# fetch_prefetch_queue

Figure 1. Nets reached from selected ports (fetch_prefetch_queue).
Scale: 4 px per um.
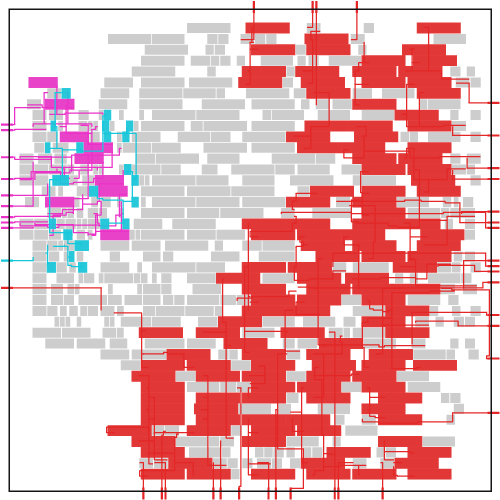

[src/rtl/fetch_prefetch_queue.sv]
// Instruction-fetch front end: PC generator plus a DEPTH-entry prefetch FIFO
// feeding decode through a valid/ready handshake. A taken branch or jump from
// EX flushes the queue and restarts fetch at the target PC.
module fetch_prefetch_queue #(
  parameter int PC_W     = 9,
  parameter int INS_W    = 32,
  parameter int DEPTH    = 4,
  parameter int PC_STEP  = 4,
  parameter int RESET_PC = 0
) (
  input  logic                           clk,
  input  logic                           reset,
  input  logic                           redirect,
  input  logic [PC_W-1:0]                redirect_pc,
  output logic                           imem_req,
  output logic [PC_W-1:0]                imem_addr,
  input  logic [INS_W-1:0]               imem_rdata,
  output logic                           id_valid,
  input  logic                           id_ready,
  output logic [PC_W-1:0]                id_pc,
  output logic [INS_W-1:0]               id_instr,
  output logic [$clog2(DEPTH+1)-1:0]     q_count
);

  localparam int CNT_W = $clog2(DEPTH + 1);
  localparam int PTR_W = (DEPTH > 1) ? $clog2(DEPTH) : 1;

  logic [PC_W-1:0]  fetch_pc;
  logic [PC_W-1:0]  req_pc;
  logic             inflight;
  logic [PC_W-1:0]  q_pc   [DEPTH];
  logic [INS_W-1:0] q_ins  [DEPTH];
  logic [PTR_W-1:0] rd_ptr;
  logic [PTR_W-1:0] wr_ptr;
  logic [CNT_W-1:0] count;
  logic [CNT_W:0]   credit_used;
  logic             push;
  logic             pop;

  function automatic logic [PTR_W-1:0] ptr_inc(input logic [PTR_W-1:0] p);
    return (p == PTR_W'(DEPTH - 1)) ? '0 : p + PTR_W'(1);
  endfunction

  // The in-flight response already owns a slot, so it counts against the credit.
  assign credit_used = {1'b0, count} + (CNT_W + 1)'(inflight);
  assign imem_req    = !reset && !redirect && (credit_used < (CNT_W + 1)'(DEPTH));
  assign imem_addr   = fetch_pc;

  // A redirect discards the response in flight and ignores decode's pop.
  assign push = inflight && !redirect && !reset;
  assign pop  = id_valid && id_ready && !redirect && !reset;

  assign id_valid = !reset && (count != '0);
  assign id_pc    = id_valid ? q_pc[rd_ptr]  : '0;
  assign id_instr = id_valid ? q_ins[rd_ptr] : '0;
  assign q_count  = count;

  // PC generator and outstanding-request tracking; reset beats redirect.
  always_ff @(posedge clk) begin
    if (reset) begin
      fetch_pc <= PC_W'(RESET_PC);
      inflight <= 1'b0;
      req_pc   <= '0;
    end else if (redirect) begin
      fetch_pc <= redirect_pc;
      inflight <= 1'b0;
    end else begin
      inflight <= imem_req;
      if (imem_req) begin
        fetch_pc <= fetch_pc + PC_W'(PC_STEP);
        req_pc   <= fetch_pc;
      end
    end
  end

  // Queue pointers and occupancy; a flush empties the queue in one cycle.
  always_ff @(posedge clk) begin
    if (reset || redirect) begin
      rd_ptr <= '0;
      wr_ptr <= '0;
      count  <= '0;
    end else begin
      if (push) wr_ptr <= ptr_inc(wr_ptr);
      if (pop)  rd_ptr <= ptr_inc(rd_ptr);
      case ({push, pop})
        2'b10:   count <= count + CNT_W'(1);
        2'b01:   count <= count - CNT_W'(1);
        default: count <= count;
      endcase
    end
  end

  // Queue storage; contents are only meaningful below the occupancy count.
  always_ff @(posedge clk) begin
    if (push) begin
      q_pc[wr_ptr]  <= req_pc;
      q_ins[wr_ptr] <= imem_rdata;
    end
  end

endmodule

[config.mk]
export PLATFORM = sky130hd
export DESIGN_NAME = fetch_prefetch_queue
export DESIGN_NICKNAME = d
export VERILOG_FILES = /design/src/rtl/fetch_prefetch_queue.sv
export SDC_FILE = /design/constraint.sdc
export NUM_CORES = 1
export LEC_CHECK = 0
export ABC_CLOCK_PERIOD_IN_PS = 2400
export CAP_MARGIN = 25
export CORE_MARGIN = 2
export CORE_UTILIZATION = 55
export CTS_BUF_LIST = sky130_fd_sc_hd__clkbuf_8
export CTS_CLUSTER_DIAMETER = 150
export DETAILED_ROUTE_END_ITERATION = 12
export GPL_ROUTABILITY_DRIVEN = 1
export PLACE_DENSITY = 0.86
export SETUP_SLACK_MARGIN = 0.02
export SYNTH_ARGS = -nofsm -noshare
export SYNTH_HDL_FRONTEND = slang
export SYNTH_SLANG_ARGS = --single-unit
[constraint.sdc]
create_clock -name clk -period 2.4 [get_ports clk]
set_input_delay 0.48 -clock clk [delete_from_list [all_inputs] [get_ports clk]]
set_output_delay 0.48 -clock clk [all_outputs]
set_load 0.03 [all_outputs]
# seg_scan_ctrl

[src/rtl/seg_scan_ctrl.sv]
// Four-digit multiplexed seven-segment driver with tear-free commit at frame boundaries.
// Optional leading-zero blanking is enabled by defining SEG_LZB_EN.
module seg_scan_ctrl #(
  parameter int unsigned DIV = 260000
) (
  input  logic        clock,
  input  logic        rst,
  input  logic [31:0] val,
  input  logic        ld,
  input  logic        page,
  output logic        pend,
  output logic [3:0]  an,
  output logic [7:0]  seg
);

  localparam int unsigned CntW = (DIV > 1) ? $clog2(DIV) : 1;
  localparam logic [CntW-1:0] CntMax = CntW'(DIV - 1);

  logic [CntW-1:0] cnt_q, cnt_d;
  logic [1:0]      idx_q, idx_d;
  logic [31:0]     pend_word_q, pend_word_d;
  logic [31:0]     disp_q, disp_d;
  logic            page_q, page_d;
  logic            pend_q, pend_d;
  logic [3:0]      an_q, an_d;
  logic [7:0]      seg_q, seg_d;

  logic            tick;
  logic            frame_end;
  logic [15:0]     half;
  logic [3:0]      nib;
  logic [7:0]      glyph;
  logic            blank;

  assign tick      = (cnt_q == CntMax);
  assign frame_end = tick && (idx_q == 2'd3);

  always_comb begin
    cnt_d       = tick ? '0 : cnt_q + 1'b1;
    idx_d       = tick ? idx_q + 2'd1 : idx_q;
    pend_word_d = pend_word_q;
    disp_d      = disp_q;
    page_d      = page_q;
    pend_d      = pend_q;
    // Commit sees the pre-edge pending word; a coincident load re-arms pend.
    if (frame_end) begin
      page_d = page;
      if (pend_q) begin
        disp_d = pend_word_q;
        pend_d = 1'b0;
      end
    end
    if (ld) begin
      pend_word_d = val;
      pend_d      = 1'b1;
    end
  end

  always_comb begin
    half = page_q ? disp_q[31:16] : disp_q[15:0];
    nib  = half[{idx_q, 2'b00} +: 4];
    unique case (nib)
      4'h0:    glyph = 8'h03;
      4'h1:    glyph = 8'h9F;
      4'h2:    glyph = 8'h25;
      4'h3:    glyph = 8'h0D;
      4'h4:    glyph = 8'h99;
      4'h5:    glyph = 8'h49;
      4'h6:    glyph = 8'h41;
      4'h7:    glyph = 8'h1F;
      4'h8:    glyph = 8'h01;
      4'h9:    glyph = 8'h09;
      4'hA:    glyph = 8'h11;
      4'hB:    glyph = 8'hC1;
      4'hC:    glyph = 8'h63;
      4'hD:    glyph = 8'h85;
      4'hE:    glyph = 8'h61;
      default: glyph = 8'h71;
    endcase
`ifdef SEG_LZB_EN
    // A digit is leading-zero when it and every nibble above it are zero.
    blank = (idx_q != 2'd0) && ((half >> {idx_q, 2'b00}) == 16'd0);
`else
    blank = 1'b0;
`endif
    an_d  = ~(4'b1000 >> idx_q);
    seg_d = blank ? 8'hFF : glyph;
    if (idx_q == 2'd0 && page_q) begin
      seg_d[0] = 1'b0;
    end
  end

  always_ff @(posedge clock or negedge rst) begin
    if (!rst) begin
      cnt_q       <= '0;
      idx_q       <= 2'd0;
      pend_word_q <= 32'd0;
      disp_q      <= 32'd0;
      page_q      <= 1'b0;
      pend_q      <= 1'b0;
      an_q        <= 4'b1111;
      seg_q       <= 8'hFF;
    end else begin
      cnt_q       <= cnt_d;
      idx_q       <= idx_d;
      pend_word_q <= pend_word_d;
      disp_q      <= disp_d;
      page_q      <= page_d;
      pend_q      <= pend_d;
      an_q        <= an_d;
      seg_q       <= seg_d;
    end
  end

  assign pend = pend_q;
  assign an   = an_q;
  assign seg  = seg_q;

endmodule

[config.mk]
export PLATFORM = sky130hd
export DESIGN_NAME = seg_scan_ctrl
export DESIGN_NICKNAME = d
export VERILOG_FILES = /design/src/rtl/seg_scan_ctrl.sv
export SDC_FILE = /design/constraint.sdc
export NUM_CORES = 1
export LEC_CHECK = 0
export CAP_MARGIN = 20
export CORE_MARGIN = 8
export CORE_UTILIZATION = 60
export CTS_CLUSTER_DIAMETER = 30
export DETAILED_ROUTE_END_ITERATION = 12
export PLACE_DENSITY = 0.93
export SYNTH_ARGS = -nofsm -noshare
export SYNTH_HDL_FRONTEND = slang
export SYNTH_SLANG_ARGS = --single-unit
[constraint.sdc]
create_clock -name clock -period 5.2 [get_ports clock]
set_clock_uncertainty 0.05 [all_clocks]
set_input_delay 0.78 -clock clock [delete_from_list [all_inputs] [get_ports clock]]
set_output_delay 0.78 -clock clock [all_outputs]
set_load 0.005 [all_outputs]
Figure 2. Clock wiring as the flow saved it (fetch_prefetch_queue).
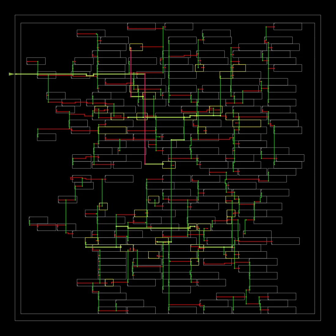
sink count of the clock tree: 192
CTS buffer count: 17
power dissipated in the clock network: 0.00213 W
clock skew after layout: 0.0104 ns
number of sequential cells in the layout: 192

Notes on Figure 1 above:
| port | colour | bits | direction | edge | end cells | buffers | wire |
|---|---|---|---|---|---|---|---|
| imem_addr | magenta | 9 | output | left | 9 | 9 | 457 um |
| reset | cyan | 1 | input | left | 23 | 3 | 154 um |
| imem_rdata | red | 32 | input | 15 right, 12 bottom, 4 top, 1 left | 128 | 32 | 1890 um |

==> run notes, fetch_prefetch_queue <==
The flow completed. The timing report gives the biggest stage delay along the critical path as 0.41 ns. Xor/xnor cell area share of the yosys netlist landed at 0.236%. The capture point of the worst register-to-register path is recorded as q_count[2]. Post-CTS setup buffer count landed at 0.

Global-route congestion overflow total landed at 0. After the last flow step, the layout net total stands at 585. Total setup violations reported at the end of the flow landed at 19. The most common cell in the synthesized netlist is sky130_fd_sc_hd__edfxtp_1. The register with the most flip-flops in the layout has 128 of them. Entering global routing, the biggest net connects 42 pins.

In this run the critical path is formed by clkdlybuf4s50_1 -> buf_4 -> or2_2 -> buf_4 -> nor2b_1 -> buf_4. Length of the first detailed-routing pass in iterations landed at 4. Per the final report, the share of cell area in clock cells is 4.50%. The die is 120 um wide. Number of standard cells after synthesis landed at 408.

Hold path depth landed at 2. Count of routing violations after the opening detailed-route iteration landed at 288. STA shows the worst reg2reg path with a cell count of 8. Number of hold-repair buffers added at the cts stage landed at 0. Final-layout non-clock buffer area share landed at 13.8%. The STA report counts the stages on the worst setup path as 6. The highest clock rate this design can be run at is 411 MHz.

Before placement the cells fill 56.2% of the core. The synthesized design contains 164 enable-type register cells. The checks that failed: negative setup slack. Hold violation total from the final report landed at 0. Final worst-path setup slack landed at -0.0322 ns. Global-route usage over all layers landed at 19.1%. According to the I/O placement log, the pin count is 100. The flow ran to the end, but the final reports show violations. Total non-filler cell area in the finished layout landed at 9260 sq um. In the placement report, post-DP HPWL is listed as 8.27 mm. Pins over their slew limit in the final report were tallied at 0.
Figure 3. Placed cells, one colour a class (seg_scan_ctrl).
Scale: 3 px per um.
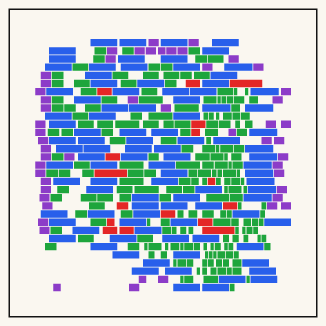
| class | colour | cells |
|---|---|---|
| clock drivers and dummy loads | red | 16 |
| flops | blue | 98 |
| other buffers and delay cells | purple | 51 |
| combinational and other logic | green | 195 |

==> run notes, seg_scan_ctrl <==
The flow completed. The routed design uses 402 um of met3 wire. At the pin with the least slew margin, the transition time is 0.832 ns. Area share of the leading cell type in the synthesized netlist landed at 48.5%.

The commonest cells after synthesis are 86 x sky130_fd_sc_hd__dfrtp_1, 39 x sky130_fd_sc_hd__mux2_2, 30 x sky130_fd_sc_hd__mux2_4. Checking hold timing, the worst path is listed with class primary input to async pin. Residual antenna-violating net count after detailed routing landed at 0. The analysis attributes to cell leakage a power of 2.42 nW. Share of power burned in the clock network landed at 39.9%. The critical path's slowest stage uses the library cell sky130_fd_sc_hd__dfrtp_1. In this run the top signal layer used is met4. Per the synthesis report, the dominant area consumer among library cells is sky130_fd_sc_hd__dfrtp_1. Number of global-route vias before repair landed at 2791. For reference, simple AND, OR, NAND and NOR cells occupy 7.22% of the area reported after synthesis.

In this run the tool buffered the top-level ports with 48 buffer cells. The run finished with clean final reports. Full die area landed at 10400 sq um.

For this block, wires on met1 add up to 3.60 mm. Of the total synthesized cell area, the portion taken by AND-OR and OR-AND cells is 2.85%. The die is 102 um wide. Number of antenna violations at the first check in global routing landed at 0. In the routed design, unresolved DRC markers number 0. The final timing report gives a worst setup slack of 2.35 ns. Slack of the worst reg-to-reg path landed at 2.35 ns. Combinational cells consume a total of 0.0000789 W. Total half-perimeter wirelength after legalization and detailed placement landed at 5.62 mm. In this run the power density over the cells is 281 nW/um^2.

==> notes/layouts.md <==
Pictures saved along the way, in no particular order.

Clock network drawn from the DEF.
Scale: 4 px per um.
shot_01.png
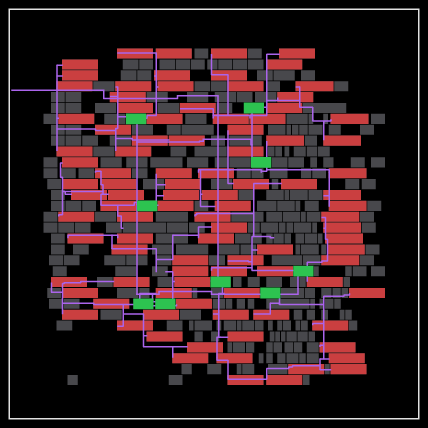
shot_02.png
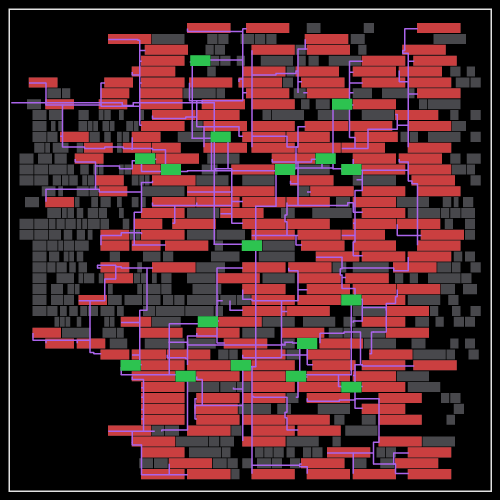
The one with the most sequential cells is shot_02.png.
The one with the largest die is shot_02.png.
fetch_prefetch_queue -> shot_02.png
seg_scan_ctrl -> shot_01.png


# sregs_rd

Figure 4. Nets reached from selected ports (sregs_rd).
Scale: 4 px per um.
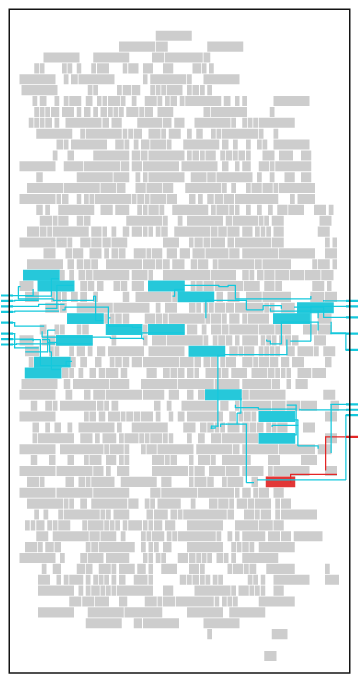

`src/rtl/sregs_pkg.sv`:
```
// sregs_pkg: the special-register map shared by the read-side responder
// (sregs_rd) and the write-side block. Both ends import it, so a selector
// value means the same register on both sides.
//   CNT_W        performance counter width (two 16-bit halves)
//   SR_W         special-register data width
//   CPU_ID_DEF   default identification constant returned at SR_ID
//   sr_rd_sel_e  readable selectors
//   SR_WR_*      selectors decoded by the write-side block
package sregs_pkg;

  localparam int CNT_W = 32;
  localparam int SR_W  = 16;

  localparam logic [SR_W-1:0] CPU_ID_DEF = 16'h0001;

  typedef enum logic [SR_W-1:0] {
    SR_ID     = 16'd0,
    SR_MODE   = 16'd1,
    SR_CYC_LO = 16'd2,
    SR_CYC_HI = 16'd3,
    SR_RET_LO = 16'd4,
    SR_RET_HI = 16'd5
  } sr_rd_sel_e;

  // Write-side map: the mode register is written at the same index it is
  // read back from ({instr_mem_over, boot_mode} in bits [1:0]).
  localparam logic [SR_W-1:0] SR_WR_MODE = 16'd1;
  localparam int              SR_WR_BOOT_MODE_BIT = 0;
  localparam int              SR_WR_IMEM_OVER_BIT = 1;

endpackage

```
`src/rtl/snap_cnt32.sv`:
```
// snap_cnt32: 32-bit free-running event counter with a high-half snapshot.
// Software reads the low half first; that same read (snap) captures the
// high half into hi_shadow, so a later high-half read pairs coherently with
// the low half even if a 16-bit carry occurs in between.
//   clk, rst_n  clock, asynchronous active-low reset
//   inc         count enable for this edge (+1, silent wrap)
//   snap        load hi_shadow with the pre-increment high half
//   lo          live low half of the counter
//   hi_shadow   high half captured by the most recent snap
module snap_cnt32
  import sregs_pkg::*;
(
  input  logic            clk,
  input  logic            rst_n,
  input  logic            inc,
  input  logic            snap,
  output logic [SR_W-1:0] lo,
  output logic [SR_W-1:0] hi_shadow
);

  logic [CNT_W-1:0] cnt;

  // NOTE: non-blocking assignments here mean hi_shadow samples cnt as it was
  // before this edge's increment -- exactly the coherence the snapshot needs.
  always_ff @(posedge clk or negedge rst_n) begin
    if (!rst_n) begin
      cnt       <= '0;
      hi_shadow <= '0;
    end else begin
      if (inc)  cnt       <= cnt + CNT_W'(1);
      if (snap) hi_shadow <= cnt[CNT_W-1:SR_W];
    end
  end

  assign lo = cnt[SR_W-1:0];

endmodule

```
`src/rtl/sregs_rd.sv`:
```
// sregs_rd: read-side responder for the special-register interface.
// A read strobe sampled at a clock edge returns the selected register on
// sr_out at that edge with a one-cycle sr_valid pulse; unmapped selectors
// return zero with sr_err. Owns the cycle and retired-instruction counters.
//   clk, rst_n      clock, asynchronous active-low reset
//   sr_re           read strobe, one cycle per read
//   sr_sel          register index
//   boot_mode       live boot mode from the write-side block
//   instr_mem_over  live instruction-memory override from the write-side block
//   instr_retire    one pulse per retired instruction
//   cnt_en          counter enable; both counters hold when low
//   sr_out          read data, holds between reads
//   sr_valid        read data valid pulse
//   sr_err          unmapped-selector pulse
module sregs_rd
  import sregs_pkg::*;
#(
  parameter logic [SR_W-1:0] CPU_ID = CPU_ID_DEF
) (
  input  logic            clk,
  input  logic            rst_n,
  input  logic            sr_re,
  input  logic [SR_W-1:0] sr_sel,
  input  logic            boot_mode,
  input  logic            instr_mem_over,
  input  logic            instr_retire,
  input  logic            cnt_en,
  output logic [SR_W-1:0] sr_out,
  output logic            sr_valid,
  output logic            sr_err
);

  logic [SR_W-1:0] cyc_lo, cyc_hi;
  logic [SR_W-1:0] ret_lo, ret_hi;
  logic            snap_cyc, snap_ret;
  logic [SR_W-1:0] rd_data;
  logic            rd_err;

  // A low-half read is what freezes the matching high half.
  assign snap_cyc = sr_re && (sr_sel == SR_CYC_LO);
  assign snap_ret = sr_re && (sr_sel == SR_RET_LO);

  snap_cnt32 u_cyc (
    .clk       (clk),
    .rst_n     (rst_n),
    .inc       (cnt_en),
    .snap      (snap_cyc),
    .lo        (cyc_lo),
    .hi_shadow (cyc_hi)
  );

  snap_cnt32 u_ret (
    .clk       (clk),
    .rst_n     (rst_n),
    .inc       (cnt_en && instr_retire),
    .snap      (snap_ret),
    .lo        (ret_lo),
    .hi_shadow (ret_hi)
  );

  // NOTE: defaults first so every path assigns every output -- no latches.
  always_comb begin
    rd_data = '0;
    rd_err  = 1'b0;
    case (sr_sel)
      SR_ID:     rd_data = CPU_ID;
      SR_MODE:   rd_data = {14'b0, instr_mem_over, boot_mode};
      SR_CYC_LO: rd_data = cyc_lo;
      SR_CYC_HI: rd_data = cyc_hi;
      SR_RET_LO: rd_data = ret_lo;
      SR_RET_HI: rd_data = ret_hi;
      default:   rd_err  = 1'b1;
    endcase
  end

  always_ff @(posedge clk or negedge rst_n) begin
    if (!rst_n) begin
      sr_out   <= '0;
      sr_valid <= 1'b0;
      sr_err   <= 1'b0;
    end else if (sr_re) begin
      sr_out   <= rd_data;
      sr_valid <= 1'b1;
      sr_err   <= rd_err;
    end else begin
      // sr_out keeps the last read value between strobes.
      sr_valid <= 1'b0;
      sr_err   <= 1'b0;
    end
  end

endmodule

```
`config.mk`:
```
export PLATFORM = sky130hd
export DESIGN_NAME = sregs_rd
export DESIGN_NICKNAME = d
export VERILOG_FILES = /design/src/rtl/sregs_pkg.sv /design/src/rtl/snap_cnt32.sv /design/src/rtl/sregs_rd.sv
export SDC_FILE = /design/constraint.sdc
export NUM_CORES = 1
export LEC_CHECK = 0
export ABC_AREA = 1
export CAP_MARGIN = 20
export CORE_ASPECT_RATIO = 2
export CORE_MARGIN = 2
export CORE_UTILIZATION = 45
export DETAILED_ROUTE_END_ITERATION = 8
export HOLD_SLACK_MARGIN = 0.1
export PLACE_DENSITY = 0.66
export RECOVER_POWER = 25
export SLEW_MARGIN = 20
export SYNTH_ARGS = -nofsm -noshare
export SYNTH_HDL_FRONTEND = slang
export SYNTH_SLANG_ARGS = --single-unit
```
`constraint.sdc`:
```
create_clock -name clk -period 1.6 [get_ports clk]
set_clock_uncertainty 0.05 [all_clocks]
set_input_delay 0.48 -clock clk [delete_from_list [all_inputs] [get_ports clk]]
set_output_delay 0.48 -clock clk [all_outputs]
set_load 0.01 [all_outputs]
```
# alu_cmd_sequencer

[src/rtl/alu_cmd_sequencer.sv]
`default_nettype none
// ============================================================================
// Module   : alu_cmd_sequencer
// Brief    : Command-driven initiator for the external 4-bit ALU. Buffers
//            commands in a small FIFO, drives ALU operands from an internal
//            accumulator/carry, captures the ALU result and returns it on a
//            valid/ready response stream.
// Revision : 1.0 - initial release
// ============================================================================
module alu_cmd_sequencer #(
  parameter int DEPTH = 4,
  parameter int W     = 4
) (
  input  logic         clk_i,
  input  logic         rst_ni,
  input  logic         cmd_valid_i,
  output logic         cmd_ready_o,
  input  logic [W+4:0] cmd_data_i,
  output logic         res_valid_o,
  input  logic         res_ready_i,
  output logic [W-1:0] res_data_o,
  output logic         res_cout_o,
  output logic [W-1:0] alu_a_o,
  output logic [W-1:0] alu_b_o,
  output logic         alu_cin_o,
  output logic [1:0]   alu_opcode_o,
  output logic         alu_pass_a_o,
  output logic         alu_pass_b_o,
  input  logic [W-1:0] alu_out_i,
  input  logic         alu_cout_i
);

  localparam int          AW         = $clog2(DEPTH);
  localparam int          CW         = W + 5;
  localparam logic [AW:0] FULL_COUNT = (AW+1)'(DEPTH);
  localparam logic [AW:0] CNT_ONE    = (AW+1)'(1);
  localparam logic [AW-1:0] PTR_ONE  = (AW)'(1);

  localparam logic [1:0] MODE_OP   = 2'b00;
  localparam logic [1:0] MODE_LOAD = 2'b01;
  localparam logic [1:0] MODE_READ = 2'b10;
  localparam logic [1:0] MODE_CLRC = 2'b11;

  typedef enum logic [1:0] {
    S_IDLE  = 2'd0,
    S_DRIVE = 2'd1,
    S_RESP  = 2'd2
  } state_t;

  // --------------------------------------------------------------------------
  // Command FIFO
  // --------------------------------------------------------------------------
  logic [CW-1:0] mem_q [DEPTH];
  logic [AW-1:0] wr_ptr_q;
  logic [AW-1:0] rd_ptr_q;
  logic [AW:0]   count_q;
  logic [AW:0]   count_d;
  logic          push;
  logic          pop;
  logic          full;
  logic          empty;
  state_t        state_q;

  assign full        = (count_q == FULL_COUNT);
  assign empty       = (count_q == '0);
  assign cmd_ready_o = !full;
  assign push        = cmd_valid_i && !full;
  // Pop is gated by the registered count, so a freshly pushed command is
  // never consumed in the cycle it arrives.
  assign pop         = (state_q == S_IDLE) && !empty;

  // Occupancy moves only when exactly one of push/pop fires.
  always_comb begin
    count_d = count_q;
    if (push && !pop) begin
      count_d = count_q + CNT_ONE;
    end else if (pop && !push) begin
      count_d = count_q - CNT_ONE;
    end
  end

  // Pointer and occupancy registers; pointers wrap naturally at DEPTH.
  always_ff @(posedge clk_i or negedge rst_ni) begin
    if (!rst_ni) begin
      wr_ptr_q <= '0;
      rd_ptr_q <= '0;
      count_q  <= '0;
    end else begin
      count_q <= count_d;
      if (push) wr_ptr_q <= wr_ptr_q + PTR_ONE;
      if (pop)  rd_ptr_q <= rd_ptr_q + PTR_ONE;
    end
  end

  // Entry storage; contents are only meaningful under count_q, so no reset.
  always_ff @(posedge clk_i) begin
    if (push) mem_q[wr_ptr_q] <= cmd_data_i;
  end

  // Head-of-queue field decode.
  logic [CW-1:0] head;
  logic [1:0]    head_mode;
  logic [1:0]    head_opcode;
  logic          head_use_carry;
  logic [W-1:0]  head_imm;

  assign head           = mem_q[rd_ptr_q];
  assign head_mode      = head[W+4:W+3];
  assign head_opcode    = head[W+2:W+1];
  assign head_use_carry = head[W];
  assign head_imm       = head[W-1:0];

  // --------------------------------------------------------------------------
  // Sequencer FSM with registered ALU drive and response outputs
  // --------------------------------------------------------------------------
  logic [1:0]   mode_q;
  logic [W-1:0] acc_q;
  logic         carry_q;
  logic         res_valid_q;
  logic [W-1:0] res_data_q;
  logic         res_cout_q;
  logic [W-1:0] alu_a_q;
  logic [W-1:0] alu_b_q;
  logic         alu_cin_q;
  logic [1:0]   alu_opcode_q;
  logic         alu_pass_a_q;
  logic         alu_pass_b_q;

  // One command at a time: pop and drive, capture the ALU result, then hold
  // the response until accepted. ALU drive returns to zero between commands,
  // so only the fields a mode uses need to be loaded in IDLE.
  always_ff @(posedge clk_i or negedge rst_ni) begin
    if (!rst_ni) begin
      state_q      <= S_IDLE;
      mode_q       <= MODE_OP;
      acc_q        <= '0;
      carry_q      <= 1'b0;
      res_valid_q  <= 1'b0;
      res_data_q   <= '0;
      res_cout_q   <= 1'b0;
      alu_a_q      <= '0;
      alu_b_q      <= '0;
      alu_cin_q    <= 1'b0;
      alu_opcode_q <= 2'b00;
      alu_pass_a_q <= 1'b0;
      alu_pass_b_q <= 1'b0;
    end else begin
      case (state_q)
        S_IDLE: begin
          if (!empty) begin
            mode_q  <= head_mode;
            state_q <= S_DRIVE;
            unique case (head_mode)
              MODE_OP: begin
                alu_a_q      <= acc_q;
                alu_b_q      <= head_imm;
                alu_cin_q    <= head_use_carry & carry_q;
                alu_opcode_q <= head_opcode;
              end
              MODE_LOAD: begin
                alu_pass_b_q <= 1'b1;
                alu_b_q      <= head_imm;
              end
              MODE_READ: begin
                alu_pass_a_q <= 1'b1;
                alu_a_q      <= acc_q;
              end
              default: begin
                // CLRC leaves the ALU idle; its result is forced at capture.
              end
            endcase
          end
        end
        S_DRIVE: begin
          if (mode_q == MODE_CLRC) begin
            carry_q    <= 1'b0;
            res_data_q <= acc_q;
            res_cout_q <= 1'b0;
          end else begin
            acc_q      <= alu_out_i;
            carry_q    <= alu_cout_i;
            res_data_q <= alu_out_i;
            res_cout_q <= alu_cout_i;
          end
          res_valid_q <= 1'b1;
          state_q     <= S_RESP;
        end
        S_RESP: begin
          if (res_ready_i) begin
            res_valid_q  <= 1'b0;
            alu_a_q      <= '0;
            alu_b_q      <= '0;
            alu_cin_q    <= 1'b0;
            alu_opcode_q <= 2'b00;
            alu_pass_a_q <= 1'b0;
            alu_pass_b_q <= 1'b0;
            state_q      <= S_IDLE;
          end
        end
        default: begin
          state_q <= S_IDLE;
        end
      endcase
    end
  end

  assign res_valid_o  = res_valid_q;
  assign res_data_o   = res_data_q;
  assign res_cout_o   = res_cout_q;
  assign alu_a_o      = alu_a_q;
  assign alu_b_o      = alu_b_q;
  assign alu_cin_o    = alu_cin_q;
  assign alu_opcode_o = alu_opcode_q;
  assign alu_pass_a_o = alu_pass_a_q;
  assign alu_pass_b_o = alu_pass_b_q;

endmodule
`default_nettype wire

[config.mk]
export PLATFORM = sky130hd
export DESIGN_NAME = alu_cmd_sequencer
export DESIGN_NICKNAME = d
export VERILOG_FILES = /design/src/rtl/alu_cmd_sequencer.sv
export SDC_FILE = /design/constraint.sdc
export NUM_CORES = 1
export LEC_CHECK = 0
export CAP_MARGIN = 25
export CORE_ASPECT_RATIO = 1.75
export CORE_MARGIN = 4
export CORE_UTILIZATION = 35
export CTS_CLUSTER_SIZE = 12
export DETAILED_ROUTE_END_ITERATION = 16
export PLACE_DENSITY_LB_ADDON = 0.3
export SKIP_LAST_GASP = 1
export SLEW_MARGIN = 20
export SYNTH_ARGS = -nofsm -noshare
export SYNTH_HDL_FRONTEND = slang
export SYNTH_SLANG_ARGS = --single-unit
[constraint.sdc]
create_clock -name clk_i -period 2.61 [get_ports clk_i]
set_input_delay 0.6525 -clock clk_i [delete_from_list [all_inputs] [get_ports clk_i]]
set_output_delay 0.6525 -clock clk_i [all_outputs]
set_load 0.01 [all_outputs]
Figure 5. M3 wires (alu_cmd_sequencer).
Scale: 4 px per um. Cells faint in the background.
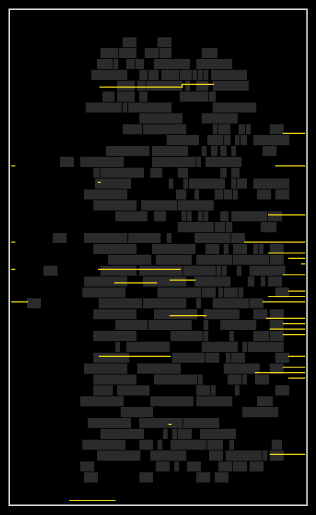
nets with wire on the layer: 26
longest straight run: 20.5 um
wire length on this layer: 252 um
share of all routed wire: 5.5%

Figure 6. Clock network drawn from the DEF (alu_cmd_sequencer).
Scale: 4 px per um.
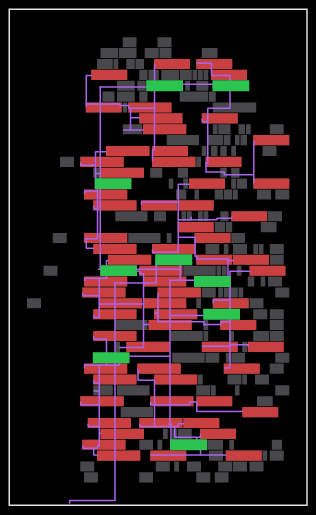
[flip-flops] red | count: 66
[clock drivers] green | count: 9
[clock wires] purple | length: 820 um
routed clock nets: 10
power dissipated in the clock network: 0.00118 W
clock insertion delay at the later pin of the skew report: 0.32 ns
clock share of power: 26.8%
clock skew after layout: 0.00434 ns

==> run notes, alu_cmd_sequencer <==
The flow completed. The slowest stage of the critical path belongs to the cell sky130_fd_sc_hd__dfrtp_1. Peak fanout along the critical path landed at 9. The clock passes through at most 2 buffers.

Starting utilization of the core area landed at 36.5%. In this run the critical register-to-register path is captured at count_q[1]. Slack of the worst reg-to-reg path landed at 0.34 ns. Number of standard cells in the layout, taps in and fillers out landed at 314. Layout overhead on the synthesized area landed at 29.3%. Per the run summary, max-cap violations total 0.

CTS clock-pin slew for the worst setup and hold paths landed at 0.05 ns. Total number of multi-input combinational cells landed at 89. For reference, simple AND, OR, NAND and NOR cells occupy 7.16% of the area reported after synthesis. The register with the most flip-flops in the final layout is mem_q.

Entering global routing, the biggest net connects 31 pins. The detailed router used layers up to and including met4. Counting every sink on the clock net gives 66. Looking at the global route congestion table, the highest-usage layer is met2. Before CTS, the worst setup slack after placement is 0.142 ns. After detailed placement, the design holds a cell count of 298. STA classifies the critical path endpoint as a register.

Once detail routing completed, the nets flagged for antenna violations numbered 0. Number of hold-repair buffers added at the cts stage landed at 0. Buffer count excluding the clock tree in the final layout landed at 41. The synthesis stats list as the most numerous cell sky130_fd_sc_hd__edfxtp_1.

In this run the worst setup path terminates at count_q[1]. Flip-flop and latch count landed at 66. Per the synth stats, the flop cell with the highest instance count is sky130_fd_sc_hd__edfxtp_1. For the worst setup path, the data arrival time is 2.47 ns. Looking at the clock tree report, the root buffer type is sky130_fd_sc_hd__clkbuf_16.

For this design the ratio of total power to cell area is 1280 nW/um^2. Number of remaining DRC errors landed at 0. Yosys mapped a number of flops with a built-in enable equal to 36. Yosys mapped the design onto 27 distinct sky130hd cell types. The run finished with clean final reports.
Figure 7. Clock network drawn from the DEF (sregs_rd).
Scale: 4 px per um.
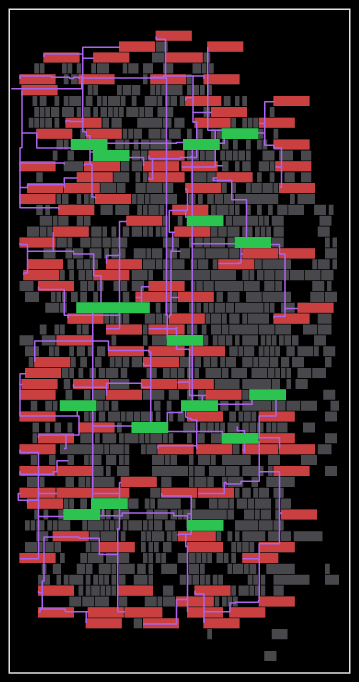
[flip-flops] red | count: 114
[clock wires] purple | length: 1600 um
[clock drivers] green | count: 17
flops lie: all over the die
routed clock nets: 18

Figure 8. Placed cells, one colour a class (sregs_rd).
Scale: 2 px per um.
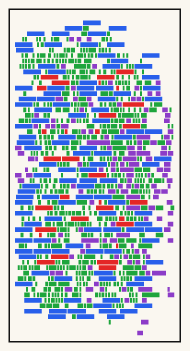
| class | colour | cells |
|---|---|---|
| combinational and other logic | green | 596 |
| flops | blue | 114 |
| clock drivers and dummy loads | red | 31 |
| other buffers and delay cells | purple | 138 |
Placeable Area: 12800 sq um
final core utilization: 63.7%

About Figure 4:
| port | colour | bits | direction | edge | end cells | buffers | wire |
|---|---|---|---|---|---|---|---|
| sr_out | cyan | 16 | output | 8 right, 8 left | 16 | 16 | 608 um |
| instr_retire | red | 1 | input | right | 1 | 1 | 27.2 um |

==> run notes, sregs_rd <==
The flow completed. The synthesis report names the predominant flop master as sky130_fd_sc_hd__dfrtp_1. The number of antenna violations at the first check in global routing was 0. The largest registers in the layout are u_cyc.cnt: 32 flops, u_ret.cnt: 32 flops. Summed negative setup slack over all endpoints landed at -0.161 ns. Sequential portion of the cell area landed at 34.9%. Number of remaining DRC errors landed at 0. Source-to-sink clock delay at the later pin of the worst-skew pair landed at 0.42 ns. The worst setup path is launched from a register. Setup slack on the critical path of the routed design comes to -0.0592 ns. Post-synthesis share of cell area spent on and, or, nand and nor gates landed at 30.7%. In this run the critical register-to-register path is launched from u_cyc.cnt[3]. Setup repair after global routing could not meet its margin everywhere. Of the total synthesized cell area, the portion taken by XOR and XNOR cells is 7.16%. CTS clock-pin slew for the worst setup and hold paths landed at 0.06 ns. The flow ran to the end, but the final reports show violations.

H-tree depth landed at 4. The largest total area in the synthesized netlist belongs to sky130_fd_sc_hd__dfrtp_1. Number of standard cells in the layout, taps in and fillers out landed at 1031. 518 cells are multi-input combinational gates. Derived from the worst setup path, the maximum achievable clock frequency is 603 MHz.

Largest voltage drop on the vdd net landed at 0.823 mV. Delay contributed by the slowest stage of the critical path landed at 0.44 ns. Total placed instance area landed at 6990 sq um. During placement, the flow inserted port buffers numbering 40. Number of placed instances, taps included landed at 972.

The max-slew check reports its worst relative slack as 72.2%. The script computed the net switching share of total power as 28.2%. Buffers added to address setup during post-CTS repair amount to 11. Global route summary, busiest routing layer listed as met2. The final critical path takes up 104% of the cycle. The worst setup path is captured at a register. The final layout report lists a clock buffer count of 21. Per the OpenROAD floorplan log, the width of the die is 84.8 um.

Fraction of area in multi-input gates landed at 36.2%. Design internal power landed at 0.00632 W. The critical path in this run is classified as register to register. After synthesis the cells add up to 5870 sq um. Clock network power for this build is 0.00385 W. Multiplexer fraction of the synthesized cell area landed at 1.09%. Area fraction in compound gates after synthesis landed at 5.45%.

Overall power consumption after layout is estimated at 0.00880 W. Data arrival time of the critical path landed at 1.95 ns. The synthesis report lists the Yosys warning total as 0. Of all the cell area in the finished design, the clock network holds 7.26%. Detail-routed via count per cell landed at 5.30.

The end-of-flow timing check tallies setup violations at 6. The capture point of the critical path was reported as u_cyc.cnt[16]. The final reports fail on negative setup slack. TritonCTS built the clock tree.

# eth_tx_mac_mmio

Figure 9. Nets reached from selected ports (eth_tx_mac_mmio).
Scale: 1.5 px per um.
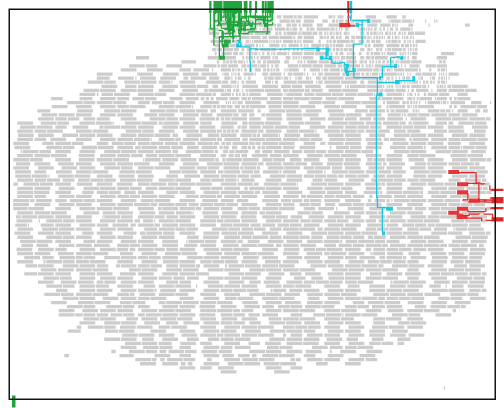

$ cat src/rtl/eth_pkg.sv
// Shared types and constants for the MMIO Ethernet transmit MAC.
package eth_pkg;

  typedef enum logic [2:0] {
    ST_IDLE,
    ST_PRE,
    ST_SFD,
    ST_DATA,
    ST_PAD,
    ST_FCS,
    ST_IFG
  } tx_state_t;

  localparam logic [3:0] REG_CTRL   = 4'h0;
  localparam logic [3:0] REG_STATUS = 4'h4;
  localparam logic [3:0] REG_LEN    = 4'h8;
  localparam logic [3:0] REG_DATA   = 4'hC;

  localparam logic [7:0] PREAMBLE_BYTE = 8'h55;
  localparam logic [7:0] SFD_BYTE      = 8'hD5;

  localparam logic [31:0] CRC_POLY = 32'hEDB88320;
  localparam logic [31:0] CRC_INIT = 32'hFFFFFFFF;

  // One byte of reflected CRC-32, LSB of the byte first.
  function automatic logic [31:0] crc32_next(input logic [31:0] crc, input logic [7:0] data);
    logic [31:0] c;
    c = crc ^ {24'h0, data};
    for (int i = 0; i < 8; i++) begin
      c = c[0] ? ((c >> 1) ^ CRC_POLY) : (c >> 1);
    end
    return c;
  endfunction

endpackage

$ cat src/rtl/eth_crc32.sv
// Byte-wide Ethernet CRC-32 accumulator; fcs is the inverted running value.
module eth_crc32
  import eth_pkg::*;
(
  input  logic        clk,
  input  logic        reset,
  input  logic        clear,
  input  logic        enable,
  input  logic [7:0]  data,
  output logic [31:0] fcs
);

  logic [31:0] crc;

  always_ff @(posedge clk) begin
    if (!reset || clear) begin
      crc <= CRC_INIT;
    end else if (enable) begin
      crc <= crc32_next(crc, data);
    end
  end

  assign fcs = ~crc;

endmodule

$ cat src/rtl/eth_tx_mac_mmio.sv
// MMIO-loaded Ethernet transmit MAC: preamble, SFD, payload, pad, FCS, IFG.
// Define ETH_TX_FCS_EN to append the CRC-32 frame check sequence.
module eth_tx_mac_mmio
  import eth_pkg::*;
#(
  parameter int          BUF_WORDS   = 32,
  parameter int          MIN_PAYLOAD = 46,
  parameter int          IFG_CYCLES  = 12,
  parameter logic [31:0] BASE_ADDR   = 32'h0
) (
  input  logic        clk,
  input  logic        reset,
  input  logic [31:0] cpu_address,
  input  logic [31:0] cpu_write_data,
  input  logic        cpu_write_enable,
  output logic [31:0] cpu_read_data,
  output logic        phy_tx_ena,
  output logic [7:0]  phy_tx_data
);

  localparam int BYTES = 4 * BUF_WORDS;
  localparam int BW    = $clog2(BYTES);
  localparam logic [BW:0]  CAPACITY = (BW + 1)'(BYTES);
  localparam logic [15:0]  MIN_LEN  = 16'(MIN_PAYLOAD);
  localparam logic [7:0]   IFG_LAST = 8'(IFG_CYCLES - 1);

  tx_state_t   state;
  logic        go;
  logic [15:0] len, xfer_len, pay_cnt;
  logic [7:0]  step_cnt;
  logic        done, overflow, start_err;
  logic [BW:0] loaded;
  logic [BW-1:0] rd_ptr;
  logic [1:0]  rd_sel;
  logic [31:0] rd_word;
  logic [31:0] mem [BUF_WORDS];

  logic       hit, wr_ctrl, wr_status, wr_len, wr_data;
  logic [3:0] off;
  logic       busy, start_req, start_ok, push_ok, push_bad, frame_end;
  logic [7:0] rd_byte;
  logic       unused;

  assign unused    = ^cpu_address[1:0];
  assign hit       = (cpu_address[31:4] == BASE_ADDR[31:4]);
  assign off       = {cpu_address[3:2], 2'b00};
  assign wr_ctrl   = cpu_write_enable && hit && (off == REG_CTRL);
  assign wr_status = cpu_write_enable && hit && (off == REG_STATUS);
  assign wr_len    = cpu_write_enable && hit && (off == REG_LEN);
  assign wr_data   = cpu_write_enable && hit && (off == REG_DATA);

  // busy covers the one cycle between an accepted start and leaving IDLE
  assign busy      = (state != ST_IDLE) || go;
  assign start_req = wr_ctrl && cpu_write_data[0];
  assign start_ok  = start_req && !busy && (len != 16'd0) && (len <= 16'(loaded));
  assign push_ok   = wr_data && !busy && (loaded != CAPACITY);
  assign push_bad  = wr_data && !push_ok;
  assign frame_end = (state == ST_IFG) && (step_cnt == IFG_LAST);
  assign rd_byte   = rd_word[{rd_sel, 3'b000} +: 8];

`ifdef ETH_TX_FCS_EN
  logic [31:0] fcs;
  localparam tx_state_t AFTER_PAYLOAD = ST_FCS;

  eth_crc32 u_crc (
    .clk    (clk),
    .reset  (reset),
    .clear  (state == ST_SFD),
    .enable ((state == ST_DATA) || (state == ST_PAD)),
    .data   ((state == ST_DATA) ? rd_byte : 8'h00),
    .fcs    (fcs)
  );
`else
  localparam tx_state_t AFTER_PAYLOAD = ST_IFG;
`endif

  // Frame buffer: synchronous write and read, no reset needed.
  always_ff @(posedge clk) begin
    if (push_ok) begin
      mem[loaded[BW-1:2]] <= cpu_write_data;
    end
    rd_word <= mem[rd_ptr[BW-1:2]];
    rd_sel  <= rd_ptr[1:0];
  end

  // rd_ptr runs one byte ahead of the byte being launched.
  always_ff @(posedge clk) begin
    if (!reset) begin
      state       <= ST_IDLE;
      go          <= 1'b0;
      xfer_len    <= 16'd0;
      pay_cnt     <= 16'd0;
      step_cnt    <= 8'd0;
      rd_ptr      <= '0;
      phy_tx_ena  <= 1'b0;
      phy_tx_data <= 8'h00;
    end else begin
      phy_tx_ena  <= 1'b0;
      phy_tx_data <= 8'h00;
      if (start_ok) begin
        go       <= 1'b1;
        xfer_len <= len;
      end
      case (state)
        ST_IDLE: begin
          rd_ptr <= '0;
          if (go) begin
            go       <= 1'b0;
            step_cnt <= 8'd0;
            state    <= ST_PRE;
          end
        end
        ST_PRE: begin
          phy_tx_ena  <= 1'b1;
          phy_tx_data <= PREAMBLE_BYTE;
          step_cnt    <= step_cnt + 8'd1;
          if (step_cnt == 8'd6) state <= ST_SFD;
        end
        ST_SFD: begin
          phy_tx_ena  <= 1'b1;
          phy_tx_data <= SFD_BYTE;
          rd_ptr      <= rd_ptr + BW'(1);
          pay_cnt     <= 16'd0;
          state       <= ST_DATA;
        end
        ST_DATA: begin
          phy_tx_ena  <= 1'b1;
          phy_tx_data <= rd_byte;
          rd_ptr      <= rd_ptr + BW'(1);
          pay_cnt     <= pay_cnt + 16'd1;
          if (pay_cnt == xfer_len - 16'd1) begin
            step_cnt <= 8'd0;
            state    <= (xfer_len < MIN_LEN) ? ST_PAD : AFTER_PAYLOAD;
          end
        end
        ST_PAD: begin
          phy_tx_ena <= 1'b1;
          pay_cnt    <= pay_cnt + 16'd1;
          if (pay_cnt == MIN_LEN - 16'd1) begin
            step_cnt <= 8'd0;
            state    <= AFTER_PAYLOAD;
          end
        end
`ifdef ETH_TX_FCS_EN
        ST_FCS: begin
          phy_tx_ena  <= 1'b1;
          phy_tx_data <= fcs[{step_cnt[1:0], 3'b000} +: 8];
          step_cnt    <= step_cnt + 8'd1;
          if (step_cnt == 8'd3) begin
            step_cnt <= 8'd0;
            state    <= ST_IFG;
          end
        end
`endif
        ST_IFG: begin
          step_cnt <= step_cnt + 8'd1;
          if (frame_end) state <= ST_IDLE;
        end
        default: state <= ST_IDLE;
      endcase
    end
  end

  // Hardware set of a sticky bit wins over a same-cycle W1C.
  always_ff @(posedge clk) begin
    if (!reset) begin
      len       <= 16'd0;
      loaded    <= '0;
      done      <= 1'b0;
      overflow  <= 1'b0;
      start_err <= 1'b0;
    end else begin
      if (wr_len) len <= cpu_write_data[15:0];
      if (frame_end) begin
        loaded <= '0;
      end else if (push_ok) begin
        loaded <= loaded + (BW + 1)'(4);
      end
      if (frame_end) done <= 1'b1;
      else if (wr_status && cpu_write_data[1]) done <= 1'b0;
      if (push_bad) overflow <= 1'b1;
      else if (wr_status && cpu_write_data[2]) overflow <= 1'b0;
      if (start_req && !start_ok) start_err <= 1'b1;
      else if (wr_status && cpu_write_data[3]) start_err <= 1'b0;
    end
  end

  always_ff @(posedge clk) begin
    if (!reset) begin
      cpu_read_data <= 32'h0;
    end else begin
      cpu_read_data <= 32'h0;
      if (hit) begin
        case (off)
          REG_STATUS: cpu_read_data <= {16'(loaded), 12'h0, start_err, overflow, done, busy};
          REG_LEN:    cpu_read_data <= {16'h0, len};
          default:    cpu_read_data <= 32'h0;
        endcase
      end
    end
  end

endmodule

$ cat config.mk
export PLATFORM = sky130hd
export DESIGN_NAME = eth_tx_mac_mmio
export DESIGN_NICKNAME = d
export VERILOG_FILES = /design/src/rtl/eth_pkg.sv /design/src/rtl/eth_crc32.sv /design/src/rtl/eth_tx_mac_mmio.sv
export SDC_FILE = /design/constraint.sdc
export NUM_CORES = 1
export LEC_CHECK = 0
export CAP_MARGIN = 20
export CORE_ASPECT_RATIO = 0.8
export CORE_MARGIN = 1.5
export CORE_UTILIZATION = 55
export DETAILED_ROUTE_END_ITERATION = 8
export PLACE_DENSITY = 0.84
export SYNTH_ARGS = -nofsm -noshare
export SYNTH_HDL_FRONTEND = slang
export SYNTH_SLANG_ARGS = --single-unit
$ cat constraint.sdc
create_clock -name clk -period 5.8 [get_ports clk]
set_clock_uncertainty 0.05 [all_clocks]
set_input_delay 1.16 -clock clk [delete_from_list [all_inputs] [get_ports clk]]
set_output_delay 1.16 -clock clk [all_outputs]
set_load 0.005 [all_outputs]
# mpmc10_app_cmd_seq

===== src/rtl/mpmc10_app_cmd_seq.sv =====
// mpmc10_app_cmd_seq: issues one arbiter transaction at a time onto the MIG UI
// command and write-data channels, aborting if neither channel makes progress.
module mpmc10_app_cmd_seq #(
  parameter int AW      = 29,
  parameter int DW      = 128,
  parameter int BEATS   = 1,
  parameter int TIMEOUT = 1023
) (
  input  logic                  clk,
  input  logic                  rst_n,
  input  logic                  calib_done,
  input  logic                  req,
  input  logic                  req_we,
  input  logic [AW-1:0]         req_adr,
  input  logic [DW*BEATS-1:0]   req_dat,
  input  logic [DW/8*BEATS-1:0] req_sel,
  output logic                  ack,
  output logic                  done,
  output logic                  err,
  output logic                  busy,
  output logic                  app_en,
  output logic [2:0]            app_cmd,
  output logic [AW-1:0]         app_addr,
  input  logic                  app_rdy,
  output logic [DW-1:0]         app_wdf_data,
  output logic [DW/8-1:0]       app_wdf_mask,
  output logic                  app_wdf_wren,
  output logic                  app_wdf_end,
  input  logic                  app_wdf_rdy
);

  // state | meaning
  // IDLE  | waiting for req while calibration is complete
  // XFER  | command and/or write beats outstanding on the MIG UI
  // DONE  | transaction handed to the MIG, done pulse showing
  typedef enum logic [1:0] {IDLE = 2'd0, XFER = 2'd1, DONE = 2'd2} state_t;

  localparam int MW = DW / 8;
  localparam int BW = (BEATS > 1) ? $clog2(BEATS) : 1;
  localparam int TW = (TIMEOUT > 0) ? $clog2(TIMEOUT + 1) : 1;

  state_t state, state_d;

  logic [DW*BEATS-1:0] dat_q;
  logic [MW*BEATS-1:0] sel_q;
  logic [BW-1:0]       beat;
  logic [TW-1:0]       tmo_cnt;
  logic                cmd_ok, dat_ok;

  logic start, cmd_hs, dat_hs, last_hs, cmd_ok_d, dat_ok_d, fin, tmo_hit;

  logic            ack_d, done_d, err_d, app_en_d, app_wdf_wren_d, app_wdf_end_d;
  logic [2:0]      app_cmd_d;
  logic [AW-1:0]   app_addr_d;
  logic [DW-1:0]   app_wdf_data_d;
  logic [MW-1:0]   app_wdf_mask_d;

  assign start    = (state == IDLE) && req && calib_done;
  assign cmd_hs   = app_en && app_rdy;
  assign dat_hs   = app_wdf_wren && app_wdf_rdy;
  assign last_hs  = dat_hs && (beat == BW'(BEATS - 1));
  assign cmd_ok_d = cmd_ok || cmd_hs;
  assign dat_ok_d = dat_ok || last_hs;
  assign fin      = (state == XFER) && cmd_ok_d && dat_ok_d;
  // Any handshake on the terminal-count edge counts as progress and wins.
  assign tmo_hit  = (TIMEOUT != 0) && (state == XFER) && !fin && !cmd_hs && !dat_hs &&
                    (tmo_cnt == TW'(TIMEOUT));
  assign busy     = (state != IDLE);

  always_ff @(posedge clk or negedge rst_n) begin
    if (!rst_n) state <= IDLE;
    else        state <= state_d;
  end

  always_comb begin
    state_d = state;
    case (state)
      IDLE:    if (start) state_d = XFER;
      XFER: begin
        if (fin)          state_d = DONE;
        else if (tmo_hit) state_d = IDLE;
      end
      DONE:    state_d = IDLE;
      default: state_d = IDLE;
    endcase
  end

  always_comb begin
    ack_d          = 1'b0;
    done_d         = 1'b0;
    err_d          = 1'b0;
    app_en_d       = app_en;
    app_cmd_d      = app_cmd;
    app_addr_d     = app_addr;
    app_wdf_wren_d = app_wdf_wren;
    app_wdf_end_d  = app_wdf_end;
    app_wdf_data_d = app_wdf_data;
    app_wdf_mask_d = app_wdf_mask;
    case (state)
      IDLE: begin
        if (start) begin
          ack_d          = 1'b1;
          app_en_d       = 1'b1;
          app_cmd_d      = req_we ? 3'b000 : 3'b001;
          app_addr_d     = req_adr;
          app_wdf_wren_d = req_we;
          app_wdf_end_d  = req_we && (BEATS == 1);
          app_wdf_data_d = req_dat[DW-1:0];
          app_wdf_mask_d = ~req_sel[MW-1:0];
        end
      end
      XFER: begin
        if (cmd_hs) app_en_d = 1'b0;
        if (last_hs) begin
          app_wdf_wren_d = 1'b0;
          app_wdf_end_d  = 1'b0;
        end else if (dat_hs) begin
          app_wdf_data_d = DW'(dat_q >> (DW * (int'(beat) + 1)));
          app_wdf_mask_d = ~MW'(sel_q >> (MW * (int'(beat) + 1)));
          app_wdf_end_d  = (int'(beat) + 2 == BEATS);
        end
        if (fin) begin
          done_d = 1'b1;
        end else if (tmo_hit) begin
          err_d          = 1'b1;
          app_en_d       = 1'b0;
          app_wdf_wren_d = 1'b0;
          app_wdf_end_d  = 1'b0;
        end
      end
      default: ;
    endcase
  end

  always_ff @(posedge clk or negedge rst_n) begin
    if (!rst_n) begin
      ack          <= 1'b0;
      done         <= 1'b0;
      err          <= 1'b0;
      app_en       <= 1'b0;
      app_cmd      <= 3'b001;
      app_addr     <= '0;
      app_wdf_wren <= 1'b0;
      app_wdf_end  <= 1'b0;
      app_wdf_data <= '0;
      app_wdf_mask <= '0;
      dat_q        <= '0;
      sel_q        <= '0;
      beat         <= '0;
      cmd_ok       <= 1'b0;
      dat_ok       <= 1'b0;
      tmo_cnt      <= '0;
    end else begin
      ack          <= ack_d;
      done         <= done_d;
      err          <= err_d;
      app_en       <= app_en_d;
      app_cmd      <= app_cmd_d;
      app_addr     <= app_addr_d;
      app_wdf_wren <= app_wdf_wren_d;
      app_wdf_end  <= app_wdf_end_d;
      app_wdf_data <= app_wdf_data_d;
      app_wdf_mask <= app_wdf_mask_d;
      if (start) begin
        dat_q   <= req_dat;
        sel_q   <= req_sel;
        beat    <= '0;
        cmd_ok  <= 1'b0;
        dat_ok  <= !req_we;
        tmo_cnt <= '0;
      end else if (state == XFER) begin
        cmd_ok <= cmd_ok_d;
        dat_ok <= dat_ok_d;
        if (dat_hs && !last_hs) beat <= beat + 1'b1;
        if (cmd_hs || dat_hs)      tmo_cnt <= '0;
        else if (tmo_cnt != '1)    tmo_cnt <= tmo_cnt + 1'b1;
      end
    end
  end

endmodule

===== config.mk =====
export PLATFORM = sky130hd
export DESIGN_NAME = mpmc10_app_cmd_seq
export DESIGN_NICKNAME = d
export VERILOG_FILES = /design/src/rtl/mpmc10_app_cmd_seq.sv
export SDC_FILE = /design/constraint.sdc
export NUM_CORES = 1
export LEC_CHECK = 0
export CAP_MARGIN = 25
export CORE_ASPECT_RATIO = 1.25
export CORE_MARGIN = 5
export CORE_UTILIZATION = 35
export CTS_CLUSTER_DIAMETER = 30
export DETAILED_ROUTE_END_ITERATION = 10
export PLACE_DENSITY = 0.71
export SLEW_MARGIN = 5
export SYNTH_ARGS = -nofsm -noshare
export SYNTH_HDL_FRONTEND = slang
export SYNTH_SLANG_ARGS = --single-unit
export TNS_END_PERCENT = 1

===== constraint.sdc =====
create_clock -name clk -period 1.75 [get_ports clk]
set_input_delay 0.525 -clock clk [delete_from_list [all_inputs] [get_ports clk]]
set_output_delay 0.525 -clock clk [all_outputs]
set_load 0.1 [all_outputs]

# stack_operand_sequencer

## src/rtl/stack_operand_sequencer.sv

```systemverilog
// ---------------------------------------------------------------------------
// stack_operand_sequencer
//
// Pops 0-3 operands from the shared operand stack on behalf of the execution
// unit. Each operand can be type-checked against the type the request expects.
// The operands are then offered as one bundle to a functional unit over a
// valid/ready handshake. If the request asks for it, the unit's result is
// accepted afterwards and pushed back onto the stack. This block is the only
// driver of the stack's op/data inputs. It raises a sticky trap for
// underflow, type mismatch and stack fault.
//
// Encodings (mirrors of the cpu.vh / stack.vh codes):
//   value type  (entry bits [WIDTH-1:WIDTH-2]): 0 i32, 1 i64, 2 f32, 3 f64
//   stack_op     : 0 NONE, 1 PUSH, 2 POP, 3 REPLACE (never generated here)
//   stack_status : 0 OK, 1 EMPTY, anything above EMPTY is a fault
//   err_code     : 0 none, 1 underflow, 2 type mismatch, 3 stack fault
//
// Ports:
//   clk, reset              clock, synchronous active-high reset
//   req_valid/req_ready     request handshake
//   req_nargs/type/check/push  request description (latched on accept)
//   opnd_valid/opnd_ready   operand bundle handshake
//   opnd_count, opnd0..2    bundle contents, opnd0 = deepest operand
//   res_valid/res_ready     result handshake, res_data = entry to push
//   stack_op/stack_data     registered command to the stack
//   stack_tos/stack_status  current stack top and status
//   busy, err, err_code     sequencer status and sticky trap
// ---------------------------------------------------------------------------
module stack_operand_sequencer #(
   parameter int WIDTH = 66
) (
   input  logic             clk,
   input  logic             reset,
   input  logic             req_valid,
   output logic             req_ready,
   input  logic [1:0]       req_nargs,
   input  logic [1:0]       req_type,
   input  logic             req_check,
   input  logic             req_push,
   output logic             opnd_valid,
   input  logic             opnd_ready,
   output logic [1:0]       opnd_count,
   output logic [WIDTH-1:0] opnd0,
   output logic [WIDTH-1:0] opnd1,
   output logic [WIDTH-1:0] opnd2,
   input  logic             res_valid,
   output logic             res_ready,
   input  logic [WIDTH-1:0] res_data,
   output logic [1:0]       stack_op,
   output logic [WIDTH-1:0] stack_data,
   input  logic [WIDTH-1:0] stack_tos,
   input  logic [1:0]       stack_status,
   output logic             busy,
   output logic             err,
   output logic [1:0]       err_code
);

   localparam logic [1:0] OP_NONE       = 2'd0;
   localparam logic [1:0] OP_PUSH       = 2'd1;
   localparam logic [1:0] OP_POP        = 2'd2;
   localparam logic [1:0] STATUS_EMPTY  = 2'd1;
   localparam logic [1:0] ERR_UNDERFLOW = 2'd1;
   localparam logic [1:0] ERR_TYPE      = 2'd2;
   localparam logic [1:0] ERR_FAULT     = 2'd3;

   typedef enum logic [2:0] {
      S_IDLE,
      S_CAPTURE,
      S_SETTLE,
      S_ISSUE,
      S_WAIT_RES,
      S_PUSH_SETTLE,
      S_ERROR
   } state_t;

   state_t           state_q;
   logic [1:0]       rem_q;
   logic [1:0]       nargs_q;
   logic [1:0]       type_q;
   logic             check_q;
   logic             push_q;
   logic [WIDTH-1:0] opnd0_q;
   logic [WIDTH-1:0] opnd1_q;
   logic [WIDTH-1:0] opnd2_q;
   logic             opnd_valid_q;
   logic             res_ready_q;
   logic             req_ready_q;
   logic             busy_q;
   logic             err_q;
   logic [1:0]       err_code_q;
   logic [1:0]       stack_op_q;
   logic [WIDTH-1:0] stack_data_q;

   // Classification of the current stack top. It is used while capturing an
   // operand, and stackFault is also used after the result push.
   logic stackEmpty;
   logic stackFault;
   logic typeBad;

   assign stackEmpty = (stack_status == STATUS_EMPTY);
   assign stackFault = (stack_status > STATUS_EMPTY);
   assign typeBad    = check_q && (stack_tos[WIDTH-1 -: 2] != type_q);

   // Sequencer FSM. Every output is a register updated on the state
   // transition, so the outputs are glitch-free and line up with the state.
   // The stack sees a registered op, applies it at the following edge, and
   // shows the new top one cycle later. That is why a SETTLE cycle follows
   // every POP before the next capture.
   always_ff @(posedge clk) begin
      if (reset) begin
         state_q      <= S_IDLE;
         rem_q        <= 2'd0;
         nargs_q      <= 2'd0;
         type_q       <= 2'd0;
         check_q      <= 1'b0;
         push_q       <= 1'b0;
         opnd0_q      <= '0;
         opnd1_q      <= '0;
         opnd2_q      <= '0;
         opnd_valid_q <= 1'b0;
         res_ready_q  <= 1'b0;
         req_ready_q  <= 1'b1;
         busy_q       <= 1'b0;
         err_q        <= 1'b0;
         err_code_q   <= 2'd0;
         stack_op_q   <= OP_NONE;
         stack_data_q <= '0;
      end else begin
         stack_op_q <= OP_NONE;
         case (state_q)
            S_IDLE: begin
               if (req_valid) begin
                  nargs_q <= req_nargs;
                  type_q  <= req_type;
                  check_q <= req_check;
                  push_q  <= req_push;
                  rem_q   <= req_nargs;
                  opnd0_q <= '0;
                  opnd1_q <= '0;
                  opnd2_q <= '0;
                  if (req_nargs != 2'd0) begin
                     state_q     <= S_CAPTURE;
                     req_ready_q <= 1'b0;
                     busy_q      <= 1'b1;
                  end else if (req_push) begin
                     state_q      <= S_ISSUE;
                     req_ready_q  <= 1'b0;
                     busy_q       <= 1'b1;
                     opnd_valid_q <= 1'b1;
                  end
               end
            end

            // Operands come off the stack TOS-first. Each one is stored in
            // slot rem-1, so opnd0 ends up holding the deepest operand.
            S_CAPTURE: begin
               if (stackEmpty) begin
                  state_q    <= S_ERROR;
                  err_q      <= 1'b1;
                  err_code_q <= ERR_UNDERFLOW;
               end else if (stackFault) begin
                  state_q    <= S_ERROR;
                  err_q      <= 1'b1;
                  err_code_q <= ERR_FAULT;
               end else if (typeBad) begin
                  state_q    <= S_ERROR;
                  err_q      <= 1'b1;
                  err_code_q <= ERR_TYPE;
               end else begin
                  case (rem_q)
                     2'd1:    opnd0_q <= stack_tos;
                     2'd2:    opnd1_q <= stack_tos;
                     default: opnd2_q <= stack_tos;
                  endcase
                  stack_op_q <= OP_POP;
                  rem_q      <= rem_q - 2'd1;
                  state_q    <= S_SETTLE;
               end
            end

            S_SETTLE: begin
               if (rem_q != 2'd0) begin
                  state_q <= S_CAPTURE;
               end else begin
                  state_q      <= S_ISSUE;
                  opnd_valid_q <= 1'b1;
               end
            end

            S_ISSUE: begin
               if (opnd_ready) begin
                  opnd_valid_q <= 1'b0;
                  if (push_q) begin
                     state_q     <= S_WAIT_RES;
                     res_ready_q <= 1'b1;
                  end else begin
                     state_q     <= S_IDLE;
                     req_ready_q <= 1'b1;
                     busy_q      <= 1'b0;
                  end
               end
            end

            // The result is pushed exactly as delivered. Its type is the
            // functional unit's responsibility.
            S_WAIT_RES: begin
               if (res_valid) begin
                  res_ready_q  <= 1'b0;
                  stack_op_q   <= OP_PUSH;
                  stack_data_q <= res_data;
                  state_q      <= S_PUSH_SETTLE;
               end
            end

            S_PUSH_SETTLE: begin
               if (stackFault) begin
                  state_q    <= S_ERROR;
                  err_q      <= 1'b1;
                  err_code_q <= ERR_FAULT;
               end else begin
                  state_q     <= S_IDLE;
                  req_ready_q <= 1'b1;
                  busy_q      <= 1'b0;
               end
            end

            // The trap is terminal. Only reset clears it, and every
            // handshake stays closed until then.
            S_ERROR: begin
               req_ready_q  <= 1'b0;
               opnd_valid_q <= 1'b0;
               res_ready_q  <= 1'b0;
            end

            default: begin
               state_q     <= S_IDLE;
               req_ready_q <= 1'b1;
               busy_q      <= 1'b0;
            end
         endcase
      end
   end

   assign req_ready  = req_ready_q;
   assign opnd_valid = opnd_valid_q;
   assign opnd_count = nargs_q;
   assign opnd0      = opnd0_q;
   assign opnd1      = opnd1_q;
   assign opnd2      = opnd2_q;
   assign res_ready  = res_ready_q;
   assign stack_op   = stack_op_q;
   assign stack_data = stack_data_q;
   assign busy       = busy_q;
   assign err        = err_q;
   assign err_code   = err_code_q;

endmodule

```

## config.mk

```make
export PLATFORM = sky130hd
export DESIGN_NAME = stack_operand_sequencer
export DESIGN_NICKNAME = d
export VERILOG_FILES = /design/src/rtl/stack_operand_sequencer.sv
export SDC_FILE = /design/constraint.sdc
export NUM_CORES = 1
export LEC_CHECK = 0
export ABC_AREA = 1
export CAP_MARGIN = 20
export CORE_UTILIZATION = 28
export DETAILED_ROUTE_END_ITERATION = 7
export GPL_TIMING_DRIVEN = 0
export PLACE_DENSITY = 0.61
export SLEW_MARGIN = 20
export SYNTH_ARGS = -nofsm -noshare
export SYNTH_HDL_FRONTEND = slang
export SYNTH_SLANG_ARGS = --single-unit
```

## constraint.sdc

```tcl
create_clock -name clk -period 1.5 [get_ports clk]
set_input_delay 0.15 -clock clk [delete_from_list [all_inputs] [get_ports clk]]
set_output_delay 0.15 -clock clk [all_outputs]
set_load 0.03 [all_outputs]
```

# stencil_row_window_flat

--- src/rtl/stencil_row_window_if.sv ---
// Pixel-in / window-out handshake bundle for the row window stage.
// master drives pixels and the downstream ready; slave is the window block.
interface stencil_row_window_if #(
    parameter int PW = 8
);
    logic            in_valid;
    logic            in_ready;
    logic [PW-1:0]   in_data;
    logic            out_valid;
    logic            out_ready;
    logic [3*PW-1:0] out_data;
    logic            out_row_last;
    logic            out_frame_last;

    modport master (
        output in_valid, in_data, out_ready,
        input  in_ready, out_valid, out_data, out_row_last, out_frame_last
    );

    modport slave (
        input  in_valid, in_data, out_ready,
        output in_ready, out_valid, out_data, out_row_last, out_frame_last
    );
endinterface

--- src/rtl/stencil_row_window.sv ---
// Raster pixel stream to 3-pixel horizontal windows {p[x], p[x-1], p[x-2]}.
// Windows never straddle a row; last-of-row and last-of-frame are flagged.
module stencil_row_window #(
    parameter int BITS  = 3,
    parameter int IMG_W = 640,
    parameter int IMG_H = 480
) (
    input  logic clk,
    input  logic rst,
    stencil_row_window_if.slave io
);
    localparam int PW = 1 << BITS;
    localparam int CW = $clog2(IMG_W);
    localparam int RW = (IMG_H > 1) ? $clog2(IMG_H) : 1;
    localparam logic [CW-1:0] COL_MAX = CW'(IMG_W - 1);
    localparam logic [RW-1:0] ROW_MAX = RW'(IMG_H - 1);

    logic [CW-1:0]   col_q, col_d;
    logic [RW-1:0]   row_q, row_d;
    logic [PW-1:0]   tap0_q, tap0_d;
    logic [PW-1:0]   tap1_q, tap1_d;
    logic            valid_q, valid_d;
    logic [3*PW-1:0] data_q, data_d;
    logic            rlast_q, rlast_d;
    logic            flast_q, flast_d;
    logic            accept;
    logic            col_end;
    logic            row_end;

    // Single output register: refill only when it is empty or draining.
    assign io.in_ready = !rst && (!valid_q || io.out_ready);
    assign accept      = io.in_valid && io.in_ready;
    assign col_end     = (col_q == COL_MAX);
    assign row_end     = (row_q == ROW_MAX);

    always_comb begin
        col_d   = col_q;
        row_d   = row_q;
        tap0_d  = tap0_q;
        tap1_d  = tap1_q;
        valid_d = valid_q;
        data_d  = data_q;
        rlast_d = rlast_q;
        flast_d = flast_q;
        if (io.out_ready) begin
            valid_d = 1'b0;
        end
        if (accept) begin
            tap1_d = tap0_q;
            tap0_d = io.in_data;
            if (col_end) begin
                col_d = '0;
                row_d = row_end ? '0 : row_q + RW'(1);
            end else begin
                col_d = col_q + CW'(1);
            end
            // First two pixels of a row only prime the taps.
            if (col_q >= CW'(2)) begin
                valid_d = 1'b1;
                data_d  = {io.in_data, tap0_q, tap1_q};
                rlast_d = col_end;
                flast_d = col_end && row_end;
            end
        end
    end

    always_ff @(posedge clk) begin
        if (rst) begin
            col_q   <= '0;
            row_q   <= '0;
            tap0_q  <= '0;
            tap1_q  <= '0;
            valid_q <= 1'b0;
            data_q  <= '0;
            rlast_q <= 1'b0;
            flast_q <= 1'b0;
        end else begin
            col_q   <= col_d;
            row_q   <= row_d;
            tap0_q  <= tap0_d;
            tap1_q  <= tap1_d;
            valid_q <= valid_d;
            data_q  <= data_d;
            rlast_q <= rlast_d;
            flast_q <= flast_d;
        end
    end

    assign io.out_valid      = valid_q;
    assign io.out_data       = data_q;
    assign io.out_row_last   = rlast_q;
    assign io.out_frame_last = flast_q;
endmodule

--- src/flat_wrapper.sv ---
// flat-port wrapper written by rule: the top's interface ports become plain ports
module stencil_row_window_flat 
#(
    parameter int BITS  = 3,
    parameter int IMG_W = 640,
    parameter int IMG_H = 480
)
  (clk, rst, io_in_valid, io_in_data, io_out_ready, io_in_ready, io_out_valid, io_out_data, io_out_row_last, io_out_frame_last);
  stencil_row_window_if #(.PW(8)) io_i ();
  input  logic clk;
  input  logic rst;
  input wire logic [$bits(io_i.in_valid)-1:0] io_in_valid;
  input wire logic [$bits(io_i.in_data)-1:0] io_in_data;
  input wire logic [$bits(io_i.out_ready)-1:0] io_out_ready;
  output wire logic [$bits(io_i.in_ready)-1:0] io_in_ready;
  output wire logic [$bits(io_i.out_valid)-1:0] io_out_valid;
  output wire logic [$bits(io_i.out_data)-1:0] io_out_data;
  output wire logic [$bits(io_i.out_row_last)-1:0] io_out_row_last;
  output wire logic [$bits(io_i.out_frame_last)-1:0] io_out_frame_last;
  assign io_i.in_valid = io_in_valid;
  assign io_i.in_data = io_in_data;
  assign io_i.out_ready = io_out_ready;
  assign io_in_ready = io_i.in_ready;
  assign io_out_valid = io_i.out_valid;
  assign io_out_data = io_i.out_data;
  assign io_out_row_last = io_i.out_row_last;
  assign io_out_frame_last = io_i.out_frame_last;
  stencil_row_window #(.BITS(BITS), .IMG_W(IMG_W), .IMG_H(IMG_H)) u_core (.clk(clk), .rst(rst), .io(io_i));
endmodule
--- config.mk ---
export PLATFORM = sky130hd
export DESIGN_NAME = stencil_row_window_flat
export DESIGN_NICKNAME = d
export VERILOG_FILES = /design/src/rtl/stencil_row_window_if.sv /design/src/rtl/stencil_row_window.sv /design/src/flat_wrapper.sv
export SDC_FILE = /design/constraint.sdc
export NUM_CORES = 1
export LEC_CHECK = 0
export CORE_MARGIN = 5
export CORE_UTILIZATION = 57
export CTS_CLUSTER_DIAMETER = 100
export DETAILED_ROUTE_END_ITERATION = 16
export PLACE_DENSITY = 0.95
export SLEW_MARGIN = 30
export SYNTH_ARGS = -nofsm -noshare
export SYNTH_HDL_FRONTEND = slang
export SYNTH_SLANG_ARGS = --single-unit
--- constraint.sdc ---
create_clock -name clk -period 5.3 [get_ports clk]
set_input_delay 0.53 -clock clk [delete_from_list [all_inputs] [get_ports clk]]
set_output_delay 0.53 -clock clk [all_outputs]
set_load 0.02 [all_outputs]
Figure 10. Clock wiring as the flow saved it (eth_tx_mac_mmio).
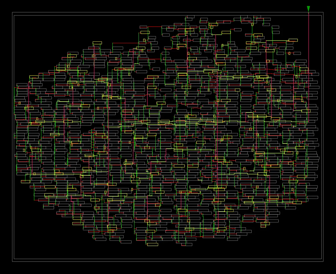
CTS buffer count: 101
Clock buffer cells: 139

Figure 11. M3 wires (eth_tx_mac_mmio).
Scale: 1 px per um. Cells faint in the background.
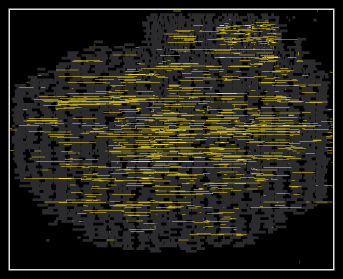
wire length on this layer: 11800 um
longest straight run: 132 um

## Picture notes: Figure 9
| port | colour | bits | direction | edge | end cells | buffers | wire |
|---|---|---|---|---|---|---|---|
| cpu_address | green | 32 | input | 30 top, 2 bottom | 12 | 30 | 684 um |
| reset | cyan | 1 | input | top | 23 | 2 | 393 um |
| phy_tx_data | red | 8 | output | 7 right, 1 top | 8 | 8 | 166 um |
tally of buffers added on design ports: 95
top-level port count: 108

==> run notes, eth_tx_mac_mmio <==
The flow completed. Hold analysis shows the worst path with a depth of 0. Tally of yosys warning messages landed at 0. Total half-perimeter wirelength after legalization and detailed placement landed at 60.7 mm. Xor/xnor cell area share of the yosys netlist landed at 0.428%.

Footprint of the flip-flops and latches landed at 33600 sq um. Met1 global-route usage landed at 36.9%. The gate-level netlist out of Yosys references 66 unique cell types. Across the placement rows, the number of tap cells is 1092.

Peak clock frequency supported by timing landed at 230 MHz. Detail-routed via count per cell landed at 6.62. Per the area breakdown, the dominant cell category is flip-flops and latches. Share of synthesized cell area in full adder, half adder and majority cells landed at 0.556%. The run finished with clean final reports.

The critical path contains buffers and inverters numbering 3 combined. Number of standard cells in the layout, taps in and fillers out landed at 3533. Of the combinational cells, the family taking the most area is multiplexers. Post-synthesis share of cell area spent on and, or, nand and nor gates landed at 3.74%. Signal routing reaches up to met5. The final layout contains routed wiring with a total length of 110 mm. Post-cts sizing count landed at 0. The DRC violation total left in the routed layout is recorded as 0. The global routing report lists met3 layer usage as 5.29%. Share of the cycle needed by the critical path after routing landed at 74.8%. Final worst-path setup slack landed at 1.46 ns.

The launch point of the worst min-delay path is recorded as rd_ptr[1]. Logic depth of the worst path, buffers included landed at 9. Clock sink count landed at 1165. The mapped netlist covers 45000 sq um.
Figure 12. Clock wiring as the flow saved it (stack_operand_sequencer).
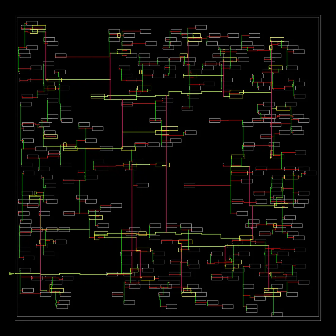
CTS buffer count: 34
Clock buffer cells: 49
clock insertion delay at the later pin of the skew report: 0.55 ns
number of sequential cells in the layout: 284

Figure 13. Nets reached from selected ports (stack_operand_sequencer).
Scale: 2 px per um.
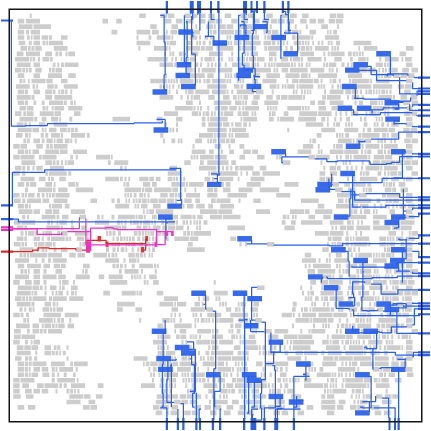
| port | colour | bits | direction | edge | end cells | buffers | wire |
|---|---|---|---|---|---|---|---|
| req_valid | red | 1 | input | left | 6 | 1 | 81.1 um |
| opnd2 | blue | 66 | output | 31 right, 18 bottom, 14 top, 3 left | 66 | 66 | 2890 um |
| req_nargs | magenta | 2 | input | left | 5 | 2 | 205 um |
tally of buffers added on design ports: 418
top-level port count: 420

==> run notes, stack_operand_sequencer <==
The flow completed. The run finished, with violations left. The checks that failed: negative setup slack. The number of global-route vias before repair is 12712.

The portion of synthesized area spent on multiplexers is 0%. Share of the cycle needed by the critical path after routing landed at 123%. Total setup violations reported at the end of the flow landed at 461. Hold-check failures listed in the final report amount to 0. The worst hold path terminates at stack_data[35]. Final worst-path setup slack landed at -0.344 ns. The placement stage leaves a total instance area of 16500 sq um. The slowest stage of the critical path belongs to the cell sky130_fd_sc_hd__dfxtp_4. Number of cell rows landed at 74. For this run, asynchronously set or reset flops after synthesis account for 0%. Number of nets in the layout landed at 2378. The critical path is of the register to register type. Along the critical path, the tally of buffer and inverter instances is 5.

Leaving out filler cells and counting taps, the final layout contains 2790. Post-synthesis share of cell area spent on and, or, nand and nor gates landed at 32.7%. After Yosys synthesis, full adders, half adders and majority gates account for 0.324% of the synthesized area.
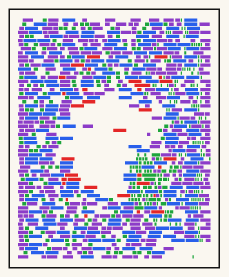
Figure 14: mpmc10_app_cmd_seq, placed cells, one colour a class.
Scale: 1.5 px per um.
| class | colour | cells |
|---|---|---|
| clock drivers and dummy loads | red | 32 |
| combinational and other logic | green | 334 |
| other buffers and delay cells | purple | 401 |
| flops | blue | 195 |

==> run notes, mpmc10_app_cmd_seq <==
The flow completed. Data arrival time of the critical path landed at 1.21 ns. Average wire per standard cell landed at 20.2 um. Across the placement rows, the number of tap cells is 274. Share of the cycle needed by the critical path after routing landed at 99.0%. Delay contributed by the slowest stage of the critical path landed at 0.40 ns. Fraction of registers with async set/reset landed at 100%. STA on the placed design reports a worst setup slack of -0.384 ns. STA classifies the critical path startpoint as a register.

In the final layout, the multi-input gates occupy 2160 sq um. Per the CTS log, the root buffer master is sky130_fd_sc_hd__clkbuf_16. Peak clock frequency supported by timing landed at 577 MHz. Post-route core utilization landed at 67.1%. In the post-synthesis netlist, the cell with the most instances is sky130_fd_sc_hd__dfrtp_1.

Pin count of the biggest net entering global routing landed at 70. Ranking logic cells in the layout by count gives the top entries 195 x sky130_fd_sc_hd__buf_12, 193 x sky130_fd_sc_hd__dfrtp_1, 176 x sky130_fd_sc_hd__clkdlybuf4s50_1. Number of hold-repair buffers added at the cts stage landed at 0. Peak fanout along the critical path landed at 2. In the setup report, the worst path falls into the class register to primary output. On the critical path, the stage with the largest delay is an instance of sky130_fd_sc_hd__dfrtp_1. The mapped netlist covers 7290 sq um. Die boundary width landed at 139 um. Of the total synthesized cell area, the portion taken by full adders, half adders and majority gates is 0.172%. For this design, the sink count on the clock tree is 195.

Slack of the worst reg-to-reg path landed at 0.06 ns. Xor/xnor cell area share of the yosys netlist landed at 0%. TritonCTS built the clock tree. Global-route congestion overflow total landed at 0.

Subtracting the final worst setup slack from the clock period gives 1.73 ns. Per Yosys stat, the portion of area used by sequential elements is 67.0%. In this run the top signal layer used is met4. During placement, the flow inserted port buffers numbering 360.

The largest registers in the layout are app_wdf_data: 128 flops, app_addr: 29 flops, app_wdf_mask: 16 flops. Non-clock inverter instance count of the final layout landed at 3. H-tree depth landed at 4. The run finished with clean final reports.

Share of cells above drive strength 1 landed at 27.7%. Final-layout non-clock buffer area share landed at 42.6%. Post-cts sizing count landed at 2.

The registers of the reported paths see a clock transition of 0.08 ns. The final timing report lists a max-slew violation count of 0. For met3 alone, demand over resource in global routing was 7.37%.

The commonest register cell is sky130_fd_sc_hd__dfrtp_1. Number of placed instances, taps included landed at 1200. In this run the deepest clock path goes through 2 buffers. The critical path endpoint has a required time of 1.22 ns. Ranked by total cell area, the synthesized netlist is headed by sky130_fd_sc_hd__dfrtp_1 67%, sky130_fd_sc_hd__a22o_1 16%, sky130_fd_sc_hd__nand2_1 4.8%, sky130_fd_sc_hd__a21oi_1 2.1%, sky130_fd_sc_hd__buf_6 1.5%. Sequential portion of the cell area landed at 35.2%. The min-delay analysis places its worst path in the category primary input to async pin.
Figure 15. Nets reached from selected ports (stencil_row_window_flat).
Scale: 6 px per um.
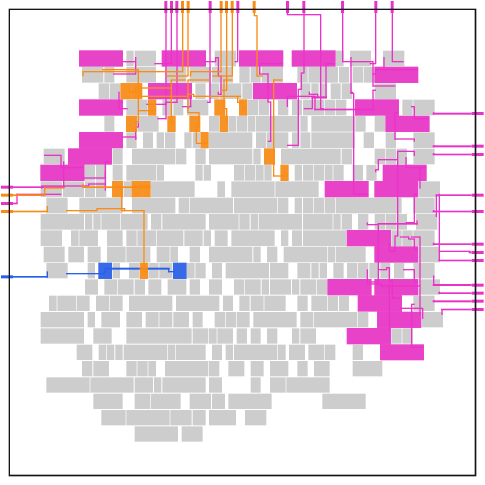
| port | colour | bits | direction | edge | end cells | buffers | wire |
|---|---|---|---|---|---|---|---|
| io_out_data | magenta | 24 | output | 12 right, 10 top, 2 left | 24 | 24 | 572 um |
| io_in_data | orange | 8 | input | 6 top, 2 left | 16 | 8 | 262 um |
| io_in_valid | blue | 1 | input | left | 2 | 1 | 25.9 um |
top-level port count: 40
tally of buffers added on design ports: 39

==> run notes, stencil_row_window_flat <==
The flow completed. Per the run summary, max-cap violations total 0. Peak clock frequency supported by timing landed at 368 MHz. Pin count of the biggest net entering global routing landed at 59.

Per STA, the worst path is made up of clkdlybuf4s50_1 -> nor2b_1 -> nor2_1 -> clkdlybuf4s50_1. Setup repair after global routing left no endpoint under its margin. Length of the first detailed-routing pass in iterations landed at 6. Final clock skew landed at 0.00482 ns.

Per the finish-stage timing summary, setup violations number 0. Net count entering floorplan landed at 335. In this run the post-CTS setup repair buffer count came out at 0.

The register with the most flip-flops in the layout has 24 of them. Met3 wirelength from detailed routing landed at 531 um. Final worst-path setup slack landed at 2.58 ns. Number of cell rows landed at 24.

Area fraction in compound gates after synthesis landed at 19.5%. CTS clock-pin slew for the worst setup and hold paths landed at 0.07 ns. The endpoint of the worst hold path is reported as u_core.tap1_q[0]. The commonest register cell is sky130_fd_sc_hd__dfxtp_1. Non-clock buffers in the final layout number 41.

Final weighted congestion in routability-driven placement landed at 0.862. Counting the buffers created by CTS gives 9. In this run the top signal layer used is met4. Per the synth stats, the proportion of register bits with asynchronous set or reset is 0%. Number of placed instances, taps included landed at 387. The run finished with clean final reports. Summed negative setup slack over all endpoints landed at 0 ns. Clock buffer count landed at 12. Looking at the clock tree report, the maximum root-to-sink buffer count equals 2.


==> notes/layouts.md <==
Pictures saved along the way, in no particular order.

Nets reached from selected ports.
panel A
Scale: 4 px per um.
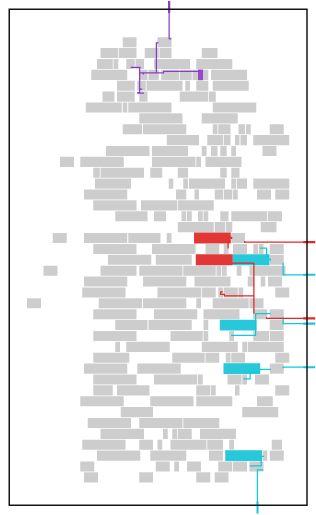
panel B
Scale: 3 px per um.
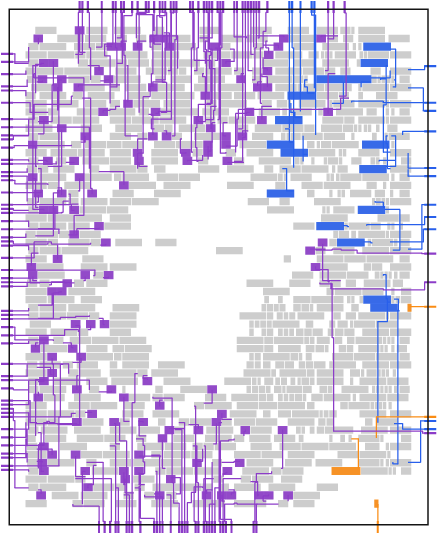
panel C
Scale: 4 px per um.
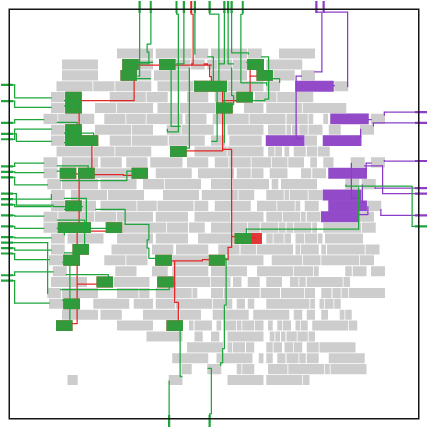
panel B: mpmc10_app_cmd_seq
panel C: seg_scan_ctrl
panel A: alu_cmd_sequencer
- fewest cells: panel A

Key to panel A:
| port | colour | bits | direction | edge | end cells | buffers | wire |
|---|---|---|---|---|---|---|---|
| alu_a_o | cyan | 4 | output | 3 right, 1 bottom | 4 | 4 | 65.3 um |
| alu_opcode_o | red | 2 | output | right | 2 | 2 | 55.7 um |
| cmd_ready_o | purple | 1 | output | top | 1 | 1 | 42.4 um |


## Gallery

Clock wiring as the flow saved it.
(a)
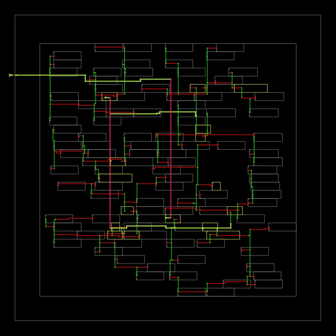
(b)
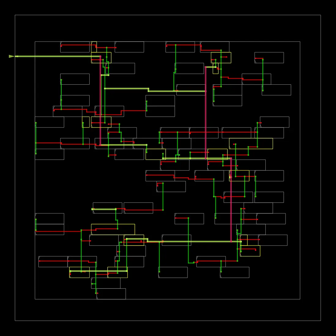
(c)
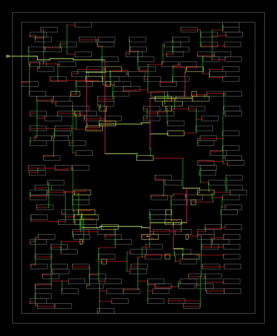
(d)
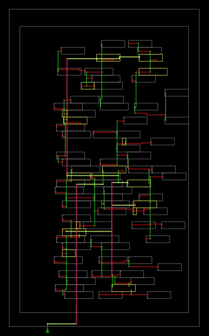
- most sequential cells: (c)
- most clock buffers: (c)
- alu_cmd_sequencer = (d)
- seg_scan_ctrl = (a)
- stencil_row_window_flat = (b)
- mpmc10_app_cmd_seq = (c)

Power is estimated from default activity; no workload was simulated.
